# pipeline_hazard_ctrl

**config.mk**
```make
export PLATFORM = sky130hd
export DESIGN_NAME = pipeline_hazard_ctrl
export DESIGN_NICKNAME = d
export VERILOG_FILES = /design/src/rtl/pipeline_hazard_ctrl_pkg.sv /design/src/rtl/pipeline_hazard_ctrl_hazard_detect.sv /design/src/rtl/pipeline_hazard_ctrl.sv
export SDC_FILE = /design/constraint.sdc
export NUM_CORES = 1
export LEC_CHECK = 0
export ABC_AREA = 1
export CORE_MARGIN = 1
export CORE_UTILIZATION = 53
export CTS_CLUSTER_SIZE = 16
export DETAILED_ROUTE_END_ITERATION = 6
export GPL_TIMING_DRIVEN = 0
export HOLD_SLACK_MARGIN = 0.03
export PLACE_DENSITY = 0.86
export SETUP_SLACK_MARGIN = 0.4
export SYNTH_ARGS = -nofsm -noshare
export SYNTH_HDL_FRONTEND = slang
export SYNTH_SLANG_ARGS = --single-unit
```
**constraint.sdc**
```tcl
create_clock -name clk -period 4.8 [get_ports clk]
set_clock_uncertainty 0.05 [all_clocks]
set_input_delay 1.2 -clock clk [delete_from_list [all_inputs] [get_ports clk]]
set_output_delay 1.2 -clock clk [all_outputs]
set_load 0.03 [all_outputs]
```
**src/rtl/pipeline_hazard_ctrl_pkg.sv**
```systemverilog
// Shared types for the pipeline hazard controller:
// FSM states, per-stage control bundle and register constants.
package pipeline_hazard_ctrl_pkg;

    localparam logic [4:0] REG_G0     = 5'd0;
    localparam int unsigned WAIT_CNT_W = 8;

    typedef enum logic [1:0] {
        ST_RUN      = 2'd0,
        ST_LD_STALL = 2'd1,
        ST_MEM_WAIT = 2'd2,
        ST_ERR      = 2'd3
    } state_e;

    typedef struct packed {
        logic pc_we;
        logic ifid_we;
        logic idex_we;
        logic exmem_we;
        logic idex_bubble;
        logic ifid_flush;
        logic pc_redirect;
    } ctrl_t;

    localparam ctrl_t CTRL_HOLD = '0;
    localparam ctrl_t CTRL_RUN  = '{1'b1, 1'b1, 1'b1, 1'b1,
                                    1'b0, 1'b0, 1'b0};
    localparam ctrl_t CTRL_REDIR = '{1'b1, 1'b1, 1'b1, 1'b1,
                                     1'b0, 1'b1, 1'b1};
    localparam ctrl_t CTRL_BUBBLE = '{1'b0, 1'b0, 1'b1, 1'b1,
                                      1'b1, 1'b0, 1'b0};

endpackage

```
**src/rtl/pipeline_hazard_ctrl_hazard_detect.sv**
```systemverilog
// Load-use compare between the load in EX and the sources of ID.
// g0 is hardwired to zero, so it never creates a dependency.
module pipeline_hazard_ctrl_hazard_detect
    import pipeline_hazard_ctrl_pkg::*;
(
    input  logic [4:0] rs1_id_i,
    input  logic [4:0] rs2_id_i,
    input  logic       uses_rs2_id_i,
    input  logic [4:0] rd_ex_i,
    input  logic       mem_read_ex_i,
    output logic       load_use_o
);

    logic rs1_hit;
    logic rs2_hit;

    assign rs1_hit = (rd_ex_i == rs1_id_i);
    assign rs2_hit = uses_rs2_id_i & (rd_ex_i == rs2_id_i);

    assign load_use_o = mem_read_ex_i & (rd_ex_i != REG_G0)
                      & (rs1_hit | rs2_hit);

endmodule

```
**src/rtl/pipeline_hazard_ctrl.sv**
```systemverilog
// Pipeline sequencer: load-use interlock, control-transfer redirect
// and data-memory wait handling with a sticky timeout error.
module pipeline_hazard_ctrl
    import pipeline_hazard_ctrl_pkg::*;
#(
    parameter int unsigned STALL_CNT_W = 16,
    parameter int unsigned MEM_TIMEOUT = 15
) (
    input  logic                   clk,
    input  logic                   rst_n,
    input  logic [4:0]             rs1_ID,
    input  logic [4:0]             rs2_ID,
    input  logic                   uses_rs2_ID,
    input  logic [4:0]             rd_EX,
    input  logic                   mem_read_EX,
    input  logic                   branch_taken_EX,
    input  logic                   call_EX,
    input  logic                   jmpl_EX,
    input  logic                   mem_req_MEM,
    input  logic                   mem_ack,
    output logic                   pc_we,
    output logic                   ifid_we,
    output logic                   idex_we,
    output logic                   exmem_we,
    output logic                   idex_bubble,
    output logic                   ifid_flush,
    output logic                   pc_redirect,
    output logic                   mem_timeout_err,
    output logic [STALL_CNT_W-1:0] stall_count
);

    localparam logic [WAIT_CNT_W-1:0] TIMEOUT_C = WAIT_CNT_W'(MEM_TIMEOUT);
    localparam logic [WAIT_CNT_W-1:0] WAIT_ONE  = WAIT_CNT_W'(1);
    localparam logic [STALL_CNT_W-1:0] STALL_ONE = STALL_CNT_W'(1);

    logic load_use;
    logic freeze;
    logic redirect;

    state_e                  state_q, state_d;
    logic [WAIT_CNT_W-1:0]   wait_cnt_q, wait_cnt_d;
    logic [STALL_CNT_W-1:0]  stall_cnt_q, stall_cnt_d;
    logic                    err_q, err_d;
    ctrl_t                   ctrl;

    pipeline_hazard_ctrl_hazard_detect u_hazard_detect (
        .rs1_id_i      (rs1_ID),
        .rs2_id_i      (rs2_ID),
        .uses_rs2_id_i (uses_rs2_ID),
        .rd_ex_i       (rd_EX),
        .mem_read_ex_i (mem_read_EX),
        .load_use_o    (load_use)
    );

    assign freeze   = mem_req_MEM & ~mem_ack;
    assign redirect = branch_taken_EX | call_EX | jmpl_EX;

    always_comb begin
        ctrl = CTRL_HOLD;
        if (!rst_n || state_q == ST_ERR || freeze) begin
            ctrl = CTRL_HOLD;
        end else if (redirect) begin
            ctrl = CTRL_REDIR;
        end else if (load_use && state_q == ST_RUN) begin
            ctrl = CTRL_BUBBLE;
        end else begin
            ctrl = CTRL_RUN;
        end
    end

    always_comb begin
        state_d    = state_q;
        wait_cnt_d = wait_cnt_q;
        err_d      = err_q;
        unique case (state_q)
            ST_RUN: begin
                if (freeze) begin
                    state_d    = ST_MEM_WAIT;
                    wait_cnt_d = wait_cnt_q + WAIT_ONE;
                end else if (load_use && !redirect) begin
                    state_d = ST_LD_STALL;
                end
            end
            ST_LD_STALL: begin
                if (freeze) begin
                    state_d    = ST_MEM_WAIT;
                    wait_cnt_d = wait_cnt_q + WAIT_ONE;
                end else begin
                    state_d    = ST_RUN;
                    wait_cnt_d = '0;
                end
            end
            ST_MEM_WAIT: begin
                if (!freeze) begin
                    state_d    = ST_RUN;
                    wait_cnt_d = '0;
                end else if (wait_cnt_q == TIMEOUT_C) begin
                    state_d = ST_ERR;
                    err_d   = 1'b1;
                end else begin
                    wait_cnt_d = wait_cnt_q + WAIT_ONE;
                end
            end
            ST_ERR: begin
                err_d = 1'b1;
            end
            default: begin
                state_d    = ST_RUN;
                wait_cnt_d = '0;
            end
        endcase
    end

    // Saturating: a long stall run must never wrap back to a small value.
    always_comb begin
        stall_cnt_d = stall_cnt_q;
        if ((freeze || ctrl.idex_bubble) && stall_cnt_q != '1) begin
            stall_cnt_d = stall_cnt_q + STALL_ONE;
        end
    end

    always_ff @(posedge clk or negedge rst_n) begin
        if (!rst_n) begin
            state_q     <= ST_RUN;
            wait_cnt_q  <= '0;
            stall_cnt_q <= '0;
            err_q       <= 1'b0;
        end else begin
            state_q     <= state_d;
            wait_cnt_q  <= wait_cnt_d;
            stall_cnt_q <= stall_cnt_d;
            err_q       <= err_d;
        end
    end

    assign pc_we           = ctrl.pc_we;
    assign ifid_we         = ctrl.ifid_we;
    assign idex_we         = ctrl.idex_we;
    assign exmem_we        = ctrl.exmem_we;
    assign idex_bubble     = ctrl.idex_bubble;
    assign ifid_flush      = ctrl.ifid_flush;
    assign pc_redirect     = ctrl.pc_redirect;
    assign mem_timeout_err = err_q;
    assign stall_count     = stall_cnt_q;

endmodule

```
# pipe_pc_fd

$ cat src/rtl/pipe_pc_fd.sv
// rtl/pipe_pc_fd.sv - F/D pipeline register with fetch address-error check
// Optional stall/flush event counters are compiled in with FD_PERF_CNT_EN.
module pipe_pc_fd #(
  parameter logic [31:0] RESET_PC = 32'h0000_3000,
  parameter logic [31:0] IM_BASE  = 32'h0000_3000,
  parameter logic [31:0] IM_SIZE  = 32'h0000_4000,
  parameter logic [4:0]  EXC_ADEL = 5'd4
) (
  input  logic        clk,
  input  logic        reset,
  input  logic        stopen,
  input  logic        flush,
  input  logic [31:0] PC_in,
  input  logic [31:0] Instr_in,
  input  logic        BD_in,
  output logic [31:0] PC_out,
  output logic [31:0] Instr_out,
  output logic [4:0]  ExcCode_out,
  output logic        BD_out,
  output logic        Valid_out
`ifdef FD_PERF_CNT_EN
  ,
  output logic [31:0] StallCnt,
  output logic [31:0] FlushCnt
`endif
);

  // Upper bound held in 33 bits so a memory ending at 2^32 does not wrap.
  localparam logic [32:0] IM_LAST = {1'b0, IM_BASE} + {1'b0, IM_SIZE} - 33'd1;

  logic        adel;
  logic [31:0] pc_d, pc_q;
  logic [31:0] instr_d, instr_q;
  logic [4:0]  exc_d, exc_q;
  logic        bd_d, bd_q;
  logic        valid_d, valid_q;

  always_comb begin
    adel = (PC_in[1:0] != 2'b00) | (PC_in < IM_BASE) | ({1'b0, PC_in} > IM_LAST);
  end

  always_comb begin
    pc_d    = pc_q;
    instr_d = instr_q;
    exc_d   = exc_q;
    bd_d    = bd_q;
    valid_d = valid_q;
    if (flush) begin
      pc_d    = RESET_PC;
      instr_d = 32'h0;
      exc_d   = 5'd0;
      bd_d    = 1'b0;
      valid_d = 1'b0;
    end else if (!stopen) begin
      // A faulting fetch still carries its PC forward as the EPC source.
      pc_d    = PC_in;
      instr_d = adel ? 32'h0 : Instr_in;
      exc_d   = adel ? EXC_ADEL : 5'd0;
      bd_d    = BD_in;
      valid_d = 1'b1;
    end
  end

  always_ff @(posedge clk) begin
    if (reset) begin
      pc_q    <= RESET_PC;
      instr_q <= 32'h0;
      exc_q   <= 5'd0;
      bd_q    <= 1'b0;
      valid_q <= 1'b0;
    end else begin
      pc_q    <= pc_d;
      instr_q <= instr_d;
      exc_q   <= exc_d;
      bd_q    <= bd_d;
      valid_q <= valid_d;
    end
  end

  assign PC_out      = pc_q;
  assign Instr_out   = instr_q;
  assign ExcCode_out = exc_q;
  assign BD_out      = bd_q;
  assign Valid_out   = valid_q;

`ifdef FD_PERF_CNT_EN
  logic [31:0] stall_cnt_d, stall_cnt_q;
  logic [31:0] flush_cnt_d, flush_cnt_q;

  always_comb begin
    stall_cnt_d = stall_cnt_q;
    flush_cnt_d = flush_cnt_q;
    if (stopen && !flush && (stall_cnt_q != 32'hFFFF_FFFF)) stall_cnt_d = stall_cnt_q + 32'd1;
    if (flush && (flush_cnt_q != 32'hFFFF_FFFF)) flush_cnt_d = flush_cnt_q + 32'd1;
  end

  always_ff @(posedge clk) begin
    if (reset) begin
      stall_cnt_q <= 32'd0;
      flush_cnt_q <= 32'd0;
    end else begin
      stall_cnt_q <= stall_cnt_d;
      flush_cnt_q <= flush_cnt_d;
    end
  end

  assign StallCnt = stall_cnt_q;
  assign FlushCnt = flush_cnt_q;
`endif

endmodule

$ cat config.mk
export PLATFORM = sky130hd
export DESIGN_NAME = pipe_pc_fd
export DESIGN_NICKNAME = d
export VERILOG_FILES = /design/src/rtl/pipe_pc_fd.sv
export SDC_FILE = /design/constraint.sdc
export NUM_CORES = 1
export LEC_CHECK = 0
export ABC_CLOCK_PERIOD_IN_PS = 2200
export CORE_ASPECT_RATIO = 1.1
export CORE_UTILIZATION = 25
export CTS_BUF_LIST = sky130_fd_sc_hd__clkbuf_8 sky130_fd_sc_hd__clkbuf_16
export DETAILED_ROUTE_END_ITERATION = 7
export GPL_ROUTABILITY_DRIVEN = 0
export GPL_TIMING_DRIVEN = 0
export PLACE_DENSITY = 0.64
export SLEW_MARGIN = 0
export SYNTH_ARGS = -nofsm -noshare
export SYNTH_HDL_FRONTEND = slang
export SYNTH_SLANG_ARGS = --single-unit
$ cat constraint.sdc
create_clock -name clk -period 2.2 [get_ports clk]
set_input_delay 0.66 -clock clk [delete_from_list [all_inputs] [get_ports clk]]
set_output_delay 0.66 -clock clk [all_outputs]
set_load 0.05 [all_outputs]
# uart_rx_fifo

[config.mk]
export PLATFORM = sky130hd
export DESIGN_NAME = uart_rx_fifo
export DESIGN_NICKNAME = d
export VERILOG_FILES = /design/src/rtl/uart_rx_fifo.sv
export SDC_FILE = /design/constraint.sdc
export NUM_CORES = 1
export LEC_CHECK = 0
export CORE_UTILIZATION = 64
export DETAILED_ROUTE_END_ITERATION = 10
export GPL_TIMING_DRIVEN = 0
export MAX_ROUTING_LAYER = met4
export PLACE_DENSITY_LB_ADDON = 0.25
export SETUP_SLACK_MARGIN = 0.02
export SLEW_MARGIN = 20
export SYNTH_ARGS = -nofsm -noshare
export SYNTH_HDL_FRONTEND = slang
export SYNTH_SLANG_ARGS = --single-unit
[constraint.sdc]
create_clock -name clk -period 5.5 [get_ports clk]
set_input_delay 0.825 -clock clk [delete_from_list [all_inputs] [get_ports clk]]
set_output_delay 0.825 -clock clk [all_outputs]
set_load 0.03 [all_outputs]
[src/rtl/uart_rx_fifo.sv]
// ---------------------------------------------------------------------------
// uart_rx_fifo
//
// Receive-side buffer between the buart receiver and the CPU I/O read mux.
// Bytes are drained from buart with its valid/rd handshake and held in a
// DEPTH-entry FIFO, so the CPU may lag by up to DEPTH bytes without loss.
// The head byte, fill level and status bits are combinational from
// registers only; no uart_* input reaches an output without a flop.
//
// Parameters:
//   DEPTH_LOG2  log2 of FIFO depth (DEPTH = 2**DEPTH_LOG2)
//   DATA_W      byte width, matches buart rx_data
//
// Ports:
//   clk         system clock
//   resetq      synchronous reset, active-low
//   uart_valid  buart byte available (level, held until uart_rd)
//   uart_data   buart byte, stable while uart_valid=1
//   uart_rd     one-cycle acknowledge to buart
//   cpu_pop     one-cycle read strobe, pops the head byte
//   cpu_clr     one-cycle strobe, clears the sticky overrun flag
//   rd_data     head byte, 0 when empty
//   level       number of stored bytes, 0..DEPTH
//   status      [0]=not empty, [1]=full, [2]=overrun (sticky)
//
// Build option:
//   UART_RX_FIFO_OVERRUN_EN  when defined, a byte offered while the FIFO is
//   full (and not being popped) is acknowledged and dropped, setting the
//   overrun flag. When undefined the ingress FSM holds off (backpressure),
//   status[2] always reads 0 and cpu_clr has no visible effect.
// ---------------------------------------------------------------------------
module uart_rx_fifo #(
    parameter int DEPTH_LOG2 = 4,
    parameter int DATA_W     = 8
) (
    input  logic                  clk,
    input  logic                  resetq,
    input  logic                  uart_valid,
    input  logic [DATA_W-1:0]     uart_data,
    output logic                  uart_rd,
    input  logic                  cpu_pop,
    input  logic                  cpu_clr,
    output logic [DATA_W-1:0]     rd_data,
    output logic [DEPTH_LOG2:0]   level,
    output logic [2:0]            status
);

    // Ingress states
    //   state    | meaning
    //   ---------+-------------------------------------------------------
    //   ST_IDLE  | waiting for uart_valid; byte captured on the way out
    //   ST_ACK   | uart_rd high for this single cycle
    //   ST_WAIT  | waiting for buart to drop uart_valid (one byte per valid)
    typedef enum logic [1:0] {
        ST_IDLE = 2'd0,
        ST_ACK  = 2'd1,
        ST_WAIT = 2'd2
    } state_t;

    localparam int                   DEPTH      = 1 << DEPTH_LOG2;
    localparam logic [DEPTH_LOG2:0]  LEVEL_FULL = (DEPTH_LOG2+1)'(DEPTH);
    localparam logic [DEPTH_LOG2:0]  LEVEL_ONE  = (DEPTH_LOG2+1)'(1);
    localparam logic [DEPTH_LOG2-1:0] PTR_ONE   = DEPTH_LOG2'(1);

    state_t                  state_q, state_d;
    logic                    uart_rd_q, uart_rd_d;
    logic [DEPTH_LOG2-1:0]   wr_ptr_q, wr_ptr_d;
    logic [DEPTH_LOG2-1:0]   rd_ptr_q, rd_ptr_d;
    logic [DEPTH_LOG2:0]     level_q, level_d;
    logic                    ovr_q, ovr_d;
    logic [DATA_W-1:0]       mem_q [DEPTH];

    logic                    full;
    logic                    empty;
    logic                    offer;
    logic                    accept;
    logic                    push;
    logic                    pop;
    logic                    drop;

    // level is the only full/empty authority; pointers just wrap.
    assign full  = (level_q == LEVEL_FULL);
    assign empty = (level_q == '0);

    always_comb begin
        pop    = cpu_pop & ~empty;
        // A pop in the same cycle frees the slot the push needs.
        accept = ~full | cpu_pop;
        offer  = (state_q == ST_IDLE) & uart_valid;
        push   = offer & accept;
`ifdef UART_RX_FIFO_OVERRUN_EN
        drop   = offer & ~accept;
`else
        drop   = 1'b0;
`endif
    end

    always_comb begin
        state_d   = state_q;
        uart_rd_d = 1'b0;
        case (state_q)
            ST_IDLE: begin
                if (push | drop) begin
                    state_d   = ST_ACK;
                    uart_rd_d = 1'b1;
                end
            end
            ST_ACK: begin
                state_d = ST_WAIT;
            end
            ST_WAIT: begin
                if (!uart_valid) begin
                    state_d = ST_IDLE;
                end
            end
            default: begin
                state_d = ST_IDLE;
            end
        endcase
    end

    always_comb begin
        wr_ptr_d = wr_ptr_q;
        rd_ptr_d = rd_ptr_q;
        level_d  = level_q;
        if (push) begin
            wr_ptr_d = wr_ptr_q + PTR_ONE;
        end
        if (pop) begin
            rd_ptr_d = rd_ptr_q + PTR_ONE;
        end
        case ({push, pop})
            2'b10:   level_d = level_q + LEVEL_ONE;
            2'b01:   level_d = level_q - LEVEL_ONE;
            default: level_d = level_q;
        endcase
    end

    // Set wins over clear. Without the overrun build drop is constant 0,
    // so the flag never leaves its reset value.
    always_comb begin
        ovr_d = ovr_q;
        if (drop) begin
            ovr_d = 1'b1;
        end else if (cpu_clr) begin
            ovr_d = 1'b0;
        end
    end

    always_ff @(posedge clk) begin
        if (!resetq) begin
            state_q   <= ST_IDLE;
            uart_rd_q <= 1'b0;
            wr_ptr_q  <= '0;
            rd_ptr_q  <= '0;
            level_q   <= '0;
            ovr_q     <= 1'b0;
        end else begin
            state_q   <= state_d;
            uart_rd_q <= uart_rd_d;
            wr_ptr_q  <= wr_ptr_d;
            rd_ptr_q  <= rd_ptr_d;
            level_q   <= level_d;
            ovr_q     <= ovr_d;
        end
    end

    // Storage needs no reset; empty entries are masked on rd_data.
    always_ff @(posedge clk) begin
        if (resetq && push) begin
            mem_q[wr_ptr_q] <= uart_data;
        end
    end

    assign uart_rd = uart_rd_q;
    assign rd_data = empty ? '0 : mem_q[rd_ptr_q];
    assign level   = level_q;
    assign status  = {ovr_q, full, ~empty};

endmodule

### M1 wires, pipeline_hazard_ctrl

Scale: 10 px per µm. Supply wires on this layer in gray.
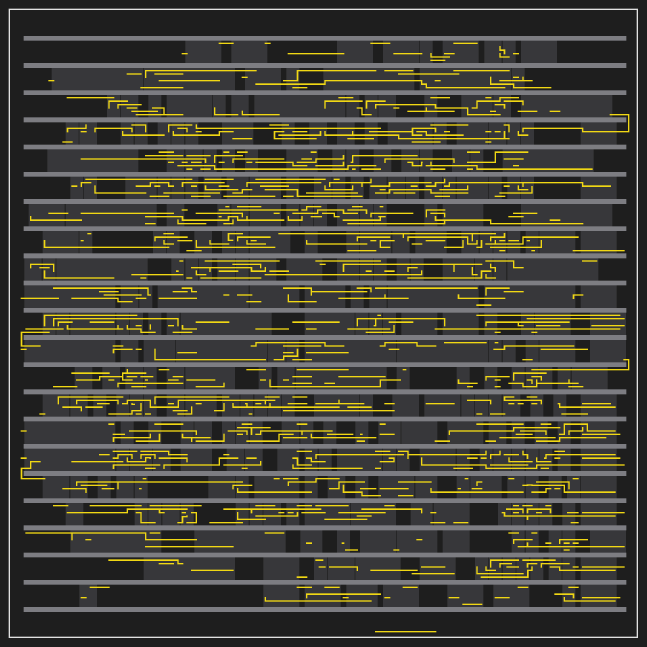
longest straight run: 21.6 µm
wire length on this layer: 2030 µm
share of all routed wire: 49%
nets with wire on the layer: 333
main direction: horizontal
global routing usage on met1: 30.08%
final wirelength: 4130 µm
routed via count: 1916

==> results.env, pipeline_hazard_ctrl <==
FILLERS=290
POSTLAYOUTSETUPSLACKWORST_NS=0.4934
SYNTHESIS.AREA_PER_INSTANCE_UM2=6.750
LAYOUT.AREA.COMB_UM2=1055
POWER.IR.VDD_WORST_mV=0.2745
IO_BUFFERS=47
POSTSYNTHREGISTERBITS=27
COMB-CELL-SHARE_PCT=41.86
SEQ_POWER_SHARE_PCT=39.9
RUN_STATUS='finished, final reports clean'
CTS_HOLD_REPAIR.BUFFERS=0
TNS_NS=0
DETAIL_ROUTE.FIRST_PASS.ITERATIONS=4
DP_WORST_SETUP_SLACK_NS=-0.3502
FLOORPLAN.CORE_AREA_UM2=3442
CRITICAL_PATH_ARRIVAL_NS=3.06
NET-SWITCHING-POWER_W=0.0003196
CTS_ROOT_BUF='clkbuf_8'
FINAL_NETS=372
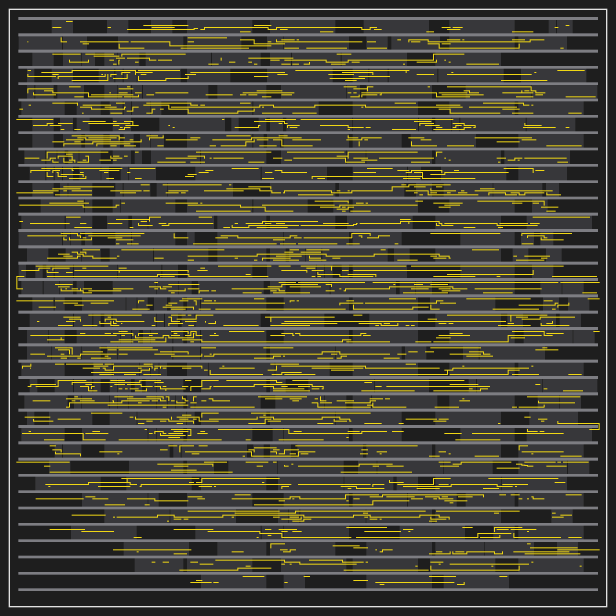
*M1 wires, uart_rx_fifo*
Scale: 6 px per µm. Supply wires on this layer in gray.
main direction: horizontal
nets with wire on the layer: 387
longest straight run: 36.8 µm
share of all routed wire: 41%
global routing usage on met1: 35.04%
routed via count: 3325

==> results.env, uart_rx_fifo <==
GRT.MET3_USAGE_PCT=6.254
AREA_DOMINANT_CLASS='sequential cells'
LARGEST_REGISTER_FFS=128
SIMPLE_GATE_FRACTION_OF_SYNTH_AREA_PCT=6.502
SYNTH-SEQ-AREA-SHARE_PCT=70.01
MET2ROUTEDLENGTH_UM=6047
ROUTED_WIRE_LENGTH_PER_INSTANCE_UM=23.17
LAYOUT.AREA.COMB_UM2=1680
DETAIL_ROUTE.FIRST_PASS.ITERATIONS=6
POST_SYNTHESIS_SHARE_OF_CELL_AREA_SPENT_ON_FULL_ADDERS_HALF_ADDERS_AND_MAJORITY_GATES_PCT=1.651
MIN_TO='state_q[1]'
SYNTHARSTFLOPSHARE_PCT=0
GRT-BUSIEST-LAYER='met2'
CLKLATENCYLATEPIN_NS=0.53
CTS.CLK_SLEW.WORST_PATHS_NS=0.06
YOSYS.AREA.TOP_TYPE='edfxtp_1'
POSTLAYOUTSETUPSLACKWORST_NS=1.384
REG2REG_SETUP_SLACK_NS=2.18
CRITICAL_PATH.STARTPOINT_TYPE='flop'
OPENROAD.WARNINGS=31
IO_BUFFERS=26
POST_CTS_SETUP_BUFFER_COUNT=0
ROUTED-WL-MET3_UM=846
FINAL.SETUP_SKEW_NS=0.01160
COMMON_CELLS='edfxtp_1 (128), mux4_2 (32), dfxtp_1 (20)'
ROW_COUNT=35
MOST_FLOP_HEAVY_REGISTER='mem_q'
INVERTERS=8
HOLD-WORST-SLACK_NS=0.4999
TOP_CELLS_BY_AREA='edfxtp_1 (63%), mux4_2 (12%), dfxtp_1 (6.6%)'
POWER_SEQUENTIAL_W=0.00129
GRT_PASS1_WL_UM=18220
TIMING.CRITICAL_PATH.SLOWEST_CELL_DELAY_NS=0.78
SYNTH.MOST_COMMON_CELL='edfxtp_1'
COMB_POWER_SHARE_PCT=24.4
SETUP_VIOL=0
DPL_CELL_AREA_UM2=6500
ANTENNA-DIODE-COUNT=0
SYNTH-CELLS-YOSYS=348
GRT.MET2_USAGE_PCT=42.63
SYNTH.NET_COUNT=369
POSTSYNTHREGISTERBITS=148
FP.DIEAREA_UM2=9865
SWITCHING_SHARE_PCT=29.44
GRT_PASS1_VIAS=3305
CRITPATHTOPFAMILY='buffers and inverters'
POWER.TOTAL_W=0.003087
CRITICAL_PATH_DEPTH=7
NET-SWITCHING-POWER_W=0.0009089
CRIT_PATH_MOST_REPEATED_CELL='buf_2'
MAX_FREQ_GHz=0.2430
HOLD_CLASS='flop to flop'
FINAL_CELL_COUNT_NO_FILL=518
CELLPOWERDENSITY_nW_PER_UM2=439.0
NUMBER_OF_CLOCK_TREE_BUFFERS_IN_THE_LAYOUT=19
ENABLE_FLOP_CELLS=128
POST_CTS_RESIZED=0
CTS_MAX_LEVEL=4
WELL_TAPS=111
FINALMAXSLEWVIOLATIONS=0
PLACE_HPWL_UM=7459
MAX_CAP_VIOLATIONS=0
MAPPED_CELLS=348
RUN_STATUS='finished, final reports clean'
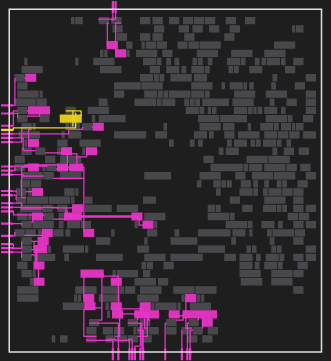
*Port wiring, pipe_pc_fd*
Scale: 3 px per µm.
[BD_out] yellow | bits: 1 | direction: output | end cells: 1 | buffers: 1 | wire: 38.9 µm
[PC_in] magenta | bits: 32 | direction: input | end cells: 39 | buffers: 32 | wire: 705 µm
buffers added on ports: 134
Ports: 140

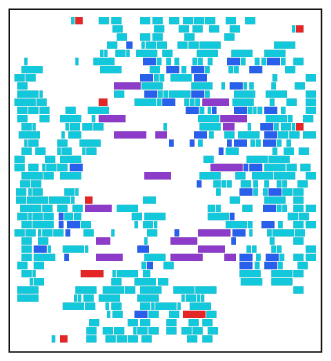
*Sizing map, pipe_pc_fd*
Scale: 3 px per µm.
[x2] blue | cells: 51
[x3 and x4] red | cells: 8
[x6 and larger] purple | cells: 17
[x1 and smaller] cyan | cells: 354
area added between synthesis and finish: 67.80%
post-route setup slack: 0.05579 ns
post-route cell area: 4760 µm²
non-clock buffer total of the final layout: 166

==> results.env, pipe_pc_fd <==
FINAL-SEQ-AREA_UM2=1341
SYN-CELL-AREA_UM2=2836
POST_CTS_SETUP_BUFFER_COUNT=0
CRIT-REG2REG-CAPTURE='ExcCode_out[2]'
COMB_CELLS=180
DETAIL_ROUTE.VIAS_PER_CELL=4.499
NET-SWITCHING-POWER_W=0.0007738
COMB-CELL-SHARE_PCT=27.92
CELLLEAKAGEPOWER_nW=1.789
CRITICAL_PATH.STARTPOINT_TYPE='flop'
MAX_CAP_VIOLATIONS=0
WIRELENGTH_MET1_UM=3648
TIMING.CRITICAL_PATH.SLOWEST_CELL_DELAY_NS=0.82
R2R_START='ExcCode_out[2]'
FINALMAXSLEWVIOLATIONS=0
WORSTPATHMAXFANOUT=2
PLACE_HPWL_UM=6208
POWER_INTERNAL_W=0.002682
OPENROAD.WARNINGS=26
DETAIL_ROUTE.FIRST_PASS.ITERATIONS=5
RUN_STATUS='finished, final reports clean'
FINAL_NETS=494
AREA_SHARE_CLOCK_BUF_INV_PCT=7.886
YOSYS.CELL_TYPES.COUNT=24
WORST_HOLD_PATH_DEPTH=1
SYNTHESIS.AREA_PER_INSTANCE_UM2=10.24
WORST_SLEW_MARGIN_REL_PCT=62.08
CP.REQUIRED_NS=1.54
CELLPOWERDENSITY_nW_PER_UM2=726.0
POWER.IR.VDD_WORST_mV=0.3597
POST_CTS_RESIZED=0
CLK_PATH_BUF_DEPTH=2
TOP_CELLS_BY_AREA='dfxtp_1 (47%), o31ai_2 (13%), mux2i_1 (12%)'
REG2REG_SETUP_SLACK_NS=1.53
INVERTERS=1
SYNTH.YOSYS.CHIP_AREA_UM2=2836
DRT-INITIAL-DRC-COUNT=131
CRITPATHTOPFAMILY='buffers and inverters'
MAPPED_CELLS=277
FINAL_LAYOUT_TOP_LOGIC_CELLS='clkdlybuf4s50_1 (130), dfxtp_1 (67), nand3_1 (65), mux2i_1 (33), nor2_1 (32)'
ROUTED_WIRELENGTH_UM=8246
DRIVE_ABOVE_1_SHARE_PCT=17.67
GRT_RESIDUAL_OVERFLOW=0
FINAL_CELL_COUNT_NO_FILL=577
END_OF_FLOW_CORE_UTILIZATION_PCT=43.42
CTS_MAX_LEVEL=3
TRITONCTS='yes'
NUMBER_OF_CLOCK_TREE_BUFFERS_IN_THE_LAYOUT=10
HOLD_CLASS='flop to flop'
WORST-PATH-BUF-INV=1
CRITICAL-PATH-SLOWEST-CELL='clkdlybuf4s50_1'

# prm_edge_query_seq

### Sizing map, prm_edge_query_seq

Scale: 4 px per µm.
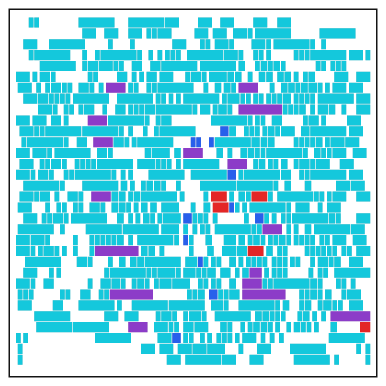

==> config.mk <==
export PLATFORM = sky130hd
export DESIGN_NAME = prm_edge_query_seq
export DESIGN_NICKNAME = d
export VERILOG_FILES = /design/src/rtl/prm_edge_query_seq.sv
export SDC_FILE = /design/constraint.sdc
export NUM_CORES = 1
export LEC_CHECK = 0
export ABC_AREA = 1
export CAP_MARGIN = 25
export CORE_MARGIN = 1
export CORE_UTILIZATION = 54
export DETAILED_ROUTE_END_ITERATION = 8
export GPL_TIMING_DRIVEN = 0
export PLACE_DENSITY = 0.86
export REMOVE_ABC_BUFFERS = 1
export SLEW_MARGIN = 20
export SYNTH_ARGS = -nofsm -noshare
export SYNTH_HDL_FRONTEND = slang
export SYNTH_SLANG_ARGS = --single-unit
==> constraint.sdc <==
create_clock -name clk -period 2.9 [get_ports clk]
set_input_delay 0.58 -clock clk [delete_from_list [all_inputs] [get_ports clk]]
set_output_delay 0.58 -clock clk [all_outputs]
set_load 0.02 [all_outputs]
==> src/rtl/prm_edge_query_seq.sv <==
// prm_edge_query_seq: sweeps edge-query codes into a checker and packs mask results into words (optional hit counter: PRM_EDGE_HITCNT_EN)
module prm_edge_query_seq #(
  parameter int QW = 15,
  parameter int PW = 32,
  parameter int CW = 16
) (
  input  logic          clk,
  input  logic          rst_n,
  input  logic          start_i,
  input  logic [QW-1:0] base_i,
  input  logic [CW-1:0] count_i,
  output logic [QW-1:0] query_o,
  output logic          query_vld_o,
  input  logic          edge_mask_i,
  output logic [PW-1:0] word_o,
  output logic          word_vld_o,
  input  logic          word_rdy_i,
  output logic          word_last_o,
  output logic          busy_o,
  output logic          done_o,
  output logic [CW-1:0] hit_cnt_o
);
  localparam int BW = $clog2(PW);
  typedef enum logic [1:0] {IDLE, ISSUE, EMIT, DONE} state_t;
  state_t        state_q, state_d;
  logic [QW-1:0] query_q, query_d;
  logic [CW-1:0] rem_q, rem_d;
  logic [BW-1:0] bit_q, bit_d;
  logic [PW-1:0] pack_q, pack_d;
  logic          start_ok, issue, emit_hs;
  assign start_ok = state_q == IDLE && start_i;
  assign issue    = state_q == ISSUE;
  assign emit_hs  = state_q == EMIT && word_rdy_i;
  // register stage for FSM and datapath; reset aborts any sweep
  always_ff @(posedge clk or negedge rst_n) begin
    if (!rst_n) begin
      state_q <= IDLE;
      query_q <= '0;
      rem_q   <= '0;
      bit_q   <= '0;
      pack_q  <= '0;
    end else begin
      state_q <= state_d;
      query_q <= query_d;
      rem_q   <= rem_d;
      bit_q   <= bit_d;
      pack_q  <= pack_d;
    end
  end
  // next state: a word closes when it fills or the last query is sampled
  always_comb begin
    state_d = state_q;
    case (state_q)
      IDLE:    if (start_i) state_d = (count_i == '0) ? DONE : ISSUE;
      ISSUE:   if (bit_q == BW'(PW-1) || rem_q == CW'(1)) state_d = EMIT;
      EMIT:    if (word_rdy_i) state_d = (rem_q == '0) ? DONE : ISSUE;
      default: state_d = IDLE;
    endcase
  end
  // datapath: capture on start, sample/advance in ISSUE, clear pack on handshake
  always_comb begin
    query_d = start_ok ? base_i : issue ? query_q + QW'(1) : query_q;
    rem_d   = start_ok ? count_i : issue ? rem_q - CW'(1) : rem_q;
    bit_d   = (start_ok || emit_hs) ? '0 : issue ? bit_q + BW'(1) : bit_q;
    pack_d  = (start_ok || emit_hs) ? '0 : pack_q;
    if (issue) pack_d[bit_q] = edge_mask_i;
  end
  // state-decoded outputs
  always_comb begin
    query_o     = query_q;
    query_vld_o = issue;
    word_vld_o  = state_q == EMIT;
    word_o      = word_vld_o ? pack_q : '0;
    word_last_o = word_vld_o && rem_q == '0;
    busy_o      = state_q != IDLE;
    done_o      = state_q == DONE;
  end
`ifdef PRM_EDGE_HITCNT_EN
  logic [CW-1:0] hit_q, hit_d;
  // saturating count of sampled hits, cleared by each accepted start
  always_comb hit_d = start_ok ? '0 : (issue && edge_mask_i && hit_q != '1) ? hit_q + CW'(1) : hit_q;
  // hit counter register
  always_ff @(posedge clk or negedge rst_n) begin
    if (!rst_n) hit_q <= '0;
    else hit_q <= hit_d;
  end
  assign hit_cnt_o = hit_q;
`else
  assign hit_cnt_o = '0;
`endif
endmodule

# div_seq_ctrl

[src/rtl/div_seq_ctrl.sv]
// Multi-cycle RV32M DIV/DIVU/REM/REMU sequencer using a restoring shift-subtract datapath.
// Latency: 32/STEPS_PER_CYCLE cycles from accept to resp_valid; divide-by-zero and signed overflow take 1 cycle.
// Backpressure: one op in flight; req_ready only in IDLE without flush; the result is held until resp_ready.
module div_seq_ctrl #(
  parameter int STEPS_PER_CYCLE = 1
) (
  input  logic        clk,
  input  logic        rst_n,
  input  logic        req_valid,
  output logic        req_ready,
  input  logic [1:0]  req_op,
  input  logic [31:0] req_a,
  input  logic [31:0] req_b,
  input  logic [4:0]  req_rd,
  input  logic        flush,
  output logic        resp_valid,
  input  logic        resp_ready,
  output logic [31:0] resp_data,
  output logic [4:0]  resp_rd,
  output logic        busy
);

  localparam logic [5:0] STEP = 6'(STEPS_PER_CYCLE);

  typedef enum logic [1:0] {IDLE = 2'd0, CALC = 2'd1, DONE = 2'd2} state_t;

  state_t      state_q, state_d;
  logic [5:0]  cnt_q, cnt_d;
  logic [31:0] rem_q, rem_d;
  logic [31:0] quo_q, quo_d;
  logic [31:0] dvs_q, dvs_d;
  logic        is_rem_q, is_rem_d;
  logic        q_neg_q, q_neg_d;
  logic        r_neg_q, r_neg_d;
  logic [31:0] data_q, data_d;
  logic [4:0]  rd_q, rd_d;

  // One restoring step on {partial remainder, dividend/quotient}.
  function automatic logic [63:0] divu_1iter(input logic [63:0] rq, input logic [31:0] d);
    logic [32:0] r;
    logic [31:0] q;
    r = {rq[63:32], rq[31]};
    q = {rq[30:0], 1'b0};
    if (r >= {1'b0, d}) begin
      r    = r - {1'b0, d};
      q[0] = 1'b1;
    end
    return {r[31:0], q};
  endfunction

  logic        is_signed;
  logic [31:0] a_abs, b_abs;
  logic        div_zero, sgn_ovf, accept;
  logic [63:0] iter_rq;
  logic [31:0] iter_dvs;
  logic [31:0] q_fix, r_fix;
  logic [5:0]  cnt_nxt;

  assign is_signed = ~req_op[0];
  assign a_abs     = (is_signed & req_a[31]) ? -req_a : req_a;
  assign b_abs     = (is_signed & req_b[31]) ? -req_b : req_b;
  assign div_zero  = (req_b == 32'd0);
  assign sgn_ovf   = is_signed & (req_a == 32'h8000_0000) & (req_b == 32'hFFFF_FFFF);
  assign accept    = req_valid & req_ready;
  assign cnt_nxt   = cnt_q + STEP;

  // The accept edge already performs the first group of steps.
  always_comb begin
    iter_rq  = (state_q == IDLE) ? {32'd0, a_abs} : {rem_q, quo_q};
    iter_dvs = (state_q == IDLE) ? b_abs : dvs_q;
    for (int i = 0; i < STEPS_PER_CYCLE; i++) begin
      iter_rq = divu_1iter(iter_rq, iter_dvs);
    end
  end

  assign q_fix = q_neg_q ? -iter_rq[31:0]  : iter_rq[31:0];
  assign r_fix = r_neg_q ? -iter_rq[63:32] : iter_rq[63:32];

  always_comb begin
    state_d  = state_q;
    cnt_d    = cnt_q;
    rem_d    = rem_q;
    quo_d    = quo_q;
    dvs_d    = dvs_q;
    is_rem_d = is_rem_q;
    q_neg_d  = q_neg_q;
    r_neg_d  = r_neg_q;
    data_d   = data_q;
    rd_d     = rd_q;

    case (state_q)
      IDLE: begin
        if (accept) begin
          rd_d     = req_rd;
          is_rem_d = req_op[1];
          q_neg_d  = is_signed & (req_a[31] ^ req_b[31]);
          r_neg_d  = is_signed & req_a[31];
          if (div_zero) begin
            data_d  = req_op[1] ? req_a : 32'hFFFF_FFFF;
            state_d = DONE;
          end else if (sgn_ovf) begin
            data_d  = req_op[1] ? 32'd0 : 32'h8000_0000;
            state_d = DONE;
          end else begin
            rem_d   = iter_rq[63:32];
            quo_d   = iter_rq[31:0];
            dvs_d   = b_abs;
            cnt_d   = STEP;
            state_d = CALC;
          end
        end
      end
      CALC: begin
        rem_d = iter_rq[63:32];
        quo_d = iter_rq[31:0];
        cnt_d = cnt_nxt;
        if (cnt_nxt == 6'd32) begin
          data_d  = is_rem_q ? r_fix : q_fix;
          state_d = DONE;
        end
      end
      DONE: begin
        if (resp_ready) begin
          state_d = IDLE;
          cnt_d   = 6'd0;
        end
      end
      default: begin
        state_d = IDLE;
        cnt_d   = 6'd0;
      end
    endcase

    if (flush) begin
      state_d = IDLE;
      cnt_d   = 6'd0;
    end
  end

  always_ff @(posedge clk or negedge rst_n) begin
    if (!rst_n) begin
      state_q  <= IDLE;
      cnt_q    <= 6'd0;
      rem_q    <= 32'd0;
      quo_q    <= 32'd0;
      dvs_q    <= 32'd0;
      is_rem_q <= 1'b0;
      q_neg_q  <= 1'b0;
      r_neg_q  <= 1'b0;
      data_q   <= 32'd0;
      rd_q     <= 5'd0;
    end else begin
      state_q  <= state_d;
      cnt_q    <= cnt_d;
      rem_q    <= rem_d;
      quo_q    <= quo_d;
      dvs_q    <= dvs_d;
      is_rem_q <= is_rem_d;
      q_neg_q  <= q_neg_d;
      r_neg_q  <= r_neg_d;
      data_q   <= data_d;
      rd_q     <= rd_d;
    end
  end

  assign req_ready  = (state_q == IDLE) & ~flush;
  assign resp_valid = (state_q == DONE);
  assign busy       = (state_q != IDLE);
  assign resp_data  = data_q;
  assign resp_rd    = rd_q;

endmodule

[config.mk]
export PLATFORM = sky130hd
export DESIGN_NAME = div_seq_ctrl
export DESIGN_NICKNAME = d
export VERILOG_FILES = /design/src/rtl/div_seq_ctrl.sv
export SDC_FILE = /design/constraint.sdc
export NUM_CORES = 1
export LEC_CHECK = 0
export ABC_AREA = 0
export CORE_MARGIN = 8
export CORE_UTILIZATION = 35
export CTS_BUF_LIST = sky130_fd_sc_hd__clkbuf_8
export CTS_CLUSTER_SIZE = 16
export DETAILED_ROUTE_END_ITERATION = 10
export DONT_BUFFER_PORTS = 1
export HOLD_SLACK_MARGIN = 0.05
export PLACE_DENSITY = 0.48
export SLEW_MARGIN = 20
export SYNTH_ARGS = -nofsm -noshare
export SYNTH_HDL_FRONTEND = slang
export SYNTH_SLANG_ARGS = --single-unit
[constraint.sdc]
create_clock -name clk -period 10.6 [get_ports clk]
set_input_delay 1.59 -clock clk [delete_from_list [all_inputs] [get_ports clk]]
set_output_delay 1.59 -clock clk [all_outputs]
set_load 0.03 [all_outputs]
# mul_div_unit

## src/rtl/mdu_pkg.sv

```systemverilog
// Shared definitions for the multi-cycle multiply/divide unit: operation
// encodings, FSM states and small decode helpers.
package mdu_pkg;

    // Operation encodings as driven by the control unit on op[1:0]
    typedef enum logic [1:0] {
        MDU_MULTU = 2'b00,
        MDU_MULT  = 2'b01,
        MDU_DIVU  = 2'b10,
        MDU_DIV   = 2'b11
    } mdu_op_t;

    // Sequencer states
    typedef enum logic [1:0] {
        IDLE = 2'b00,
        CALC = 2'b01,
        FIX  = 2'b10,
        DONE = 2'b11
    } mdu_state_t;

    // Width of the iteration counter; it must count 0 .. width-1
    function automatic int mdu_cnt_width(input int width);
        return (width > 1) ? $clog2(width) : 1;
    endfunction

    // High op bit selects divide, low op bit selects signed operation
    function automatic logic mdu_is_div(input mdu_op_t op);
        return op[1];
    endfunction

    function automatic logic mdu_is_signed(input mdu_op_t op);
        return op[0];
    endfunction

endpackage

```

## src/rtl/mdu_step.sv

```systemverilog
// One iteration of the multiply/divide datapath.
// Multiply: {part_hi, part_lo} is the running product with the multiplier in
// the low half; add the multiplicand when the current multiplier bit is set,
// then shift the whole pair right by one.
// Divide: part_hi is the partial remainder, part_lo shifts the dividend out of
// its top and the quotient bits into its bottom (restoring division).
module mdu_step
    import mdu_pkg::*;
#(
    parameter int WIDTH = 32
) (
    input  mdu_op_t          op,
    input  logic [WIDTH-1:0] opnd,
    input  logic [WIDTH-1:0] part_hi,
    input  logic [WIDTH-1:0] part_lo,
    output logic [WIDTH-1:0] next_hi,
    output logic [WIDTH-1:0] next_lo
);

    logic [WIDTH:0]   sum;
    logic [WIDTH:0]   shifted;
    logic             fits;
    logic [WIDTH-1:0] diff;

    // Compute both candidate next states and pick the one for the current op
    always_comb begin
        sum     = {1'b0, part_hi} + (part_lo[0] ? {1'b0, opnd} : {(WIDTH+1){1'b0}});
        shifted = {part_hi, part_lo[WIDTH-1]};
        fits    = (shifted >= {1'b0, opnd});
        // The true difference is below the divisor, so the low WIDTH bits are exact
        diff    = shifted[WIDTH-1:0] - opnd;
        if (mdu_is_div(op)) begin
            next_hi = fits ? diff : shifted[WIDTH-1:0];
            next_lo = {part_lo[WIDTH-2:0], fits};
        end else begin
            next_hi = sum[WIDTH:1];
            next_lo = {sum[0], part_lo[WIDTH-1:1]};
        end
    end

endmodule

```

## src/rtl/mul_div_unit.sv

```systemverilog
// Multi-cycle multiply/divide unit holding the architectural HI/LO registers.
// Operands are reduced to magnitudes on start, iterated WIDTH times through
// mdu_step, and signs are applied in the FIX state before HI/LO are written.
module mul_div_unit
    import mdu_pkg::*;
#(
    parameter int WIDTH = 32
) (
    input  logic             clk,
    input  logic             rst,
    input  logic             start,
    input  logic [1:0]       op,
    input  logic [WIDTH-1:0] a,
    input  logic [WIDTH-1:0] b,
    input  logic             hi_we,
    input  logic             lo_we,
    input  logic [WIDTH-1:0] wdata,
    output logic             busy,
    output logic             done,
    output logic [WIDTH-1:0] hi,
    output logic [WIDTH-1:0] lo
);

    localparam int CNT_W = mdu_cnt_width(WIDTH);

    mdu_state_t       state_q;
    mdu_op_t          op_q;
    logic [CNT_W-1:0] cnt_q;
    logic [WIDTH-1:0] opnd_q;
    logic [WIDTH-1:0] part_hi_q;
    logic [WIDTH-1:0] part_lo_q;
    logic [WIDTH-1:0] a_raw_q;
    logic             neg_quo_q;
    logic             neg_rem_q;
    logic             b_zero_q;
    logic [WIDTH-1:0] hi_q;
    logic [WIDTH-1:0] lo_q;
    logic             busy_q;
    logic             done_q;

    mdu_op_t          op_in;
    logic             a_neg;
    logic             b_neg;
    logic [WIDTH-1:0] a_mag;
    logic [WIDTH-1:0] b_mag;

    logic [WIDTH-1:0] step_hi;
    logic [WIDTH-1:0] step_lo;

    logic [2*WIDTH-1:0] prod;
    logic [2*WIDTH-1:0] prod_signed;
    logic [WIDTH-1:0]   quo_signed;
    logic [WIDTH-1:0]   rem_signed;
    logic [WIDTH-1:0]   fix_hi;
    logic [WIDTH-1:0]   fix_lo;

    // Decode the incoming request and take operand magnitudes for signed ops;
    // the most-negative value maps onto itself, which is its correct unsigned magnitude
    always_comb begin
        op_in = mdu_op_t'(op);
        a_neg = mdu_is_signed(op_in) & a[WIDTH-1];
        b_neg = mdu_is_signed(op_in) & b[WIDTH-1];
        a_mag = a_neg ? -a : a;
        b_mag = b_neg ? -b : b;
    end

    mdu_step #(
        .WIDTH(WIDTH)
    ) u_step (
        .op      (op_q),
        .opnd    (opnd_q),
        .part_hi (part_hi_q),
        .part_lo (part_lo_q),
        .next_hi (step_hi),
        .next_lo (step_lo)
    );

    // Apply result signs and the divide-by-zero convention for the FIX write
    always_comb begin
        prod        = {part_hi_q, part_lo_q};
        prod_signed = neg_quo_q ? -prod : prod;
        quo_signed  = neg_quo_q ? -part_lo_q : part_lo_q;
        rem_signed  = neg_rem_q ? -part_hi_q : part_hi_q;
        fix_hi      = prod_signed[2*WIDTH-1:WIDTH];
        fix_lo      = prod_signed[WIDTH-1:0];
        if (mdu_is_div(op_q)) begin
            if (b_zero_q) begin
                fix_hi = a_raw_q;
                fix_lo = '1;
            end else begin
                fix_hi = rem_signed;
                fix_lo = quo_signed;
            end
        end
    end

    // Sequencer, iteration registers and HI/LO, all with registered status outputs
    always_ff @(posedge clk) begin
        if (rst) begin
            state_q   <= IDLE;
            op_q      <= MDU_MULTU;
            cnt_q     <= '0;
            opnd_q    <= '0;
            part_hi_q <= '0;
            part_lo_q <= '0;
            a_raw_q   <= '0;
            neg_quo_q <= 1'b0;
            neg_rem_q <= 1'b0;
            b_zero_q  <= 1'b0;
            hi_q      <= '0;
            lo_q      <= '0;
            busy_q    <= 1'b0;
            done_q    <= 1'b0;
        end else begin
            done_q <= 1'b0;
            case (state_q)
                IDLE, DONE: begin
                    if (start) begin
                        op_q      <= op_in;
                        opnd_q    <= mdu_is_div(op_in) ? b_mag : a_mag;
                        part_hi_q <= '0;
                        part_lo_q <= mdu_is_div(op_in) ? a_mag : b_mag;
                        a_raw_q   <= a;
                        neg_quo_q <= a_neg ^ b_neg;
                        neg_rem_q <= a_neg;
                        b_zero_q  <= (b == '0);
                        cnt_q     <= '0;
                        busy_q    <= 1'b1;
                        state_q   <= CALC;
                    end else begin
                        if (hi_we) begin
                            hi_q <= wdata;
                        end
                        if (lo_we) begin
                            lo_q <= wdata;
                        end
                        state_q <= IDLE;
                    end
                end
                CALC: begin
                    part_hi_q <= step_hi;
                    part_lo_q <= step_lo;
                    cnt_q     <= cnt_q + CNT_W'(1);
                    if (cnt_q == CNT_W'(WIDTH - 1)) begin
                        state_q <= FIX;
                    end
                end
                FIX: begin
                    hi_q    <= fix_hi;
                    lo_q    <= fix_lo;
                    busy_q  <= 1'b0;
                    done_q  <= 1'b1;
                    state_q <= DONE;
                end
                default: begin
                    state_q <= IDLE;
                end
            endcase
        end
    end

    assign busy = busy_q;
    assign done = done_q;
    assign hi   = hi_q;
    assign lo   = lo_q;

endmodule

```

## config.mk

```make
export PLATFORM = sky130hd
export DESIGN_NAME = mul_div_unit
export DESIGN_NICKNAME = d
export VERILOG_FILES = /design/src/rtl/mdu_pkg.sv /design/src/rtl/mdu_step.sv /design/src/rtl/mul_div_unit.sv
export SDC_FILE = /design/constraint.sdc
export NUM_CORES = 1
export LEC_CHECK = 0
export ABC_CLOCK_PERIOD_IN_PS = 3850
export CAP_MARGIN = 20
export CORE_MARGIN = 4
export CORE_UTILIZATION = 59
export DETAILED_ROUTE_END_ITERATION = 8
export PLACE_DENSITY = 0.82
export SLEW_MARGIN = 20
export SYNTH_ARGS = -nofsm -noshare
export SYNTH_HDL_FRONTEND = slang
export SYNTH_SLANG_ARGS = --single-unit
```

## constraint.sdc

```tcl
create_clock -name clk -period 3.85 [get_ports clk]
set_clock_uncertainty 0.2 [all_clocks]
set_input_delay 0.77 -clock clk [delete_from_list [all_inputs] [get_ports clk]]
set_output_delay 0.77 -clock clk [all_outputs]
set_load 0.01 [all_outputs]
```

# kmeans_centroid_update_k2_d4

[config.mk]
export PLATFORM = sky130hd
export DESIGN_NAME = kmeans_centroid_update_k2_d4
export DESIGN_NICKNAME = d
export VERILOG_FILES = /design/src/rtl/kmeans_pkg.sv /design/src/rtl/kmeans_divider_seq.sv /design/src/rtl/kmeans_centroid_update_k2_d4.sv
export SDC_FILE = /design/constraint.sdc
export NUM_CORES = 2
export LEC_CHECK = 0
export ABC_CLOCK_PERIOD_IN_PS = 6900
export CAP_MARGIN = 10
export CELL_PAD_IN_SITES_DETAIL_PLACEMENT = 0
export CELL_PAD_IN_SITES_GLOBAL_PLACEMENT = 1
export CORE_UTILIZATION = 40
export DETAILED_ROUTE_END_ITERATION = 8
export PLACE_DENSITY_LB_ADDON = 0.1
export SLEW_MARGIN = 30
export SYNTH_ARGS = -nofsm -noshare
export SYNTH_HDL_FRONTEND = slang
export SYNTH_SLANG_ARGS = --single-unit
export TNS_END_PERCENT = 100
[constraint.sdc]
create_clock -name clk -period 6.9 [get_ports clk]
set_input_delay 1.725 -clock clk [delete_from_list [all_inputs] [get_ports clk]]
set_output_delay 1.725 -clock clk [all_outputs]
set_load 0.01 [all_outputs]
[src/rtl/kmeans_pkg.sv]
// Shared definitions for the two-centroid, four-dimension k-means update block.
package kmeans_pkg;

  localparam int unsigned NumDims      = 4;
  localparam int unsigned NumCentroids = 2;
  localparam int unsigned NumElems     = NumDims * NumCentroids;
  localparam int unsigned DimIdxWidth  = $clog2(NumDims);
  localparam int unsigned ElemIdxWidth = $clog2(NumElems);

  typedef enum logic [1:0] {
    StIdle = 2'd0,
    StAcc  = 2'd1,
    StDiv  = 2'd2,
    StDone = 2'd3
  } state_e;

endpackage

[src/rtl/kmeans_divider_seq.sv]
// Restoring unsigned divider: one load cycle, then one quotient bit per cycle.
// done and quotient are valid during the final iteration cycle.
module kmeans_divider_seq #(
  parameter int unsigned dividend_width = 32,
  parameter int unsigned divisor_width  = 16,
  parameter int unsigned quotient_width = 16
) (
  input  logic                      clk,
  input  logic                      rst_n,
  input  logic                      start,
  input  logic [dividend_width-1:0] dividend,
  input  logic [divisor_width-1:0]  divisor,
  output logic                      done,
  output logic [quotient_width-1:0] quotient
);

  localparam int unsigned IterWidth = $clog2(dividend_width + 1);

  logic [dividend_width-1:0] quo_q, quo_d;
  logic [divisor_width-1:0]  rem_q, rem_d, div_q;
  logic [divisor_width:0]    rem_shift;
  logic [IterWidth-1:0]      iter_q;
  logic                      active_q;

  // One restoring step: shift in the next dividend bit, subtract if it fits.
  always_comb begin
    rem_shift = {rem_q, quo_q[dividend_width-1]};
    quo_d     = {quo_q[dividend_width-2:0], 1'b0};
    rem_d     = rem_shift[divisor_width-1:0];
    if (rem_shift >= {1'b0, div_q}) begin
      // Remainder stays below the divisor, so the low bits of the difference are exact.
      rem_d    = rem_shift[divisor_width-1:0] - div_q;
      quo_d[0] = 1'b1;
    end
    done     = active_q && (iter_q == IterWidth'(1));
    quotient = quo_d[quotient_width-1:0];
  end

  // Load on start, then iterate dividend_width times.
  always_ff @(posedge clk) begin
    if (!rst_n) begin
      quo_q    <= '0;
      rem_q    <= '0;
      div_q    <= '0;
      iter_q   <= '0;
      active_q <= 1'b0;
    end else if (start && !active_q) begin
      quo_q    <= dividend;
      rem_q    <= '0;
      div_q    <= divisor;
      iter_q   <= IterWidth'(dividend_width);
      active_q <= 1'b1;
    end else if (active_q) begin
      quo_q  <= quo_d;
      rem_q  <= rem_d;
      iter_q <= iter_q - 1'b1;
      if (iter_q == IterWidth'(1)) begin
        active_q <= 1'b0;
      end
    end
  end

endmodule

[src/rtl/kmeans_centroid_update_k2_d4.sv]
// Accumulates per-centroid sums and counts over an epoch, then divides them
// sequentially into new centroids with a single shared divider.
module kmeans_centroid_update_k2_d4
  import kmeans_pkg::*;
#(
  parameter int unsigned input_data_width = 16,
  parameter int unsigned count_width      = 16
) (
  input  logic                                clk,
  input  logic                                rst_n,
  input  logic                                start,
  input  logic                                in_valid,
  output logic                                in_ready,
  input  logic                                in_last,
  input  logic [NumDims*input_data_width-1:0]  input_data,
  input  logic                                selected_centroid,
  input  logic [NumElems*input_data_width-1:0] centroid_in,
  output logic [NumElems*input_data_width-1:0] centroid_out,
  output logic                                update_valid,
  output logic                                busy,
  output logic                                overflow
);

  localparam int unsigned SumWidth = input_data_width + count_width;
  localparam logic [ElemIdxWidth-1:0] LastElem = ElemIdxWidth'(NumElems - 1);

  logic [NumDims-1:0][input_data_width-1:0]                din;
  logic [NumElems-1:0][input_data_width-1:0]               cin;
  logic [NumElems-1:0][input_data_width-1:0]               res_q, out_q;
  logic [NumCentroids-1:0][NumDims-1:0][SumWidth-1:0]      sum_q;
  logic [NumCentroids-1:0][count_width-1:0]                cnt_q;
  logic [count_width-1:0]                                  cur_cnt;
  logic [ElemIdxWidth-1:0]                                 idx_q;
  logic                                                    cur_k;
  logic [DimIdxWidth-1:0]                                  cur_d;
  logic                                                    pending_q, overflow_q, accept;
  logic                                                    div_start, div_done, elem_done;
  logic [input_data_width-1:0]                             div_quotient, elem_val;
  state_e                                                  state_q, state_d;

  assign din          = input_data;
  assign cin          = centroid_in;
  assign centroid_out = out_q;
  assign overflow     = overflow_q;
  assign in_ready     = (state_q == StAcc);
  assign busy         = (state_q != StIdle);
  assign update_valid = (state_q == StDone);
  assign accept       = in_ready && in_valid;
  assign cur_k        = idx_q[ElemIdxWidth-1];
  assign cur_d        = idx_q[DimIdxWidth-1:0];
  assign cur_cnt      = cnt_q[cur_k];

  kmeans_divider_seq #(
    .dividend_width (SumWidth),
    .divisor_width  (count_width),
    .quotient_width (input_data_width)
  ) u_divider (
    .clk      (clk),
    .rst_n    (rst_n),
    .start    (div_start),
    .dividend (sum_q[cur_k][cur_d]),
    .divisor  (cur_cnt),
    .done     (div_done),
    .quotient (div_quotient)
  );

  // Next state plus per-element divide sequencing.
  always_comb begin
    state_d   = state_q;
    div_start = 1'b0;
    elem_done = 1'b0;
    elem_val  = cin[idx_q];
    unique case (state_q)
      StIdle: if (start) state_d = StAcc;
      StAcc:  if (in_valid && in_last) state_d = StDiv;
      StDiv: begin
        // Empty centroids keep their previous position and skip the divider.
        if (cur_cnt == '0) begin
          elem_done = 1'b1;
        end else if (pending_q) begin
          elem_done = div_done;
          elem_val  = div_quotient;
        end else begin
          div_start = 1'b1;
        end
        if (elem_done && (idx_q == LastElem)) state_d = StDone;
      end
      StDone:  state_d = StIdle;
      default: state_d = StIdle;
    endcase
  end

  // State register.
  always_ff @(posedge clk) begin
    if (!rst_n) state_q <= StIdle;
    else        state_q <= state_d;
  end

  // Accumulation, quotient collection and the output register.
  always_ff @(posedge clk) begin
    if (!rst_n) begin
      sum_q      <= '0;
      cnt_q      <= '0;
      res_q      <= '0;
      out_q      <= '0;
      idx_q      <= '0;
      pending_q  <= 1'b0;
      overflow_q <= 1'b0;
    end else begin
      if ((state_q == StIdle) && start) begin
        sum_q      <= '0;
        cnt_q      <= '0;
        idx_q      <= '0;
        pending_q  <= 1'b0;
        overflow_q <= 1'b0;
      end
      if (accept) begin
        // A saturated counter drops the whole beat so sums cannot wrap.
        if (cnt_q[selected_centroid] == '1) begin
          overflow_q <= 1'b1;
        end else begin
          cnt_q[selected_centroid] <= cnt_q[selected_centroid] + 1'b1;
          for (int d = 0; d < NumDims; d++) begin
            sum_q[selected_centroid][d] <= sum_q[selected_centroid][d] + SumWidth'(din[d]);
          end
        end
      end
      if (div_start) pending_q <= 1'b1;
      if (elem_done) begin
        pending_q    <= 1'b0;
        res_q[idx_q] <= elem_val;
        idx_q        <= idx_q + 1'b1;
        // The visible result changes only once, as the last quotient lands.
        if (idx_q == LastElem) begin
          out_q           <= res_q;
          out_q[LastElem] <= elem_val;
        end
      end
    end
  end

endmodule
### Port wiring, kmeans_centroid_update_k2_d4

Scale: 1 px per µm.
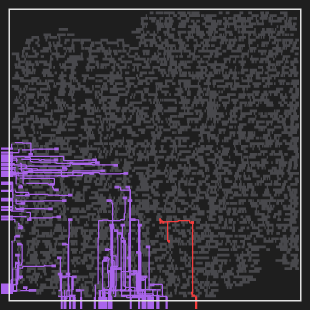
[input_data] purple | bits: 64 | direction: input | end cells: 68 | buffers: 64 | wire: 3830 µm
[in_valid] red | bits: 1 | direction: input | end cells: 6 | buffers: 1 | wire: 144 µm
buffers added on ports: 329
Ports: 330

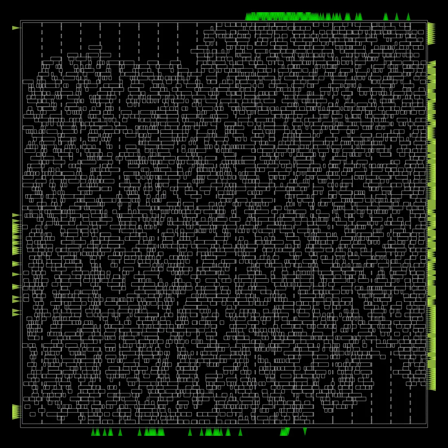
*Placed standard cells, kmeans_centroid_update_k2_d4*
floorplan row count: 105
total core area: 82110 µm²

==> results.env, kmeans_centroid_update_k2_d4 <==
GRT_PASS1_VIAS=27580
TIMING.CRITICAL_PATH.SLOWEST_CELL_DELAY_NS=0.68
SYNTH.AREA.MUX_SHARE_PCT=13.53
LARGEST_REGISTER_FFS=256
GRT.MET2_USAGE_PCT=42.23
GRT-BUSIEST-LAYER='met2'
LAYOUT.CELL_AREA.NON_FILLER_UM2=39590
SYNTH.NET_COUNT=4136
HOLD_VIOLATIONS=0
CLOCK_SINK_COUNT=606
CLOCK_POWER_W=0.00382
RUN_STATUS='finished, final reports clean'
DETAIL_ROUTE.VIAS_PER_CELL=5.634
CLKLATENCYLATEPIN_NS=0.63
YOSYSWARNINGS=0
MIN_TO='centroid_out[78]'
WORSTSETUPSTARTPOINT='selected_centroid'
POWER.IR.VDD_WORST_mV=0.1773
SYN-CELL-AREA_UM2=33160
TIMING_WORST_SLEW_PIN_VALUE_NS=1.003
HOLD-WORST-SLACK_NS=0.4497
PLACE.DETAILED.INSTANCES=5018
FINAL_LAYOUT_TOP_LOGIC_CELLS='nand2_1 (747), dfxtp_1 (602), clkdlybuf4s50_1 (327), a21boi_0 (305), nand3_1 (200)'
DRC=0
POWER_INTERNAL_W=0.006527
SETUP_VIOL=0
MIN-DELAY-START='res_q[78]'
GRT_MAX_DEGREE=116
DRIVE_ABOVE_1_SHARE_PCT=9.887
COMB_POWER_SHARE_PCT=20.8
COMB_CELLS=2920
CRIT_PATH_MOST_REPEATED_CELL='buf_4'
TIMING.FINAL.CRIT_SHARE_PCT=74.74
REG2REG_SETUP_SLACK_NS=3.36
AREA_DOMINANT_CLASS='multi-input combinational cells'
OPENROAD.WARNINGS=40
ANTENNA_FOUND_INITIAL=1
POSTSYNTH.TOPFLOPCELL='dfxtp_1'
FILLERS=8067
NUM_VIAS=29000
ANTENNA-DIODE-COUNT=1
RSZ0062_AT_GRT='no'
WORST_HOLD_PATH_DEPTH=2
CTS_INSERTED_BUFFERS=71
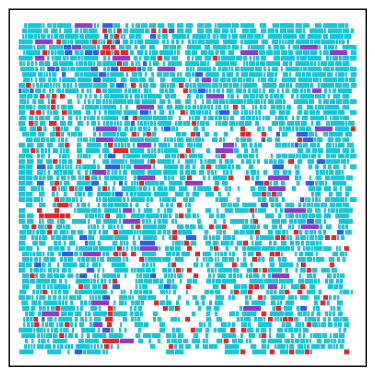
*Sizing map, mul_div_unit*
Scale: 2 px per µm.
[x3 and x4] red | cells: 177
[x6 and larger] purple | cells: 38
[x2] blue | cells: 66
[x1 and smaller] cyan | cells: 2254
area added between synthesis and finish: 21.15%
post-route setup slack: 0.1776 ns

==> results.env, mul_div_unit <==
RUN_STATUS='finished, final reports clean'
POSTSYNTHREGISTERBITS=205
GRT_UTIL_MET1_PCT=57.11
HOLD-WORST-SLACK_NS=0.2492
CTS_ROOT_BUF='clkbuf_16'
CLKLATENCYLATEPIN_NS=0.54
REG2REG_SETUP_SLACK_NS=0.18
LAYOUT_TOP_CELL_EXCL_FILL_TAP='nand2_1'
SETUP_VIOL=0
CELLLEAKAGEPOWER_nW=8.077
SYNTH.YOSYS.CHIP_AREA_UM2=17000
ROUTED_WIRELENGTH_UM=71430
DPL_CELL_AREA_UM2=19730
POST_CTS_SETUP_BUFFER_COUNT=0
GRT.MET2_USAGE_PCT=64.55
FLOORPLAN.CORE_AREA_UM2=28090
NET-SWITCHING-POWER_W=0.006351
IO_BUFFERS=168
FILLERS=2281
DESIGN.SEQ.COUNT=205
GRT_PASS1_WL_UM=106800
GRT_PASS1_VIAS=18420
ANTENNA-DIODE-COUNT=0
SYNTHARSTFLOPSHARE_PCT=0
MAPPED_CELLS=2343
CRIT_END='part_hi_q[28]'
FP.DIEAREA_UM2=31590
CRITPATHTOPFAMILY='simple AND/OR/NAND/NOR gates'
WORSTSETUPSTARTPOINT='part_lo_q[0]'
HIGHEST-SIGNAL-LAYER='met5'
TOPCOMBFAMILYBYAREA='AND-OR/OR-AND gates'
YOSYS.AREA.TOP_TYPE='dfxtp_1'
CRITICAL-PATH-SLOWEST-CELL='or4b_2'
POWER_SEQUENTIAL_W=0.00333
SYNTH-CELLS-YOSYS=2343
ROW_COUNT=61
WORSTPATHMAXFANOUT=22
PLACE_HPWL_UM=54350
GRT_RESIDUAL_OVERFLOW=0
MAX_FREQ_GHz=0.2723
GRTUSAGETOTAL_PCT=43.12
WORST-PATH-BUF-INV=2
PLACE.DETAILED.INSTANCES=2869
ENABLE_FLOP_CELLS=0
PLACE.GP.CONGESTION=1.034
MET2ROUTEDLENGTH_UM=29450
COMBINATIONALPOWER_W=0.00763
TNS_NS=0
CRIT_PATH_MOST_REPEATED_CELL='and3_1'
MAX_CAP_VIOLATIONS=0
FINAL_LAYOUT_TOP_LOGIC_CELLS='nand2_1 (313), a21oi_1 (238), nor2_1 (218), dfxtp_1 (202), clkdlybuf4s50_1 (166)'
DRIVE_ABOVE_1_SHARE_PCT=11.08
CELLPOWERDENSITY_nW_PER_UM2=652.0
SYNTH-SEQ-AREA-SHARE_PCT=24.14
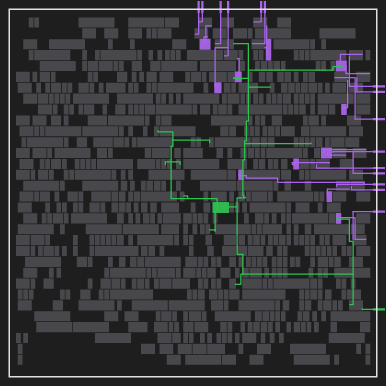
*Port wiring, prm_edge_query_seq*
Scale: 4 px per µm.
[query_vld_o] green | bits: 1 | direction: output | end cells: 1 | buffers: 1 | wire: 241 µm
[base_i] purple | bits: 15 | direction: input | end cells: 15 | buffers: 15 | wire: 296 µm
Ports: 104
buffers added on ports: 87

Notes on 'Sizing map' of prm_edge_query_seq above:
[x2] blue | cells: 12
[x3 and x4] red | cells: 5
[x6 and larger] purple | cells: 16
[x1 and smaller] cyan | cells: 674
post-route cell area: 5475 µm²
non-clock buffer total of the final layout: 88

==> results.env, prm_edge_query_seq <==
CTS.CLK_SLEW.WORST_PATHS_NS=0.08
PLACE_HPWL_UM=7566
ROW_COUNT=32
R2R_START='state_q[1]'
WORST-PATH-BUF-INV=1
FINAL.SETUP_SKEW_NS=0.01088
DRC=0
RSZ0062_AT_GRT='no'
FINAL_NETS=746
FINAL_CELL_COUNT_NO_FILL=809
YOSYSTOPAREACELLSHARE_PCT=40.47
LAYOUT.AREA.COMB_UM2=2131
AREA_DOMINANT_CLASS='multi-input combinational cells'
TOPCOMBFAMILYBYAREA='simple AND/OR/NAND/NOR gates'
LARGEST_REGISTER_FFS=32
CRIT-REG2REG-CAPTURE='bit_q[4]'
CRITPATHTOPFAMILY='buffers and inverters'
PLACE.GP.CONGESTION=0.8990
DP_WORST_SETUP_SLACK_NS=0.3311
POSTLAYOUTSETUPSLACKWORST_NS=0.2503
MAX_FREQ_GHz=0.3774
CORE_UTIL_FLOORPLAN_PCT=56.01
HOLD_CLASS='input pin to async pin'
FINAL_LAYOUT_TOP_LOGIC_CELLS='nand2_1 (164), nor2_1 (120), clkdlybuf4s50_1 (85), inv_1 (73), dfrtp_1 (70)'
NUM_VIAS=4317
MAX_CAP_VIOLATIONS=0
DRIVE_ABOVE_1_SHARE_PCT=4.668
COMB-CELL-SHARE_PCT=38.92
GRT.MET3_USAGE_PCT=5.025
SYNTHARSTFLOPSHARE_PCT=100.0
MAPPED_CELLS=622
POSTSYNTHREGISTERBITS=70
SWITCHING_SHARE_PCT=44.31
SYNTH.AREA.MUX_SHARE_PCT=0
TNS_NS=0
GRT_PASS1_WL_UM=18640
POST_CTS_RESIZED=2
PLACE.DETAILED.INSTANCES=792
FP.DIEAREA_UM2=8377
ROUTED_WIRE_LENGTH_PER_INSTANCE_UM=13.78
RUN_STATUS='finished, final reports clean'
CRIT_END='word_o[19]'
WORST_SLEW_MARGIN_REL_PCT=33.14
FF2FF_PATH_DEPTH=6
CTS_HOLD_REPAIR.BUFFERS=0
LAYOUT_TOP_CELL_EXCL_FILL_TAP='nand2_1'
ANTENNA-DIODE-COUNT=0
REG2REG_SETUP_SLACK_NS=0.66
POWER.TOTAL_W=0.004863
CELLPOWERDENSITY_nW_PER_UM2=888.2
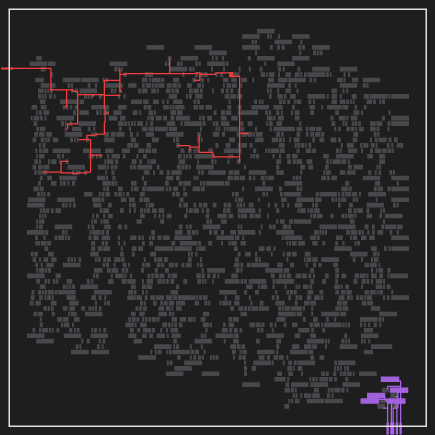
*Port wiring, div_seq_ctrl*
Scale: 2 px per µm.
[busy] red | bits: 1 | direction: output | end cells: 1 | buffers: 0 | wire: 393 µm
[resp_rd] purple | bits: 5 | direction: output | end cells: 5 | buffers: 0 | wire: 108 µm
buffers added on ports: 0
Ports: 116

==> results.env, div_seq_ctrl <==
HOLD_CLASS='flop to flop'
CORE_UTIL_FLOORPLAN_PCT=35.32
DRT.ANTENNA.VIOLATING_NETS=0
SYNTHARSTFLOPSHARE_PCT=100.0
COMMON_CELLS='nor2_1 (228), nand2_1 (205), a21oi_1 (177)'
DRIVE_ABOVE_1_SHARE_PCT=6.254
POST_CTS_SETUP_BUFFER_COUNT=0
FINAL_NETS=1765
HOLD_VIOLATIONS=0
ENABLE_FLOP_CELLS=0
CTS_MAX_LEVEL=4
LAYOUT_TOP_CELL_EXCL_FILL_TAP='nor2_1'
NUMBER_OF_CLOCK_TREE_BUFFERS_IN_THE_LAYOUT=18
END_OF_FLOW_CORE_UTILIZATION_PCT=37.23
WORST_HOLD_PATH_DEPTH=2
XOR_AREA_SHARE_PCT=7.964
GRT_RESIDUAL_OVERFLOW=0
TIMING.FINAL.CRIT_SHARE_PCT=78.79
POWER_INTERNAL_W=0.001386
POSTLAYOUTSETUPSLACKWORST_NS=2.248
HOLD-WORST-SLACK_NS=0.4771
CELLLEAKAGEPOWER_nW=5.271
SWITCHING_SHARE_PCT=47.90
FP.DIEAREA_UM2=43160
PLACE.GP.CONGESTION=0.8823
POSTSYNTHREGISTERBITS=144
RUN_STATUS='finished, final reports clean'
CRIT_PATH_MOST_REPEATED_CELL='ha_1'
RSZ0062_AT_GRT='no'
DRT-INITIAL-DRC-COUNT=1014
SYNTHESIS.AREA_PER_INSTANCE_UM2=7.477
FINAL_LAYOUT_TOP_LOGIC_CELLS='nor2_1 (227), nand2_1 (205), a21oi_1 (176), dfrtp_1 (144), o21ai_0 (130)'
GRT.MET2_USAGE_PCT=32.57
CTS_HOLD_REPAIR.BUFFERS=0
CTS.CLK_SLEW.WORST_PATHS_NS=0.10
HIGHEST-SIGNAL-LAYER='met4'
TRITONCTS='yes'
CRIT_PATH_END_KIND='flop'
WORST_SLEW_MARGIN_REL_PCT=32.20
FINALMAXSLEWVIOLATIONS=0
LAYOUT.CELL_AREA.NON_FILLER_UM2=13560
TIMING.CRITICAL_PATH.SLOWEST_CELL_DELAY_NS=0.57
FLOORPLAN.CORE_AREA_UM2=36430

# feature_bank_router

### Sizing map, feature_bank_router

Scale: 2 px per µm.
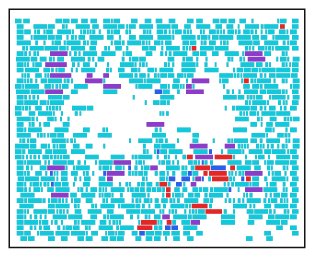

**src/rtl/feature_bank_router.sv**
```systemverilog
`default_nettype none
// ============================================================================
// Module   : feature_bank_router
// Purpose  : Routes fetcher line writes into a ring of scratchpad feature
//            banks. Each bank is filled with a latched number of lines, then
//            marked full and handed to the consumer, which releases banks in
//            ring order.
// Options  : FEATURE_BANK_ROUTER_ERR_EN - compiles in sticky protocol error
//            detection (write while not ready, release while not valid).
// Revision : 1.0 - initial release
// ============================================================================
module feature_bank_router #(
  parameter int NUM_BANKS  = 2,
  parameter int DATA_WIDTH = 128,
  parameter int ADDR_WIDTH = 8
) (
  input  logic                         clk,
  input  logic                         rst,
  input  logic                         i_wr_en,
  input  logic [DATA_WIDTH-1:0]        i_wr_data,
  input  logic [ADDR_WIDTH:0]          i_fill_len,
  output logic                         o_wr_ready,
  input  logic                         i_rd_release,
  output logic [NUM_BANKS-1:0]         o_bank_wr_en,
  output logic [ADDR_WIDTH-1:0]        o_bank_wr_addr,
  output logic [DATA_WIDTH-1:0]        o_bank_wr_data,
  output logic                         o_rd_valid,
  output logic [$clog2(NUM_BANKS)-1:0] o_rd_bank,
  output logic [NUM_BANKS-1:0]         o_bank_full,
  output logic                         o_fill_done,
  output logic                         o_err
);

  localparam int PW = $clog2(NUM_BANKS);
  localparam logic [ADDR_WIDTH:0] c_MAX_LEN = {1'b1, {ADDR_WIDTH{1'b0}}};
  localparam logic [PW-1:0]       c_LAST_BANK = PW'(NUM_BANKS - 1);

  logic [PW-1:0]           r_wp;
  logic [PW-1:0]           r_rp;
  logic [ADDR_WIDTH:0]     r_cnt;
  logic [ADDR_WIDTH:0]     r_len;
  logic [NUM_BANKS-1:0]    r_bank_full;
  logic [NUM_BANKS-1:0]    r_bank_wr_en;
  logic [ADDR_WIDTH-1:0]   r_bank_wr_addr;
  logic [DATA_WIDTH-1:0]   r_bank_wr_data;
  logic                    r_fill_done;

  logic                    w_wr_ready;
  logic                    w_accept;
  logic                    w_release;
  logic                    w_last;
  logic [ADDR_WIDTH:0]     w_len_sat;
  logic [ADDR_WIDTH:0]     w_len_eff;
  logic [ADDR_WIDTH:0]     w_cnt_inc;
  logic [PW-1:0]           w_wp_next;
  logic [PW-1:0]           w_rp_next;
  logic [NUM_BANKS-1:0]    w_wp_onehot;
  logic [NUM_BANKS-1:0]    w_full_next;

  // Handshake and ring decode, all from registered state
  assign w_wr_ready  = ~r_bank_full[r_wp];
  assign w_accept    = i_wr_en & w_wr_ready;
  assign w_release   = i_rd_release & r_bank_full[r_rp];
  assign w_cnt_inc   = r_cnt + 1'b1;
  assign w_wp_next   = (r_wp == c_LAST_BANK) ? '0 : r_wp + 1'b1;
  assign w_rp_next   = (r_rp == c_LAST_BANK) ? '0 : r_rp + 1'b1;
  assign w_wp_onehot = {{(NUM_BANKS-1){1'b0}}, 1'b1} << r_wp;

  // Clamp requested fill length into 1..2^ADDR_WIDTH
  always_comb begin
    w_len_sat = i_fill_len;
    if (i_fill_len == '0) begin
      w_len_sat = {{ADDR_WIDTH{1'b0}}, 1'b1};
    end else if (i_fill_len > c_MAX_LEN) begin
      w_len_sat = c_MAX_LEN;
    end
  end

  // The first line of a fill uses the live length; later lines use the latch
  assign w_len_eff = (r_cnt == '0) ? w_len_sat : r_len;
  assign w_last    = w_accept & (w_cnt_inc == w_len_eff);

  // Full flags: completion sets the write bank, release clears the read bank
  always_comb begin
    w_full_next = r_bank_full;
    if (w_last) begin
      w_full_next[r_wp] = 1'b1;
    end
    if (w_release) begin
      w_full_next[r_rp] = 1'b0;
    end
  end

  // Ring pointers, fill counter, length latch and registered write port
  always_ff @(posedge clk) begin
    if (!rst) begin
      r_wp           <= '0;
      r_rp           <= '0;
      r_cnt          <= '0;
      r_len          <= '0;
      r_bank_full    <= '0;
      r_bank_wr_en   <= '0;
      r_bank_wr_addr <= '0;
      r_bank_wr_data <= '0;
      r_fill_done    <= 1'b0;
    end else begin
      r_bank_wr_en <= w_accept ? w_wp_onehot : '0;
      r_fill_done  <= w_last;
      r_bank_full  <= w_full_next;
      if (w_accept) begin
        r_bank_wr_addr <= r_cnt[ADDR_WIDTH-1:0];
        r_bank_wr_data <= i_wr_data;
        if (r_cnt == '0) begin
          r_len <= w_len_sat;
        end
        if (w_last) begin
          r_cnt <= '0;
          r_wp  <= w_wp_next;
        end else begin
          r_cnt <= w_cnt_inc;
        end
      end
      if (w_release) begin
        r_rp <= w_rp_next;
      end
    end
  end

`ifdef FEATURE_BANK_ROUTER_ERR_EN
  logic r_err;

  // Sticky flag for writes into a full bank or releases of an empty one
  always_ff @(posedge clk) begin
    if (!rst) begin
      r_err <= 1'b0;
    end else if ((i_wr_en & ~w_wr_ready) | (i_rd_release & ~r_bank_full[r_rp])) begin
      r_err <= 1'b1;
    end
  end

  assign o_err = r_err;
`else
  assign o_err = 1'b0;
`endif

  assign o_wr_ready     = w_wr_ready;
  assign o_bank_wr_en   = r_bank_wr_en;
  assign o_bank_wr_addr = r_bank_wr_addr;
  assign o_bank_wr_data = r_bank_wr_data;
  assign o_rd_valid     = r_bank_full[r_rp];
  assign o_rd_bank      = r_rp;
  assign o_bank_full    = r_bank_full;
  assign o_fill_done    = r_fill_done;

endmodule
`default_nettype wire

```
**config.mk**
```make
export PLATFORM = sky130hd
export DESIGN_NAME = feature_bank_router
export DESIGN_NICKNAME = d
export VERILOG_FILES = /design/src/rtl/feature_bank_router.sv
export SDC_FILE = /design/constraint.sdc
export NUM_CORES = 1
export LEC_CHECK = 0
export CAP_MARGIN = 5
export CORE_ASPECT_RATIO = 0.8
export CORE_MARGIN = 2
export CORE_UTILIZATION = 37
export CTS_CLUSTER_SIZE = 24
export DETAILED_ROUTE_END_ITERATION = 8
export GPL_ROUTABILITY_DRIVEN = 0
export GPL_TIMING_DRIVEN = 0
export PLACE_DENSITY = 0.76
export SLEW_MARGIN = 20
export SYNTH_ARGS = -nofsm -noshare
export SYNTH_HDL_FRONTEND = slang
export SYNTH_SLANG_ARGS = --single-unit
export TNS_END_PERCENT = 5
```
**constraint.sdc**
```tcl
create_clock -name clk -period 2.9 [get_ports clk]
set_input_delay 0.87 -clock clk [delete_from_list [all_inputs] [get_ports clk]]
set_output_delay 0.87 -clock clk [all_outputs]
set_load 0.02 [all_outputs]
```
# uart_tx_fifo

File: config.mk
export PLATFORM = sky130hd
export DESIGN_NAME = uart_tx_fifo
export DESIGN_NICKNAME = d
export VERILOG_FILES = /design/src/rtl/uart_tx_fifo.sv
export SDC_FILE = /design/constraint.sdc
export NUM_CORES = 1
export LEC_CHECK = 0
export CORE_MARGIN = 5
export CORE_UTILIZATION = 38
export DETAILED_ROUTE_END_ITERATION = 7
export SYNTH_ARGS = -nofsm -noshare
export SYNTH_HDL_FRONTEND = slang
export SYNTH_SLANG_ARGS = --single-unit
File: constraint.sdc
create_clock -name clock -period 3.17 [get_ports clock]
set_clock_uncertainty 0.1 [all_clocks]
set_input_delay 0.4755 -clock clock [delete_from_list [all_inputs] [get_ports clock]]
set_output_delay 0.4755 -clock clock [all_outputs]
set_load 0.01 [all_outputs]
File: src/rtl/uart_tx_fifo.sv
// uart_tx_fifo: word buffer between a byte producer and uart_tx.
//
// Holds up to DEPTH words of WIDTH bits and presents the head word to the
// transmitter, so frames go out back-to-back. A word counts as taken one
// cycle after the transmitter drops its ready output, because uart_tx drops
// ready on the same edge at which it captures data.
//
// Optional feature: define UART_TX_FIFO_OVERFLOW_FLAG_EN to enable the
// sticky overflow flag. Without it, overflow is tied 0 and overflow_clear
// is ignored.
//
// Ports:
//   clock, resetn   system clock, asynchronous active-low reset
//   in_data/in_valid/in_ready   producer side valid/ready handshake
//   tx_data   head word (0 when empty), to uart_tx data
//   tx_valid  buffer non-empty, to uart_tx can_send_next_word
//   tx_ready  from uart_tx ready; a 1->0 transition marks a capture
//   count     occupied entries (0..DEPTH)
//   full, empty   derived from count
//   overflow, overflow_clear   sticky refused-offer flag and its clear
module uart_tx_fifo #(
  parameter int WIDTH = 8,
  parameter int DEPTH = 16
) (
  input  logic                       clock,
  input  logic                       resetn,
  input  logic [WIDTH-1:0]           in_data,
  input  logic                       in_valid,
  output logic                       in_ready,
  output logic [WIDTH-1:0]           tx_data,
  output logic                       tx_valid,
  input  logic                       tx_ready,
  output logic [$clog2(DEPTH):0]     count,
  output logic                       full,
  output logic                       empty,
  output logic                       overflow,
  input  logic                       overflow_clear
);

  localparam int AW = $clog2(DEPTH);

  logic [WIDTH-1:0] mem [DEPTH];
  logic [AW-1:0]    wr_ptr;
  logic [AW-1:0]    rd_ptr;
  logic [AW:0]      count_q;
  logic             tx_ready_q;
  logic             push;
  logic             pop;

  assign full     = (count_q == (AW+1)'(DEPTH));
  assign empty    = (count_q == '0);
  assign in_ready = !full;
  assign tx_valid = !empty;
  assign count    = count_q;

  // A push is refused while full even if a pop happens on the same edge,
  // so in_ready never depends on tx_ready.
  assign push = in_valid && !full;
  // Falling edge of ready, seen through last cycle's sample, means the
  // transmitter captured tx_data one cycle ago.
  assign pop  = tx_ready_q && !tx_ready && !empty;

  assign tx_data = empty ? '0 : mem[rd_ptr];

  // NOTE: storage has no reset; validity is tracked by count and the
  // pointers, so clearing the array would only cost reset fan-out.
  always_ff @(posedge clock) begin
    if (push) mem[wr_ptr] <= in_data;
  end

  // NOTE: sequential state uses non-blocking assignments so every register
  // samples pre-edge values regardless of statement order.
  always_ff @(posedge clock or negedge resetn) begin
    if (!resetn) begin
      wr_ptr     <= '0;
      rd_ptr     <= '0;
      count_q    <= '0;
      tx_ready_q <= 1'b1;
    end else begin
      tx_ready_q <= tx_ready;
      if (push) wr_ptr <= wr_ptr + 1'b1;
      if (pop)  rd_ptr <= rd_ptr + 1'b1;
      case ({push, pop})
        2'b10:   count_q <= count_q + 1'b1;
        2'b01:   count_q <= count_q - 1'b1;
        default: count_q <= count_q;
      endcase
    end
  end

`ifdef UART_TX_FIFO_OVERFLOW_FLAG_EN
  logic overflow_q;

  // Set has priority over clear so a refused offer is never lost.
  always_ff @(posedge clock or negedge resetn) begin
    if (!resetn)                overflow_q <= 1'b0;
    else if (in_valid && full)  overflow_q <= 1'b1;
    else if (overflow_clear)    overflow_q <= 1'b0;
  end

  assign overflow = overflow_q;
`else
  logic unused_overflow_clear;

  assign unused_overflow_clear = overflow_clear;
  assign overflow              = 1'b0;
`endif

endmodule
### Sizing map, uart_tx_fifo

Scale: 3 px per µm.
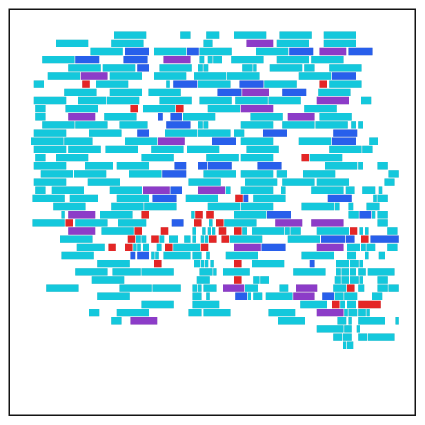
[x3 and x4] red | cells: 32
[x1 and smaller] cyan | cells: 286
[x2] blue | cells: 41
[x6 and larger] purple | cells: 23
area added between synthesis and finish: 21.01%
post-route setup slack: 0.1778 ns
post-route cell area: 7171 µm²

==> results.env, uart_tx_fifo <==
ANTENNA_FOUND_INITIAL=0
SIMPLE_GATE_FRACTION_OF_SYNTH_AREA_PCT=3.822
COMPOUND_AREA_SHARE_PCT=3.083
TIMING.CRITICAL_PATH.CELLS='buf_12 -> mux4_1 -> mux2_2 -> o21ai_1 -> a21oi_1 -> dlygate4sd2_1'
CRITPATHTOPFAMILY='multiplexers'
DRC=0
DIE_H_UM=134.9
HIGHEST-SIGNAL-LAYER='met4'
ROW_COUNT=45
POWER.IR.VDD_WORST_mV=0.4883
SEQ_POWER_SHARE_PCT=38.5
POSTSYNTHREGISTERBITS=142
DRT.ANTENNA.VIOLATING_NETS=0
GRT_PASS1_VIAS=3155
FF2FF_PATH_DEPTH=10
CELLLEAKAGEPOWER_nW=2.476
SYNTH-SEQ-AREA-SHARE_PCT=70.80
ANTENNA-DIODE-COUNT=0
TNS_NS=0
RSZ0062_AT_GRT='no'
DPL_CELL_AREA_UM2=6559
GRTUSAGETOTAL_PCT=13.81
CRIT_END='tx_data[0]'
CP.REQUIRED_NS=2.59
DRT-INITIAL-DRC-COUNT=211
POWER_INTERNAL_W=0.004576
GRT_MAX_DEGREE=28
CRITICAL_PATH_DEPTH=6
COMB_CELLS=144
LAYOUT_TOP_CELL_EXCL_FILL_TAP='edfxtp_1'
NET-SWITCHING-POWER_W=0.001889
FINAL_LAYOUT_TOP_LOGIC_CELLS='edfxtp_1 (128), buf_4 (27), mux4_2 (23), clkdlybuf4s50_1 (20), clkbuf_16 (17)'
TRITONCTS='yes'
POWER_SEQUENTIAL_W=0.00249
FINALMAXSLEWVIOLATIONS=0
POST_CTS_RESIZED=7
CLKLATENCYLATEPIN_NS=0.42
DETAIL_ROUTE.VIAS_PER_CELL=5.081
NUM-NONCLK-BUFFERS=58
POWER.TOTAL_W=0.006466
SYNTH.YOSYS.CHIP_AREA_UM2=5926
INVERTERS=7
WORSTPATHMAXFANOUT=16
SYNTHARSTFLOPSHARE_PCT=9.859
TIMING_WORST_SLEW_PIN_VALUE_NS=0.6732
GRT_RESIDUAL_OVERFLOW=0
RUN_STATUS='finished, final reports clean'
POSTSYNTH.TOPFLOPCELL='edfxtp_1'
COMB-CELL-SHARE_PCT=21.81
PLACE.GP.CONGESTION=0.8607
CRIT-REG2REG-CAPTURE='count[4]'
GRT.MET3_USAGE_PCT=3.987
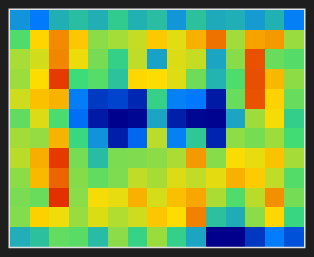
*Placement density heat map, feature_bank_router*
Scale: 2 px per µm. 15 x 12 tiles, from dark blue (low) to red (high), 0 to 100% covered.
nearly empty tiles: 3.3%
emptiest ninth of the die: center
fullest tile: 95%
mean over tiles: 55%
tiles over 75% full: 20%
Core Util at FP: 38.06%
end-of-flow core utilization: 62.32%
total core area: 15900 µm²

Notes on 'Sizing map' of feature_bank_router above:
[x6 and larger] purple | cells: 29
[x3 and x4] red | cells: 19
[x1 and smaller] cyan | cells: 1030
[x2] blue | cells: 19
post-route cell area: 9911 µm²
non-clock buffer total of the final layout: 346

==> results.env, feature_bank_router <==
SETUP_VIOL=1
POSTLAYOUTSETUPSLACKWORST_NS=-0.003078
MET2ROUTEDLENGTH_UM=9562
CELLLEAKAGEPOWER_nW=3.745
COMPOUND_AREA_SHARE_PCT=14.96
PERIOD_NEEDED_NS=2.903
SWITCHING_SHARE_PCT=27.02
CTS_INSERTED_BUFFERS=17
CTS.CLK_SLEW.WORST_PATHS_NS=0.06
GRT_MAX_DEGREE=17
CRITICAL_PATH_ARRIVAL_NS=3.25
VIOLATIONS_IN_THE_FINAL_REPORTS='negative setup slack'
DRT.ANTENNA.VIOLATING_NETS=0
CRITICAL-PATH-SLOWEST-CELL='or4_4'
FINAL_CELL_COUNT_NO_FILL=1312
WORST_HOLD_PATH_DEPTH=2
MAX_FREQ_GHz=0.3445
RUN_STATUS='complete, but fails checks'
ENABLE_FLOP_CELLS=0
DESIGN.PORTCOUNT=286
POSTSYNTHREGISTERBITS=161
DETAIL_ROUTE.VIAS_PER_CELL=4.788
ANTENNA_FOUND_INITIAL=0
POWER_SEQUENTIAL_W=0.00240
CRIT-REG2REG-CAPTURE='o_bank_full[1]'
MAPPED_CELLS=778
CTS_MAX_LEVEL=4
POST_CTS_RESIZED=23
TIMING.FINAL.CRIT_SHARE_PCT=100.1
TOP_POWER_GROUP='sequential cells'
LAYOUT_TOP_CELL_EXCL_FILL_TAP='nand2_1'
RSZ0062_AT_GRT='yes'
ANTENNA-DIODE-COUNT=0
YOSYS.CELL_TYPES.COUNT=48
HOLD_CLASS='flop to flop'
WORST_SLEW_MARGIN_REL_PCT=54.19
SYNTHESIS.AREA_PER_INSTANCE_UM2=7.781
SYNTH.YOSYS.CHIP_AREA_UM2=6053
HIGHEST-SIGNAL-LAYER='met4'
CRITICAL_PATH.STARTPOINT_TYPE='flop'
DRT-INITIAL-DRC-COUNT=294
CRITICAL_PATH_DEPTH=12
BUFFER_SHARE_OF_CELL_AREA_PCT=31.62
GRT.MET3_USAGE_PCT=9.691
DESIGN.SEQ.COUNT=161
COMMON_CELLS='nand2_1 (302), dfxtp_1 (161), a21oi_1 (152)'
CRIT_END='o_bank_full[1]'

==> layout pictures side by side <==
Port wiring.
(a)
Scale: 2 px per µm.
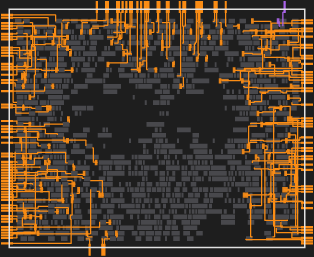
(b)
Scale: 3 px per µm.
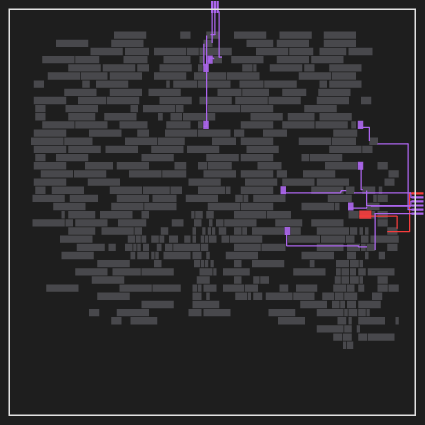
The one with the most cells is (a).
feature_bank_router -> (a)
uart_tx_fifo -> (b)


# ps2_key_event_queue

### Placement density heat map, ps2_key_event_queue

Scale: 3 px per µm. 12 x 12 tiles, from dark blue (low) to red (high), 0 to 100% covered.
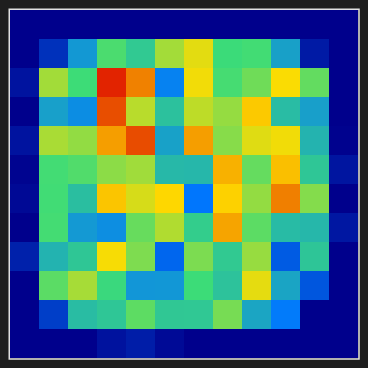

**config.mk**
```make
export PLATFORM = sky130hd
export DESIGN_NAME = ps2_key_event_queue
export DESIGN_NICKNAME = d
export VERILOG_FILES = /design/src/rtl/ps2_defs.sv /design/src/rtl/ps2_event_fifo.sv /design/src/rtl/ps2_key_event_queue.sv
export SDC_FILE = /design/constraint.sdc
export NUM_CORES = 1
export LEC_CHECK = 0
export CELL_PAD_IN_SITES_DETAIL_PLACEMENT = 0
export CELL_PAD_IN_SITES_GLOBAL_PLACEMENT = 2
export CORE_MARGIN = 8
export CORE_UTILIZATION = 43
export CTS_CLUSTER_DIAMETER = 80
export DETAILED_ROUTE_END_ITERATION = 16
export PLACE_DENSITY_LB_ADDON = 0.1
export SLEW_MARGIN = 20
export SYNTH_ARGS = -nofsm -noshare
export SYNTH_HDL_FRONTEND = slang
export SYNTH_SLANG_ARGS = --single-unit
```
**constraint.sdc**
```tcl
create_clock -name clk -period 3.1 [get_ports clk]
set_clock_uncertainty 0.1 [all_clocks]
set_input_delay 0.31 -clock clk [delete_from_list [all_inputs] [get_ports clk]]
set_output_delay 0.31 -clock clk [all_outputs]
set_load 0.01 [all_outputs]
```
**src/rtl/ps2_defs.sv**
```systemverilog
// Shared PS/2 Set-2 definitions: prefix bytes, event field layout and prefix FSM states.
package ps2_defs;

  localparam logic [7:0] PFX_EXT    = 8'hE0;
  localparam logic [7:0] PFX_BRK    = 8'hF0;
  localparam logic [7:0] PFX_PAUSE  = 8'hE1;
  localparam logic [7:0] ERR_00     = 8'h00;
  localparam logic [7:0] ERR_FF     = 8'hFF;
  localparam logic [7:0] PAUSE_CODE = 8'h77;

  localparam int EV_W        = 10;
  localparam int EV_BRK      = 9;
  localparam int EV_EXT      = 8;
  localparam int EV_CODE_MSB = 7;
  localparam int EV_CODE_LSB = 0;

  typedef enum logic [2:0] {
    ST_IDLE   = 3'd0,
    ST_EXT    = 3'd1,
    ST_BRK    = 3'd2,
    ST_EXTBRK = 3'd3,
    ST_PAUSE  = 3'd4
  } pfx_state_t;

  // 00 and FF are the keyboard's error / buffer-overrun indications.
  function automatic logic is_err_byte(input logic [7:0] b);
    return (b == ERR_00) || (b == ERR_FF);
  endfunction

endpackage

```
**src/rtl/ps2_event_fifo.sv**
```systemverilog
// First-word-fall-through event FIFO with occupancy count and sticky overflow flag.
module ps2_event_fifo #(
  parameter int DEPTH  = 8,
  parameter int WIDTH  = 10,
  parameter int ADDR_W = $clog2(DEPTH)
) (
  input  logic              clk,
  input  logic              reset,
  input  logic              wr_en,
  input  logic [WIDTH-1:0]  wr_data,
  input  logic              rd_en,
  input  logic              ovf_clear,
  output logic [WIDTH-1:0]  rd_data,
  output logic              empty,
  output logic              full,
  output logic [ADDR_W:0]   count,
  output logic              overflow
);

  localparam logic [ADDR_W:0] FULL_CNT = (ADDR_W+1)'(DEPTH);

  logic [WIDTH-1:0]  mem [DEPTH];
  logic [ADDR_W-1:0] wr_ptr;
  logic [ADDR_W-1:0] rd_ptr;
  logic              do_pop;
  logic              do_push;

  assign empty   = (count == '0);
  assign full    = (count == FULL_CNT);
  assign do_pop  = rd_en && !empty;
  // A pop on the same edge frees the slot, so a full FIFO still accepts the write.
  assign do_push = wr_en && (!full || do_pop);
  assign rd_data = empty ? '0 : mem[rd_ptr];

  always_ff @(posedge clk or posedge reset) begin
    if (reset) begin
      wr_ptr   <= '0;
      rd_ptr   <= '0;
      count    <= '0;
      overflow <= 1'b0;
    end else begin
      if (do_push) wr_ptr <= wr_ptr + ADDR_W'(1);
      if (do_pop)  rd_ptr <= rd_ptr + ADDR_W'(1);
      case ({do_push, do_pop})
        2'b10:   count <= count + (ADDR_W+1)'(1);
        2'b01:   count <= count - (ADDR_W+1)'(1);
        default: count <= count;
      endcase
      if (ovf_clear) overflow <= 1'b0;
      if (wr_en && !do_push) overflow <= 1'b1;
    end
  end

  always_ff @(posedge clk) begin
    if (do_push) mem[wr_ptr] <= wr_data;
  end

endmodule

```
**src/rtl/ps2_key_event_queue.sv**
```systemverilog
// Folds PS/2 Set-2 E0/F0 prefixes into key events and queues them for the bus side.
// Optional Pause-sequence filter: define PS2_PAUSE_FILTER_EN.
module ps2_key_event_queue
  import ps2_defs::*;
#(
  parameter int DEPTH  = 8,
  parameter int ADDR_W = $clog2(DEPTH)
) (
  input  logic              clk,
  input  logic              reset,
  input  logic              byte_valid,
  input  logic [7:0]        byte_data,
  input  logic              rd_en,
  input  logic              ovf_clear,
  output logic [EV_W-1:0]   rd_data,
  output logic              empty,
  output logic              full,
  output logic [ADDR_W:0]   count,
  output logic              overflow,
  output logic              kbd_err,
  output logic              irq
);

`ifdef PS2_PAUSE_FILTER_EN
  localparam logic [2:0] PAUSE_SKIP_LAST = 3'd6;
  logic [2:0] skip_cnt;
`endif

  pfx_state_t      state;
  logic            ev_brk;
  logic            ev_ext;
  logic [7:0]      ev_code;
  logic            vld_p1;
  logic [EV_W-1:0] ev_data_p1;

  assign ev_brk  = (state == ST_BRK) || (state == ST_EXTBRK);
  assign ev_ext  = (state == ST_EXT) || (state == ST_EXTBRK) || (state == ST_PAUSE);
  assign ev_code = (state == ST_PAUSE) ? PAUSE_CODE : byte_data;

  // Stage p0 -> p1: decode byte against prefix state, register event strobe
  always_ff @(posedge clk or posedge reset) begin
    if (reset) begin
      state   <= ST_IDLE;
      vld_p1  <= 1'b0;
      kbd_err <= 1'b0;
`ifdef PS2_PAUSE_FILTER_EN
      skip_cnt <= '0;
`endif
    end else begin
      vld_p1 <= 1'b0;
      if (ovf_clear) kbd_err <= 1'b0;
      if (byte_valid) begin
`ifdef PS2_PAUSE_FILTER_EN
        if (state == ST_PAUSE) begin
          if (is_err_byte(byte_data)) begin
            kbd_err <= 1'b1;
            state   <= ST_IDLE;
          end else if (skip_cnt == PAUSE_SKIP_LAST) begin
            vld_p1 <= 1'b1;
            state  <= ST_IDLE;
          end else begin
            skip_cnt <= skip_cnt + 3'd1;
          end
        end else
`endif
        if (is_err_byte(byte_data)) begin
          kbd_err <= 1'b1;
          state   <= ST_IDLE;
        end else if (byte_data == PFX_PAUSE) begin
`ifdef PS2_PAUSE_FILTER_EN
          state    <= (state == ST_IDLE) ? ST_PAUSE : ST_IDLE;
          skip_cnt <= '0;
`else
          state <= ST_IDLE;
`endif
        end else if (byte_data == PFX_EXT) begin
          state <= ev_brk ? ST_EXTBRK : ST_EXT;
        end else if (byte_data == PFX_BRK) begin
          state <= ev_ext ? ST_EXTBRK : ST_BRK;
        end else begin
          vld_p1 <= 1'b1;
          state  <= ST_IDLE;
        end
      end
    end
  end

  always_ff @(posedge clk) begin
    if (byte_valid) begin
      ev_data_p1[EV_BRK]                  <= ev_brk;
      ev_data_p1[EV_EXT]                  <= ev_ext;
      ev_data_p1[EV_CODE_MSB:EV_CODE_LSB] <= ev_code;
    end
  end

  // Stage p1 -> queue: event written on the following edge
  ps2_event_fifo #(
    .DEPTH  (DEPTH),
    .WIDTH  (EV_W),
    .ADDR_W (ADDR_W)
  ) u_fifo (
    .clk       (clk),
    .reset     (reset),
    .wr_en     (vld_p1),
    .wr_data   (ev_data_p1),
    .rd_en     (rd_en),
    .ovf_clear (ovf_clear),
    .rd_data   (rd_data),
    .empty     (empty),
    .full      (full),
    .count     (count),
    .overflow  (overflow)
  );

  assign irq = ~empty;

endmodule

```
# shift_buffer_ex

[config.mk]
export PLATFORM = sky130hd
export DESIGN_NAME = shift_buffer_ex
export DESIGN_NICKNAME = d
export VERILOG_FILES = /design/src/rtl/util_pkg.sv /design/src/rtl/shift_buffer_ex_frame_counter.sv /design/src/rtl/shift_buffer_ex.sv
export SDC_FILE = /design/constraint.sdc
export NUM_CORES = 1
export LEC_CHECK = 0
export CORE_MARGIN = 3
export CORE_UTILIZATION = 35
export DETAILED_ROUTE_END_ITERATION = 8
export DONT_BUFFER_PORTS = 1
export SYNTH_ARGS = -nofsm -noshare
export SYNTH_HDL_FRONTEND = slang
export SYNTH_SLANG_ARGS = --single-unit
[constraint.sdc]
create_clock -name clk -period 1.4 [get_ports clk]
set_input_delay 0.14 -clock clk [delete_from_list [all_inputs] [get_ports clk]]
set_output_delay 0.14 -clock clk [all_outputs]
set_load 0.02 [all_outputs]
[src/rtl/util_pkg.sv]
// util_pkg
// Shared helpers for the serial datapath units.
//   clog2     : ceiling log2 of a positive integer (constant-function safe)
//   frame_len : number of shift steps that move a full word through a register
package util_pkg;

    // Smallest r such that 2**r >= value; returns 0 for value <= 1.
    function automatic int clog2(input int value);
        int r;
        r = 0;
        while ((32'sd1 <<< r) < value) begin
            r = r + 32'sd1;
        end
        return r;
    endfunction

    // Frame length: shifts of 'step' bits needed to pass a 'width'-bit word.
    function automatic int frame_len(input int width, input int step);
        return width / step;
    endfunction

endpackage

[src/rtl/shift_buffer_ex_frame_counter.sv]
// frame_counter
// Modulo-F event counter with synchronous clear and a registered wrap pulse.
// Ports:
//   clk   in  clock, rising edge
//   rst   in  asynchronous active-high reset
//   clear in  return count to zero, suppress wrap (has priority over en)
//   en    in  count one event
//   count out events seen since the last clear/wrap (0 .. F-1)
//   wrap  out one-cycle pulse in the cycle after the F-th event
module frame_counter
    import util_pkg::*;
#(
    parameter int F  = 8,
    parameter int CW = clog2(F + 1)
) (
    input  logic          clk,
    input  logic          rst,
    input  logic          clear,
    input  logic          en,
    output logic [CW-1:0] count,
    output logic          wrap
);

    localparam logic [CW-1:0] LastCount = CW'(F - 1);

    logic [CW-1:0] count_r;
    logic          wrap_r;
    logic [CW-1:0] count_next_s;
    logic          wrap_next_s;

    // Next count/wrap: clear beats counting; wrap only on the F-th event.
    always_comb begin
        count_next_s = count_r;
        wrap_next_s  = 1'b0;
        if (clear) begin
            count_next_s = {CW{1'b0}};
            wrap_next_s  = 1'b0;
        end else if (en) begin
            if (count_r == LastCount) begin
                count_next_s = {CW{1'b0}};
                wrap_next_s  = 1'b1;
            end else begin
                count_next_s = count_r + {{(CW-1){1'b0}}, 1'b1};
                wrap_next_s  = 1'b0;
            end
        end else begin
            count_next_s = count_r;
            wrap_next_s  = 1'b0;
        end
    end

    // Counter and wrap pulse registers; reset discards any partial frame.
    always_ff @(posedge clk or posedge rst) begin
        if (rst) begin
            count_r <= {CW{1'b0}};
            wrap_r  <= 1'b0;
        end else begin
            count_r <= count_next_s;
            wrap_r  <= wrap_next_s;
        end
    end

    assign count = count_r;
    assign wrap  = wrap_r;

endmodule

[src/rtl/shift_buffer_ex.sv]
// shift_buffer_ex
// Parallel-load shift register moving Step bits per shift, left or right,
// with optional rotation, a serial output and a frame counter that pulses
// 'done' once a full word (Width/Step shifts) has passed through.
// Ports:
//   clk    in  clock, rising edge
//   rst    in  asynchronous active-high reset (Q=Init, count=0, done=0)
//   we     in  parallel load of D (beats en)
//   D      in  [Width-1:0] parallel load data
//   en     in  shift enable
//   dir    in  0 = toward MSB (left), 1 = toward LSB (right)
//   rotate in  1 = ejected bits re-enter at the opposite end, sin ignored
//   sin    in  [Step-1:0] serial input bits
//   Q      out [Width-1:0] register contents
//   sout   out [Step-1:0] bits the next shift in direction dir will eject
//   count  out shifts completed since last load/wrap
//   done   out one-cycle pulse after a full frame of shifts
module shift_buffer_ex
    import util_pkg::*;
#(
    parameter int                 Width = 8,
    parameter int                 Step  = 1,
    parameter logic [Width-1:0]   Init  = {Width{1'b0}}
) (
    input  logic                              clk,
    input  logic                              rst,
    input  logic                              we,
    input  logic [Width-1:0]                  D,
    input  logic                              en,
    input  logic                              dir,
    input  logic                              rotate,
    input  logic [Step-1:0]                   sin,
    output logic [Width-1:0]                  Q,
    output logic [Step-1:0]                   sout,
    output logic [$clog2(Width/Step+1)-1:0]   count,
    output logic                              done
);

    localparam int F  = frame_len(Width, Step);
    localparam int CW = $clog2(Width / Step + 1);

    // Reject geometries where a frame is not a whole number of shifts.
    if ((Width < 2) || (Step < 1) || (Step >= Width) || ((Width % Step) != 0)) begin : g_bad_params
        $error("shift_buffer_ex: need Width>=2, 1<=Step<Width, Width%%Step==0");
    end

    logic [Width-1:0] q_r;
    logic [Width-1:0] next_q_s;
    logic [Step-1:0]  sout_s;

    // Next register value: load beats shift; shift form chosen by dir/rotate.
    always_comb begin
        next_q_s = q_r;
        if (we) begin
            next_q_s = D;
        end else if (en) begin
            case ({dir, rotate})
                2'b00:   next_q_s = {q_r[Width-Step-1:0], sin};
                2'b01:   next_q_s = {q_r[Width-Step-1:0], q_r[Width-1:Width-Step]};
                2'b10:   next_q_s = {sin, q_r[Width-1:Step]};
                2'b11:   next_q_s = {q_r[Step-1:0], q_r[Width-1:Step]};
                default: next_q_s = q_r;
            endcase
        end else begin
            next_q_s = q_r;
        end
    end

    // Shift register state.
    always_ff @(posedge clk or posedge rst) begin
        if (rst) begin
            q_r <= Init;
        end else begin
            q_r <= next_q_s;
        end
    end

    // Serial output: the Step bits at the leading edge for the current dir.
    always_comb begin
        sout_s = q_r[Step-1:0];
        if (dir) begin
            sout_s = q_r[Step-1:0];
        end else begin
            sout_s = q_r[Width-1:Width-Step];
        end
    end

    // A load restarts the frame; only real shifts advance it.
    frame_counter #(
        .F  (F),
        .CW (CW)
    ) u_frame_counter (
        .clk   (clk),
        .rst   (rst),
        .clear (we),
        .en    (en),
        .count (count),
        .wrap  (done)
    );

    assign Q    = q_r;
    assign sout = sout_s;

endmodule

==> gallery <==
Port wiring.
Plate I
Scale: 3 px per µm.
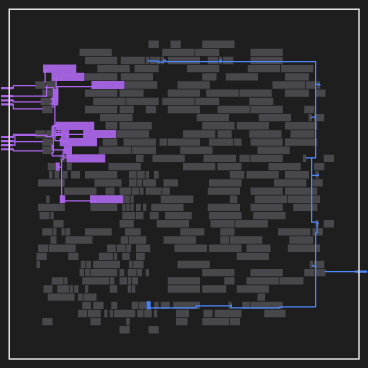
Plate II
Scale: 8 px per µm.
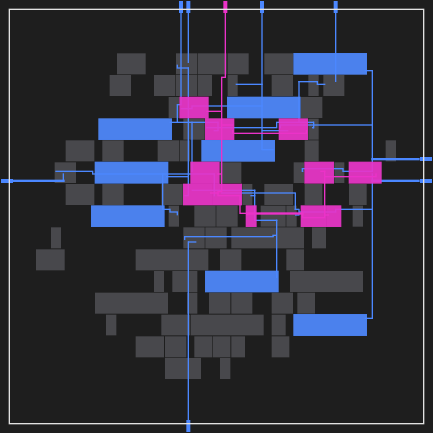
ps2_key_event_queue: Plate I
shift_buffer_ex: Plate II

Key to Plate II:
[Q] blue | bits: 8 | direction: output | end cells: 8 | buffers: 4 | wire: 304 µm
[dir] magenta | bits: 1 | direction: input | end cells: 11 | buffers: 0 | wire: 68.1 µm

### M1 wires, ps2_key_event_queue

Scale: 4 px per µm. Supply wires on this layer in gray.
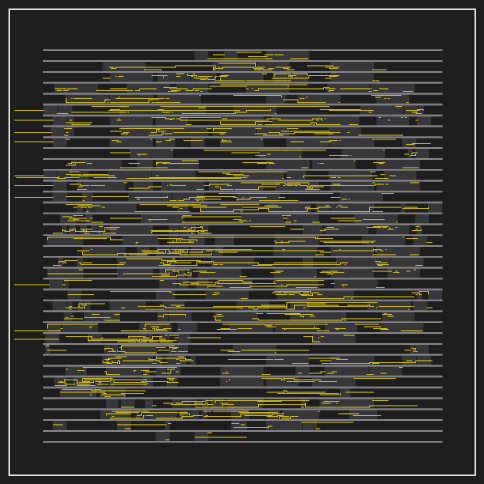
share of all routed wire: 47%
main direction: horizontal
wire length on this layer: 3720 µm
routed via count: 2202
global routing usage on met1: 16.74%
final wirelength: 7931 µm

Notes on 'Placement density heat map' of ps2_key_event_queue above:
nearly empty tiles: 26%
tiles over 75% full: 9.7%
mean over tiles: 37%
densest ninth of the die: center
end-of-flow core utilization: 52.12%
total core area: 9774 µm²

==> results.env, ps2_key_event_queue <==
GRT.MET2_USAGE_PCT=19.58
POST_CTS_RESIZED=0
AREA_DOMINANT_CLASS='sequential cells'
HOLD-WORST-SLACK_NS=0.2097
DIE.SIZE.X_UM=116.1
CELLLEAKAGEPOWER_nW=1.783
LAYOUT_TOP_CELL_EXCL_FILL_TAP='edfxtp_1'
DESIGN.SEQ.COUNT=105
PLACE.DETAILED.INSTANCES=414
SWITCHING_SHARE_PCT=30.83
DESIGN.PORTCOUNT=32
TOP_CELLS_BY_AREA='edfxtp_1 (63%), mux4_2 (10%), dfrtp_1 (8.7%)'
COMB_POWER_SHARE_PCT=34.8
DP_WORST_SETUP_SLACK_NS=0.3296
FINAL-SEQ-AREA_UM2=3078
SYNTH-SEQ-AREA-SHARE_PCT=71.41
SYNTHARSTFLOPSHARE_PCT=14.29
SYNTHESIS.AREA_PER_INSTANCE_UM2=17.45
ROW_COUNT=36
SYNTH.AREA.MUX_SHARE_PCT=13.79
FP.DIEAREA_UM2=13480
SYNTH.MOST_COMMON_CELL='edfxtp_1'
REG2REG_SETUP_SLACK_NS=0.32
RUN_STATUS='finished, final reports clean'
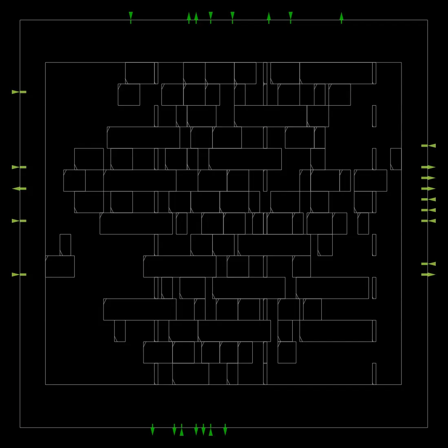
*Placed standard cells, shift_buffer_ex*
Final Instance Count excl. Fillers: 114
total core area: 1839 µm²

==> results.env, shift_buffer_ex <==
DRT-INITIAL-DRC-COUNT=8
PLACE.DETAILED.INSTANCES=102
IO_BUFFERS=0
AREA_DOMINANT_CLASS='multi-input combinational cells'
TOPCOMBFAMILYBYAREA='AND-OR/OR-AND gates'
GRT_MAX_DEGREE=23
LAYOUT.CELL_AREA.NON_FILLER_UM2=888.4
WORST_SLEW_MARGIN_REL_PCT=66.30
COMPOUND_AREA_SHARE_PCT=18.38
DP_WORST_SETUP_SLACK_NS=0.2133
TIMING.CRITICAL_PATH.SLOWEST_CELL_DELAY_NS=0.50
AREA_ADDED_BETWEEN_SYNTHESIS_AND_FINISH_PCT=21.99
FINAL_LAYOUT_TOP_LOGIC_CELLS='dfrtp_1 (13), nor2_1 (11), dlygate4sd3_1 (8), mux2i_1 (7), buf_4 (7)'
CELLLEAKAGEPOWER_nW=0.4354
ANTENNA-DIODE-COUNT=0
POWER_INTERNAL_W=0.0005985
END_OF_FLOW_CORE_UTILIZATION_PCT=48.30
RUN_STATUS='finished, final reports clean'
YOSYS.CELL_TYPES.COUNT=24
HOLD-WORST-SLACK_NS=0.004854
POSTSYNTH.TOPFLOPCELL='dfrtp_1'
BUFFER_SHARE_OF_CELL_AREA_PCT=14.93
WORST_HOLD_PATH_DEPTH=2

# optical_transmitter

### Placement density heat map, optical_transmitter

Scale: 6 px per µm. 6 x 6 tiles, from dark blue (low) to red (high), 0 to 100% covered.
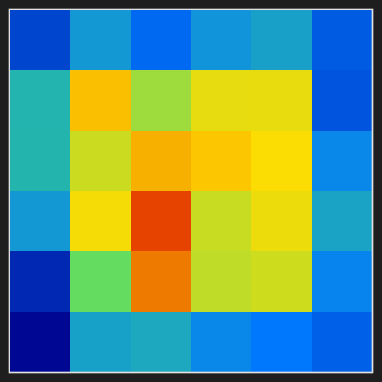
### M1 wires, optical_transmitter

Scale: 10 px per µm. Supply wires on this layer in gray.
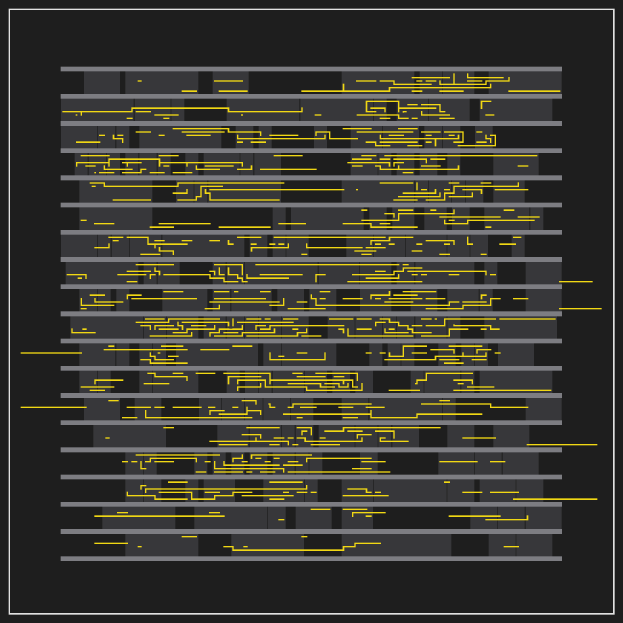
==> config.mk <==
export PLATFORM = sky130hd
export DESIGN_NAME = optical_transmitter
export DESIGN_NICKNAME = d
export VERILOG_FILES = /design/src/rtl/optical_transmitter.sv
export SDC_FILE = /design/constraint.sdc
export NUM_CORES = 1
export LEC_CHECK = 0
export CAP_MARGIN = 25
export CORE_MARGIN = 5
export CORE_UTILIZATION = 58
export DETAILED_ROUTE_END_ITERATION = 12
export GPL_TIMING_DRIVEN = 0
export PLACE_DENSITY_LB_ADDON = 0.08
export SLEW_MARGIN = 10
export SYNTH_ARGS = -nofsm -noshare
export SYNTH_HDL_FRONTEND = slang
export SYNTH_SLANG_ARGS = --single-unit
==> constraint.sdc <==
create_clock -name i_clk -period 3.4 [get_ports i_clk]
set_input_delay 0.68 -clock i_clk [delete_from_list [all_inputs] [get_ports i_clk]]
set_output_delay 0.68 -clock i_clk [all_outputs]
set_load 0.01 [all_outputs]
==> src/rtl/optical_transmitter.sv <==
// optical_transmitter: pulse-width line-code serialiser for an 8-bit optical sample bus.
// Each frame is a START pulse, then 8 data symbols MSB first; every pulse is followed by an
// OFF gap. A data bit of 1 gives a LONG pulse and a data bit of 0 gives a SHORT pulse.
// Optional feature macro: OPTICAL_TX_PARITY_EN appends one even-parity symbol after bit 0.
module optical_transmitter #(
    parameter int unsigned SHORT_CYCLES = 4,
    parameter int unsigned LONG_CYCLES  = 8,
    parameter int unsigned START_CYCLES = 16,
    parameter int unsigned GAP_CYCLES   = 4
) (
    input  logic       i_clk,
    input  logic       i_rst,
    input  logic [7:0] i_din,
    input  logic       i_vin,
    output logic       o_ready,
    output logic [7:0] o_dout,
    output logic       o_busy
);

    typedef enum logic [2:0] {
        StIdle,
        StStartOn,
        StStartGap,
        StBitOn,
`ifdef OPTICAL_TX_PARITY_EN
        StParOn,
        StParGap,
`endif
        StBitGap
    } state_e;

    localparam logic [8:0] LdShort = 9'(SHORT_CYCLES - 1);
    localparam logic [8:0] LdLong  = 9'(LONG_CYCLES - 1);
    localparam logic [8:0] LdStart = 9'(START_CYCLES - 1);
    localparam logic [8:0] LdGap   = 9'(GAP_CYCLES - 1);

    state_e     r_state, w_state_d;
    logic [8:0] r_cnt, w_cnt_d;
    logic [2:0] r_bit_idx, w_bit_idx_d;
    logic [7:0] r_shift, w_shift_d;
    logic [7:0] r_dout;
    logic       w_on;
`ifdef OPTICAL_TX_PARITY_EN
    logic       r_par, w_par_d;
`endif

    // Counter reload value for an ON pulse carrying the given symbol value.
    function automatic logic [8:0] pulse_ld(input logic b);
        return b ? LdLong : LdShort;
    endfunction

    // State, run counter and byte registers.
    always_ff @(posedge i_clk) begin
        if (i_rst) begin
            r_state   <= StIdle;
            r_cnt     <= 9'd0;
            r_bit_idx <= 3'd7;
            r_shift   <= 8'h00;
        end else begin
            r_state   <= w_state_d;
            r_cnt     <= w_cnt_d;
            r_bit_idx <= w_bit_idx_d;
            r_shift   <= w_shift_d;
        end
    end

`ifdef OPTICAL_TX_PARITY_EN
    // Parity of the accepted byte, held for the trailing parity symbol.
    always_ff @(posedge i_clk) begin
        if (i_rst) r_par <= 1'b0;
        else       r_par <= w_par_d;
    end
`endif

    // Next-state logic: the counter is loaded with length-1 on entry and the state
    // advances on the cycle it reads zero, so every run is exactly its nominal length.
    always_comb begin
        w_state_d   = r_state;
        w_cnt_d     = r_cnt;
        w_bit_idx_d = r_bit_idx;
        w_shift_d   = r_shift;
`ifdef OPTICAL_TX_PARITY_EN
        w_par_d     = r_par;
`endif
        unique case (r_state)
            StIdle: begin
                if (i_vin) begin
                    w_state_d   = StStartOn;
                    w_cnt_d     = LdStart;
                    w_shift_d   = i_din;
                    w_bit_idx_d = 3'd7;
`ifdef OPTICAL_TX_PARITY_EN
                    w_par_d     = ^i_din;
`endif
                end
            end
            StStartOn: begin
                if (r_cnt == 9'd0) begin
                    w_state_d = StStartGap;
                    w_cnt_d   = LdGap;
                end else begin
                    w_cnt_d = r_cnt - 9'd1;
                end
            end
            StStartGap: begin
                if (r_cnt == 9'd0) begin
                    w_state_d = StBitOn;
                    w_cnt_d   = pulse_ld(r_shift[r_bit_idx]);
                end else begin
                    w_cnt_d = r_cnt - 9'd1;
                end
            end
            StBitOn: begin
                if (r_cnt == 9'd0) begin
                    w_state_d = StBitGap;
                    w_cnt_d   = LdGap;
                end else begin
                    w_cnt_d = r_cnt - 9'd1;
                end
            end
            StBitGap: begin
                if (r_cnt == 9'd0) begin
                    if (r_bit_idx == 3'd0) begin
`ifdef OPTICAL_TX_PARITY_EN
                        w_state_d = StParOn;
                        w_cnt_d   = pulse_ld(r_par);
`else
                        w_state_d = StIdle;
                        w_cnt_d   = 9'd0;
`endif
                    end else begin
                        w_state_d   = StBitOn;
                        w_bit_idx_d = r_bit_idx - 3'd1;
                        w_cnt_d     = pulse_ld(r_shift[r_bit_idx - 3'd1]);
                    end
                end else begin
                    w_cnt_d = r_cnt - 9'd1;
                end
            end
`ifdef OPTICAL_TX_PARITY_EN
            StParOn: begin
                if (r_cnt == 9'd0) begin
                    w_state_d = StParGap;
                    w_cnt_d   = LdGap;
                end else begin
                    w_cnt_d = r_cnt - 9'd1;
                end
            end
            StParGap: begin
                if (r_cnt == 9'd0) begin
                    w_state_d = StIdle;
                    w_cnt_d   = 9'd0;
                end else begin
                    w_cnt_d = r_cnt - 9'd1;
                end
            end
`endif
            default: begin
                w_state_d = StIdle;
                w_cnt_d   = 9'd0;
            end
        endcase
    end

    // Light is on whenever the next state is a pulse state.
    always_comb begin
        w_on = (w_state_d == StStartOn) || (w_state_d == StBitOn)
`ifdef OPTICAL_TX_PARITY_EN
            || (w_state_d == StParOn)
`endif
            ;
    end

    // Registered optical output, aligned with the state it belongs to.
    always_ff @(posedge i_clk) begin
        if (i_rst) r_dout <= 8'h00;
        else       r_dout <= w_on ? 8'hFF : 8'h00;
    end

    assign o_dout  = r_dout;
    assign o_ready = (r_state == StIdle);
    assign o_busy  = (r_state != StIdle);

endmodule

==> results.env <==
CRIT_PATH_END_KIND='primary output'
SIMPLE_GATE_FRACTION_OF_SYNTH_AREA_PCT=26.60
COMB-CELL-SHARE_PCT=49.18
SYNTHARSTFLOPSHARE_PCT=0
ROUTED-WL-MET3_UM=323
WORST-PATH-BUF-INV=3
POSTSYNTH.TOPFLOPCELL='dfxtp_1'
YOSYS.AREA.TOP_TYPE='dfxtp_1'
RUN_STATUS='finished, final reports clean'
MAX_CAP_VIOLATIONS=0
TOP_POWER_GROUP='combinational logic'
FINAL-SEQ-AREA_UM2=480.5
DIE_H_UM=60.31
POSTLAYOUTSETUPSLACKWORST_NS=0.7987
FINAL.SETUP_SKEW_NS=0.007492
GRTUSAGETOTAL_PCT=21.93
TOP_CELLS_BY_AREA='dfxtp_1 (33%), nand2_1 (7.2%), a21oi_1 (5.8%)'
R2R_START='r_cnt[0]'
POWER.IR.VDD_WORST_mV=0.3988
SYNTH-SEQ-AREA-SHARE_PCT=32.74
GRT_PASS1_WL_UM=6037
FINAL_NETS=221
POWER_SEQUENTIAL_W=0.000368
HOLD_VIOLATIONS=0
SYNTH.YOSYS.CHIP_AREA_UM2=1468
FILLERS=205
MAPPED_CELLS=181
CRITICAL-PATH-SLOWEST-CELL='clkdlybuf4s50_1'
SYNTH-CELLS-YOSYS=181
AREA_SHARE_CLOCK_BUF_INV_PCT=2.989
POWER_INTERNAL_W=0.0006588
## Picture notes: 'Placement density heat map' of optical_transmitter
densest ninth of the die: center
tiles over 75% full: 14%
nearly empty tiles: 2.8%
mean over tiles: 47%
fullest tile: 93%
end-of-flow core utilization: 71.61%
total core area: 2455 µm²
Core Util at FP: 59.79%

## Picture notes: 'M1 wires' of optical_transmitter
main direction: horizontal
wire length on this layer: 1340 µm
final wirelength: 3541 µm
routed via count: 1408
global routing usage on met1: 24.58%



## Gallery

Placed standard cells.
panel A
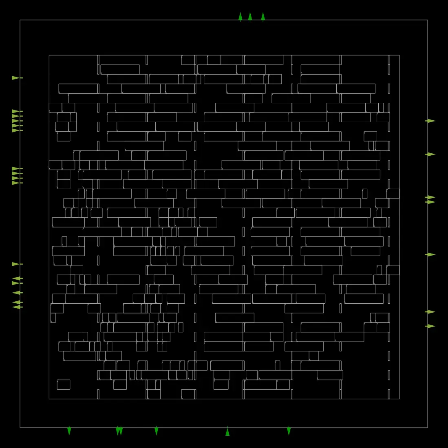
panel B
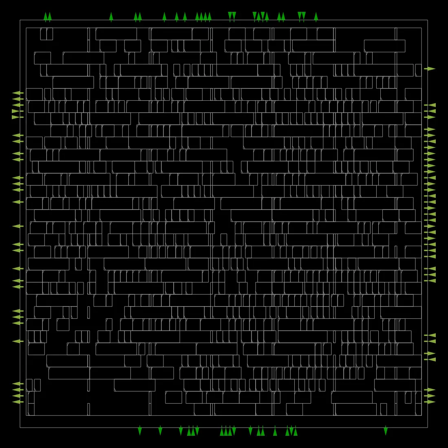
panel C
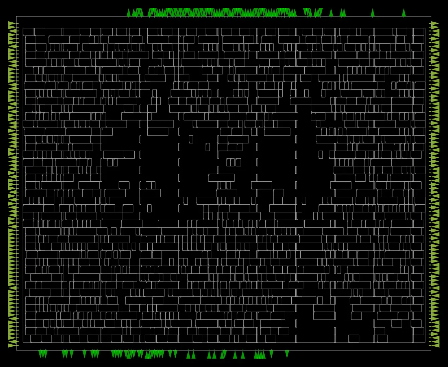
panel D
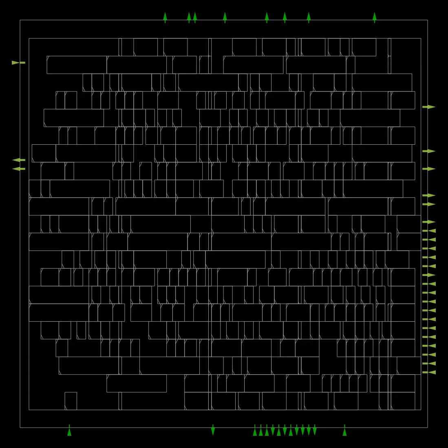
panel E
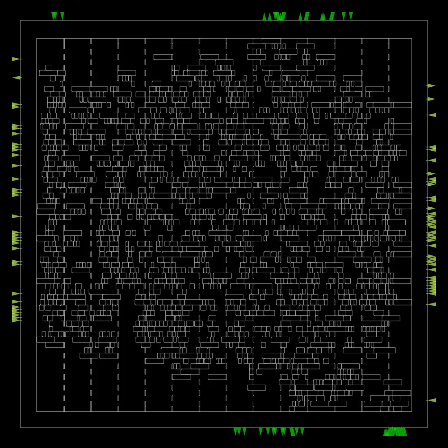
panel F
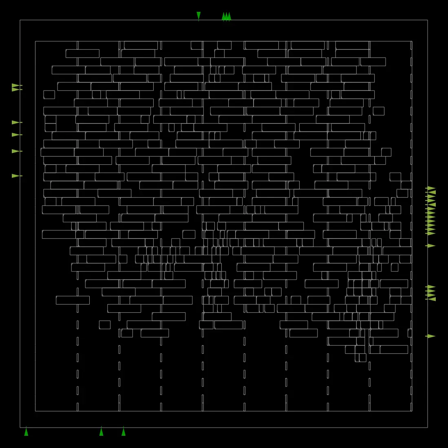
- panel D = pipeline_hazard_ctrl
- panel E = div_seq_ctrl
- panel F = uart_tx_fifo
- panel B = prm_edge_query_seq
- panel A = ps2_key_event_queue
- panel C = feature_bank_router
- most cells: panel E


==> screenshots <==
Placement density heat map.
image #1
Scale: 3 px per µm. 10 x 11 tiles, from dark blue (low) to red (high), 0 to 100% covered.
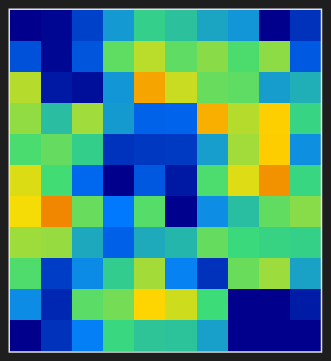
image #2
Scale: 6 px per µm. 6 x 6 tiles, from dark blue (low) to red (high), 0 to 100% covered.
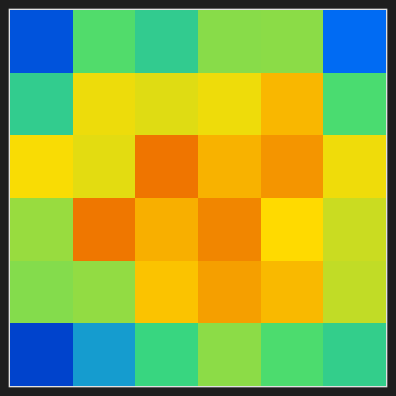
image #3
Scale: 2 px per µm. 18 x 18 tiles, from dark blue (low) to red (high), 0 to 100% covered.
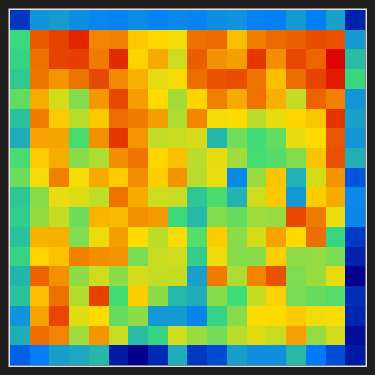
image #4
Scale: 2 px per µm. 21 x 21 tiles, from dark blue (low) to red (high), 0 to 100% covered.
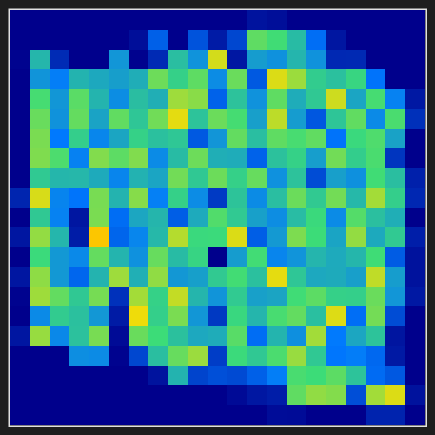
image #5
Scale: 4 px per µm. 9 x 9 tiles, from dark blue (low) to red (high), 0 to 100% covered.
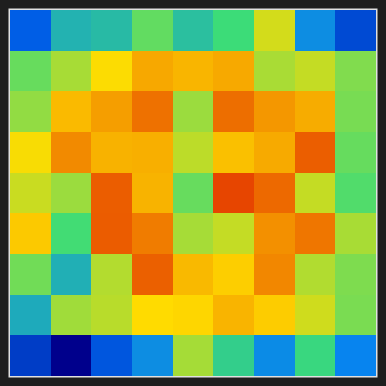
image #6
Scale: 1 px per µm. 29 x 29 tiles, from dark blue (low) to red (high), 0 to 100% covered.
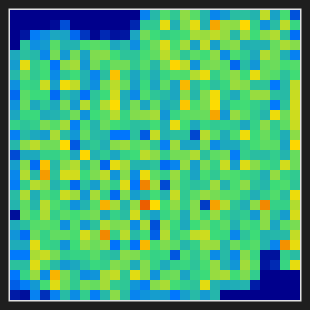
- mul_div_unit = image #3
- pipe_pc_fd = image #1
- kmeans_centroid_update_k2_d4 = image #6
- prm_edge_query_seq = image #5
- pipeline_hazard_ctrl = image #2
- div_seq_ctrl = image #4

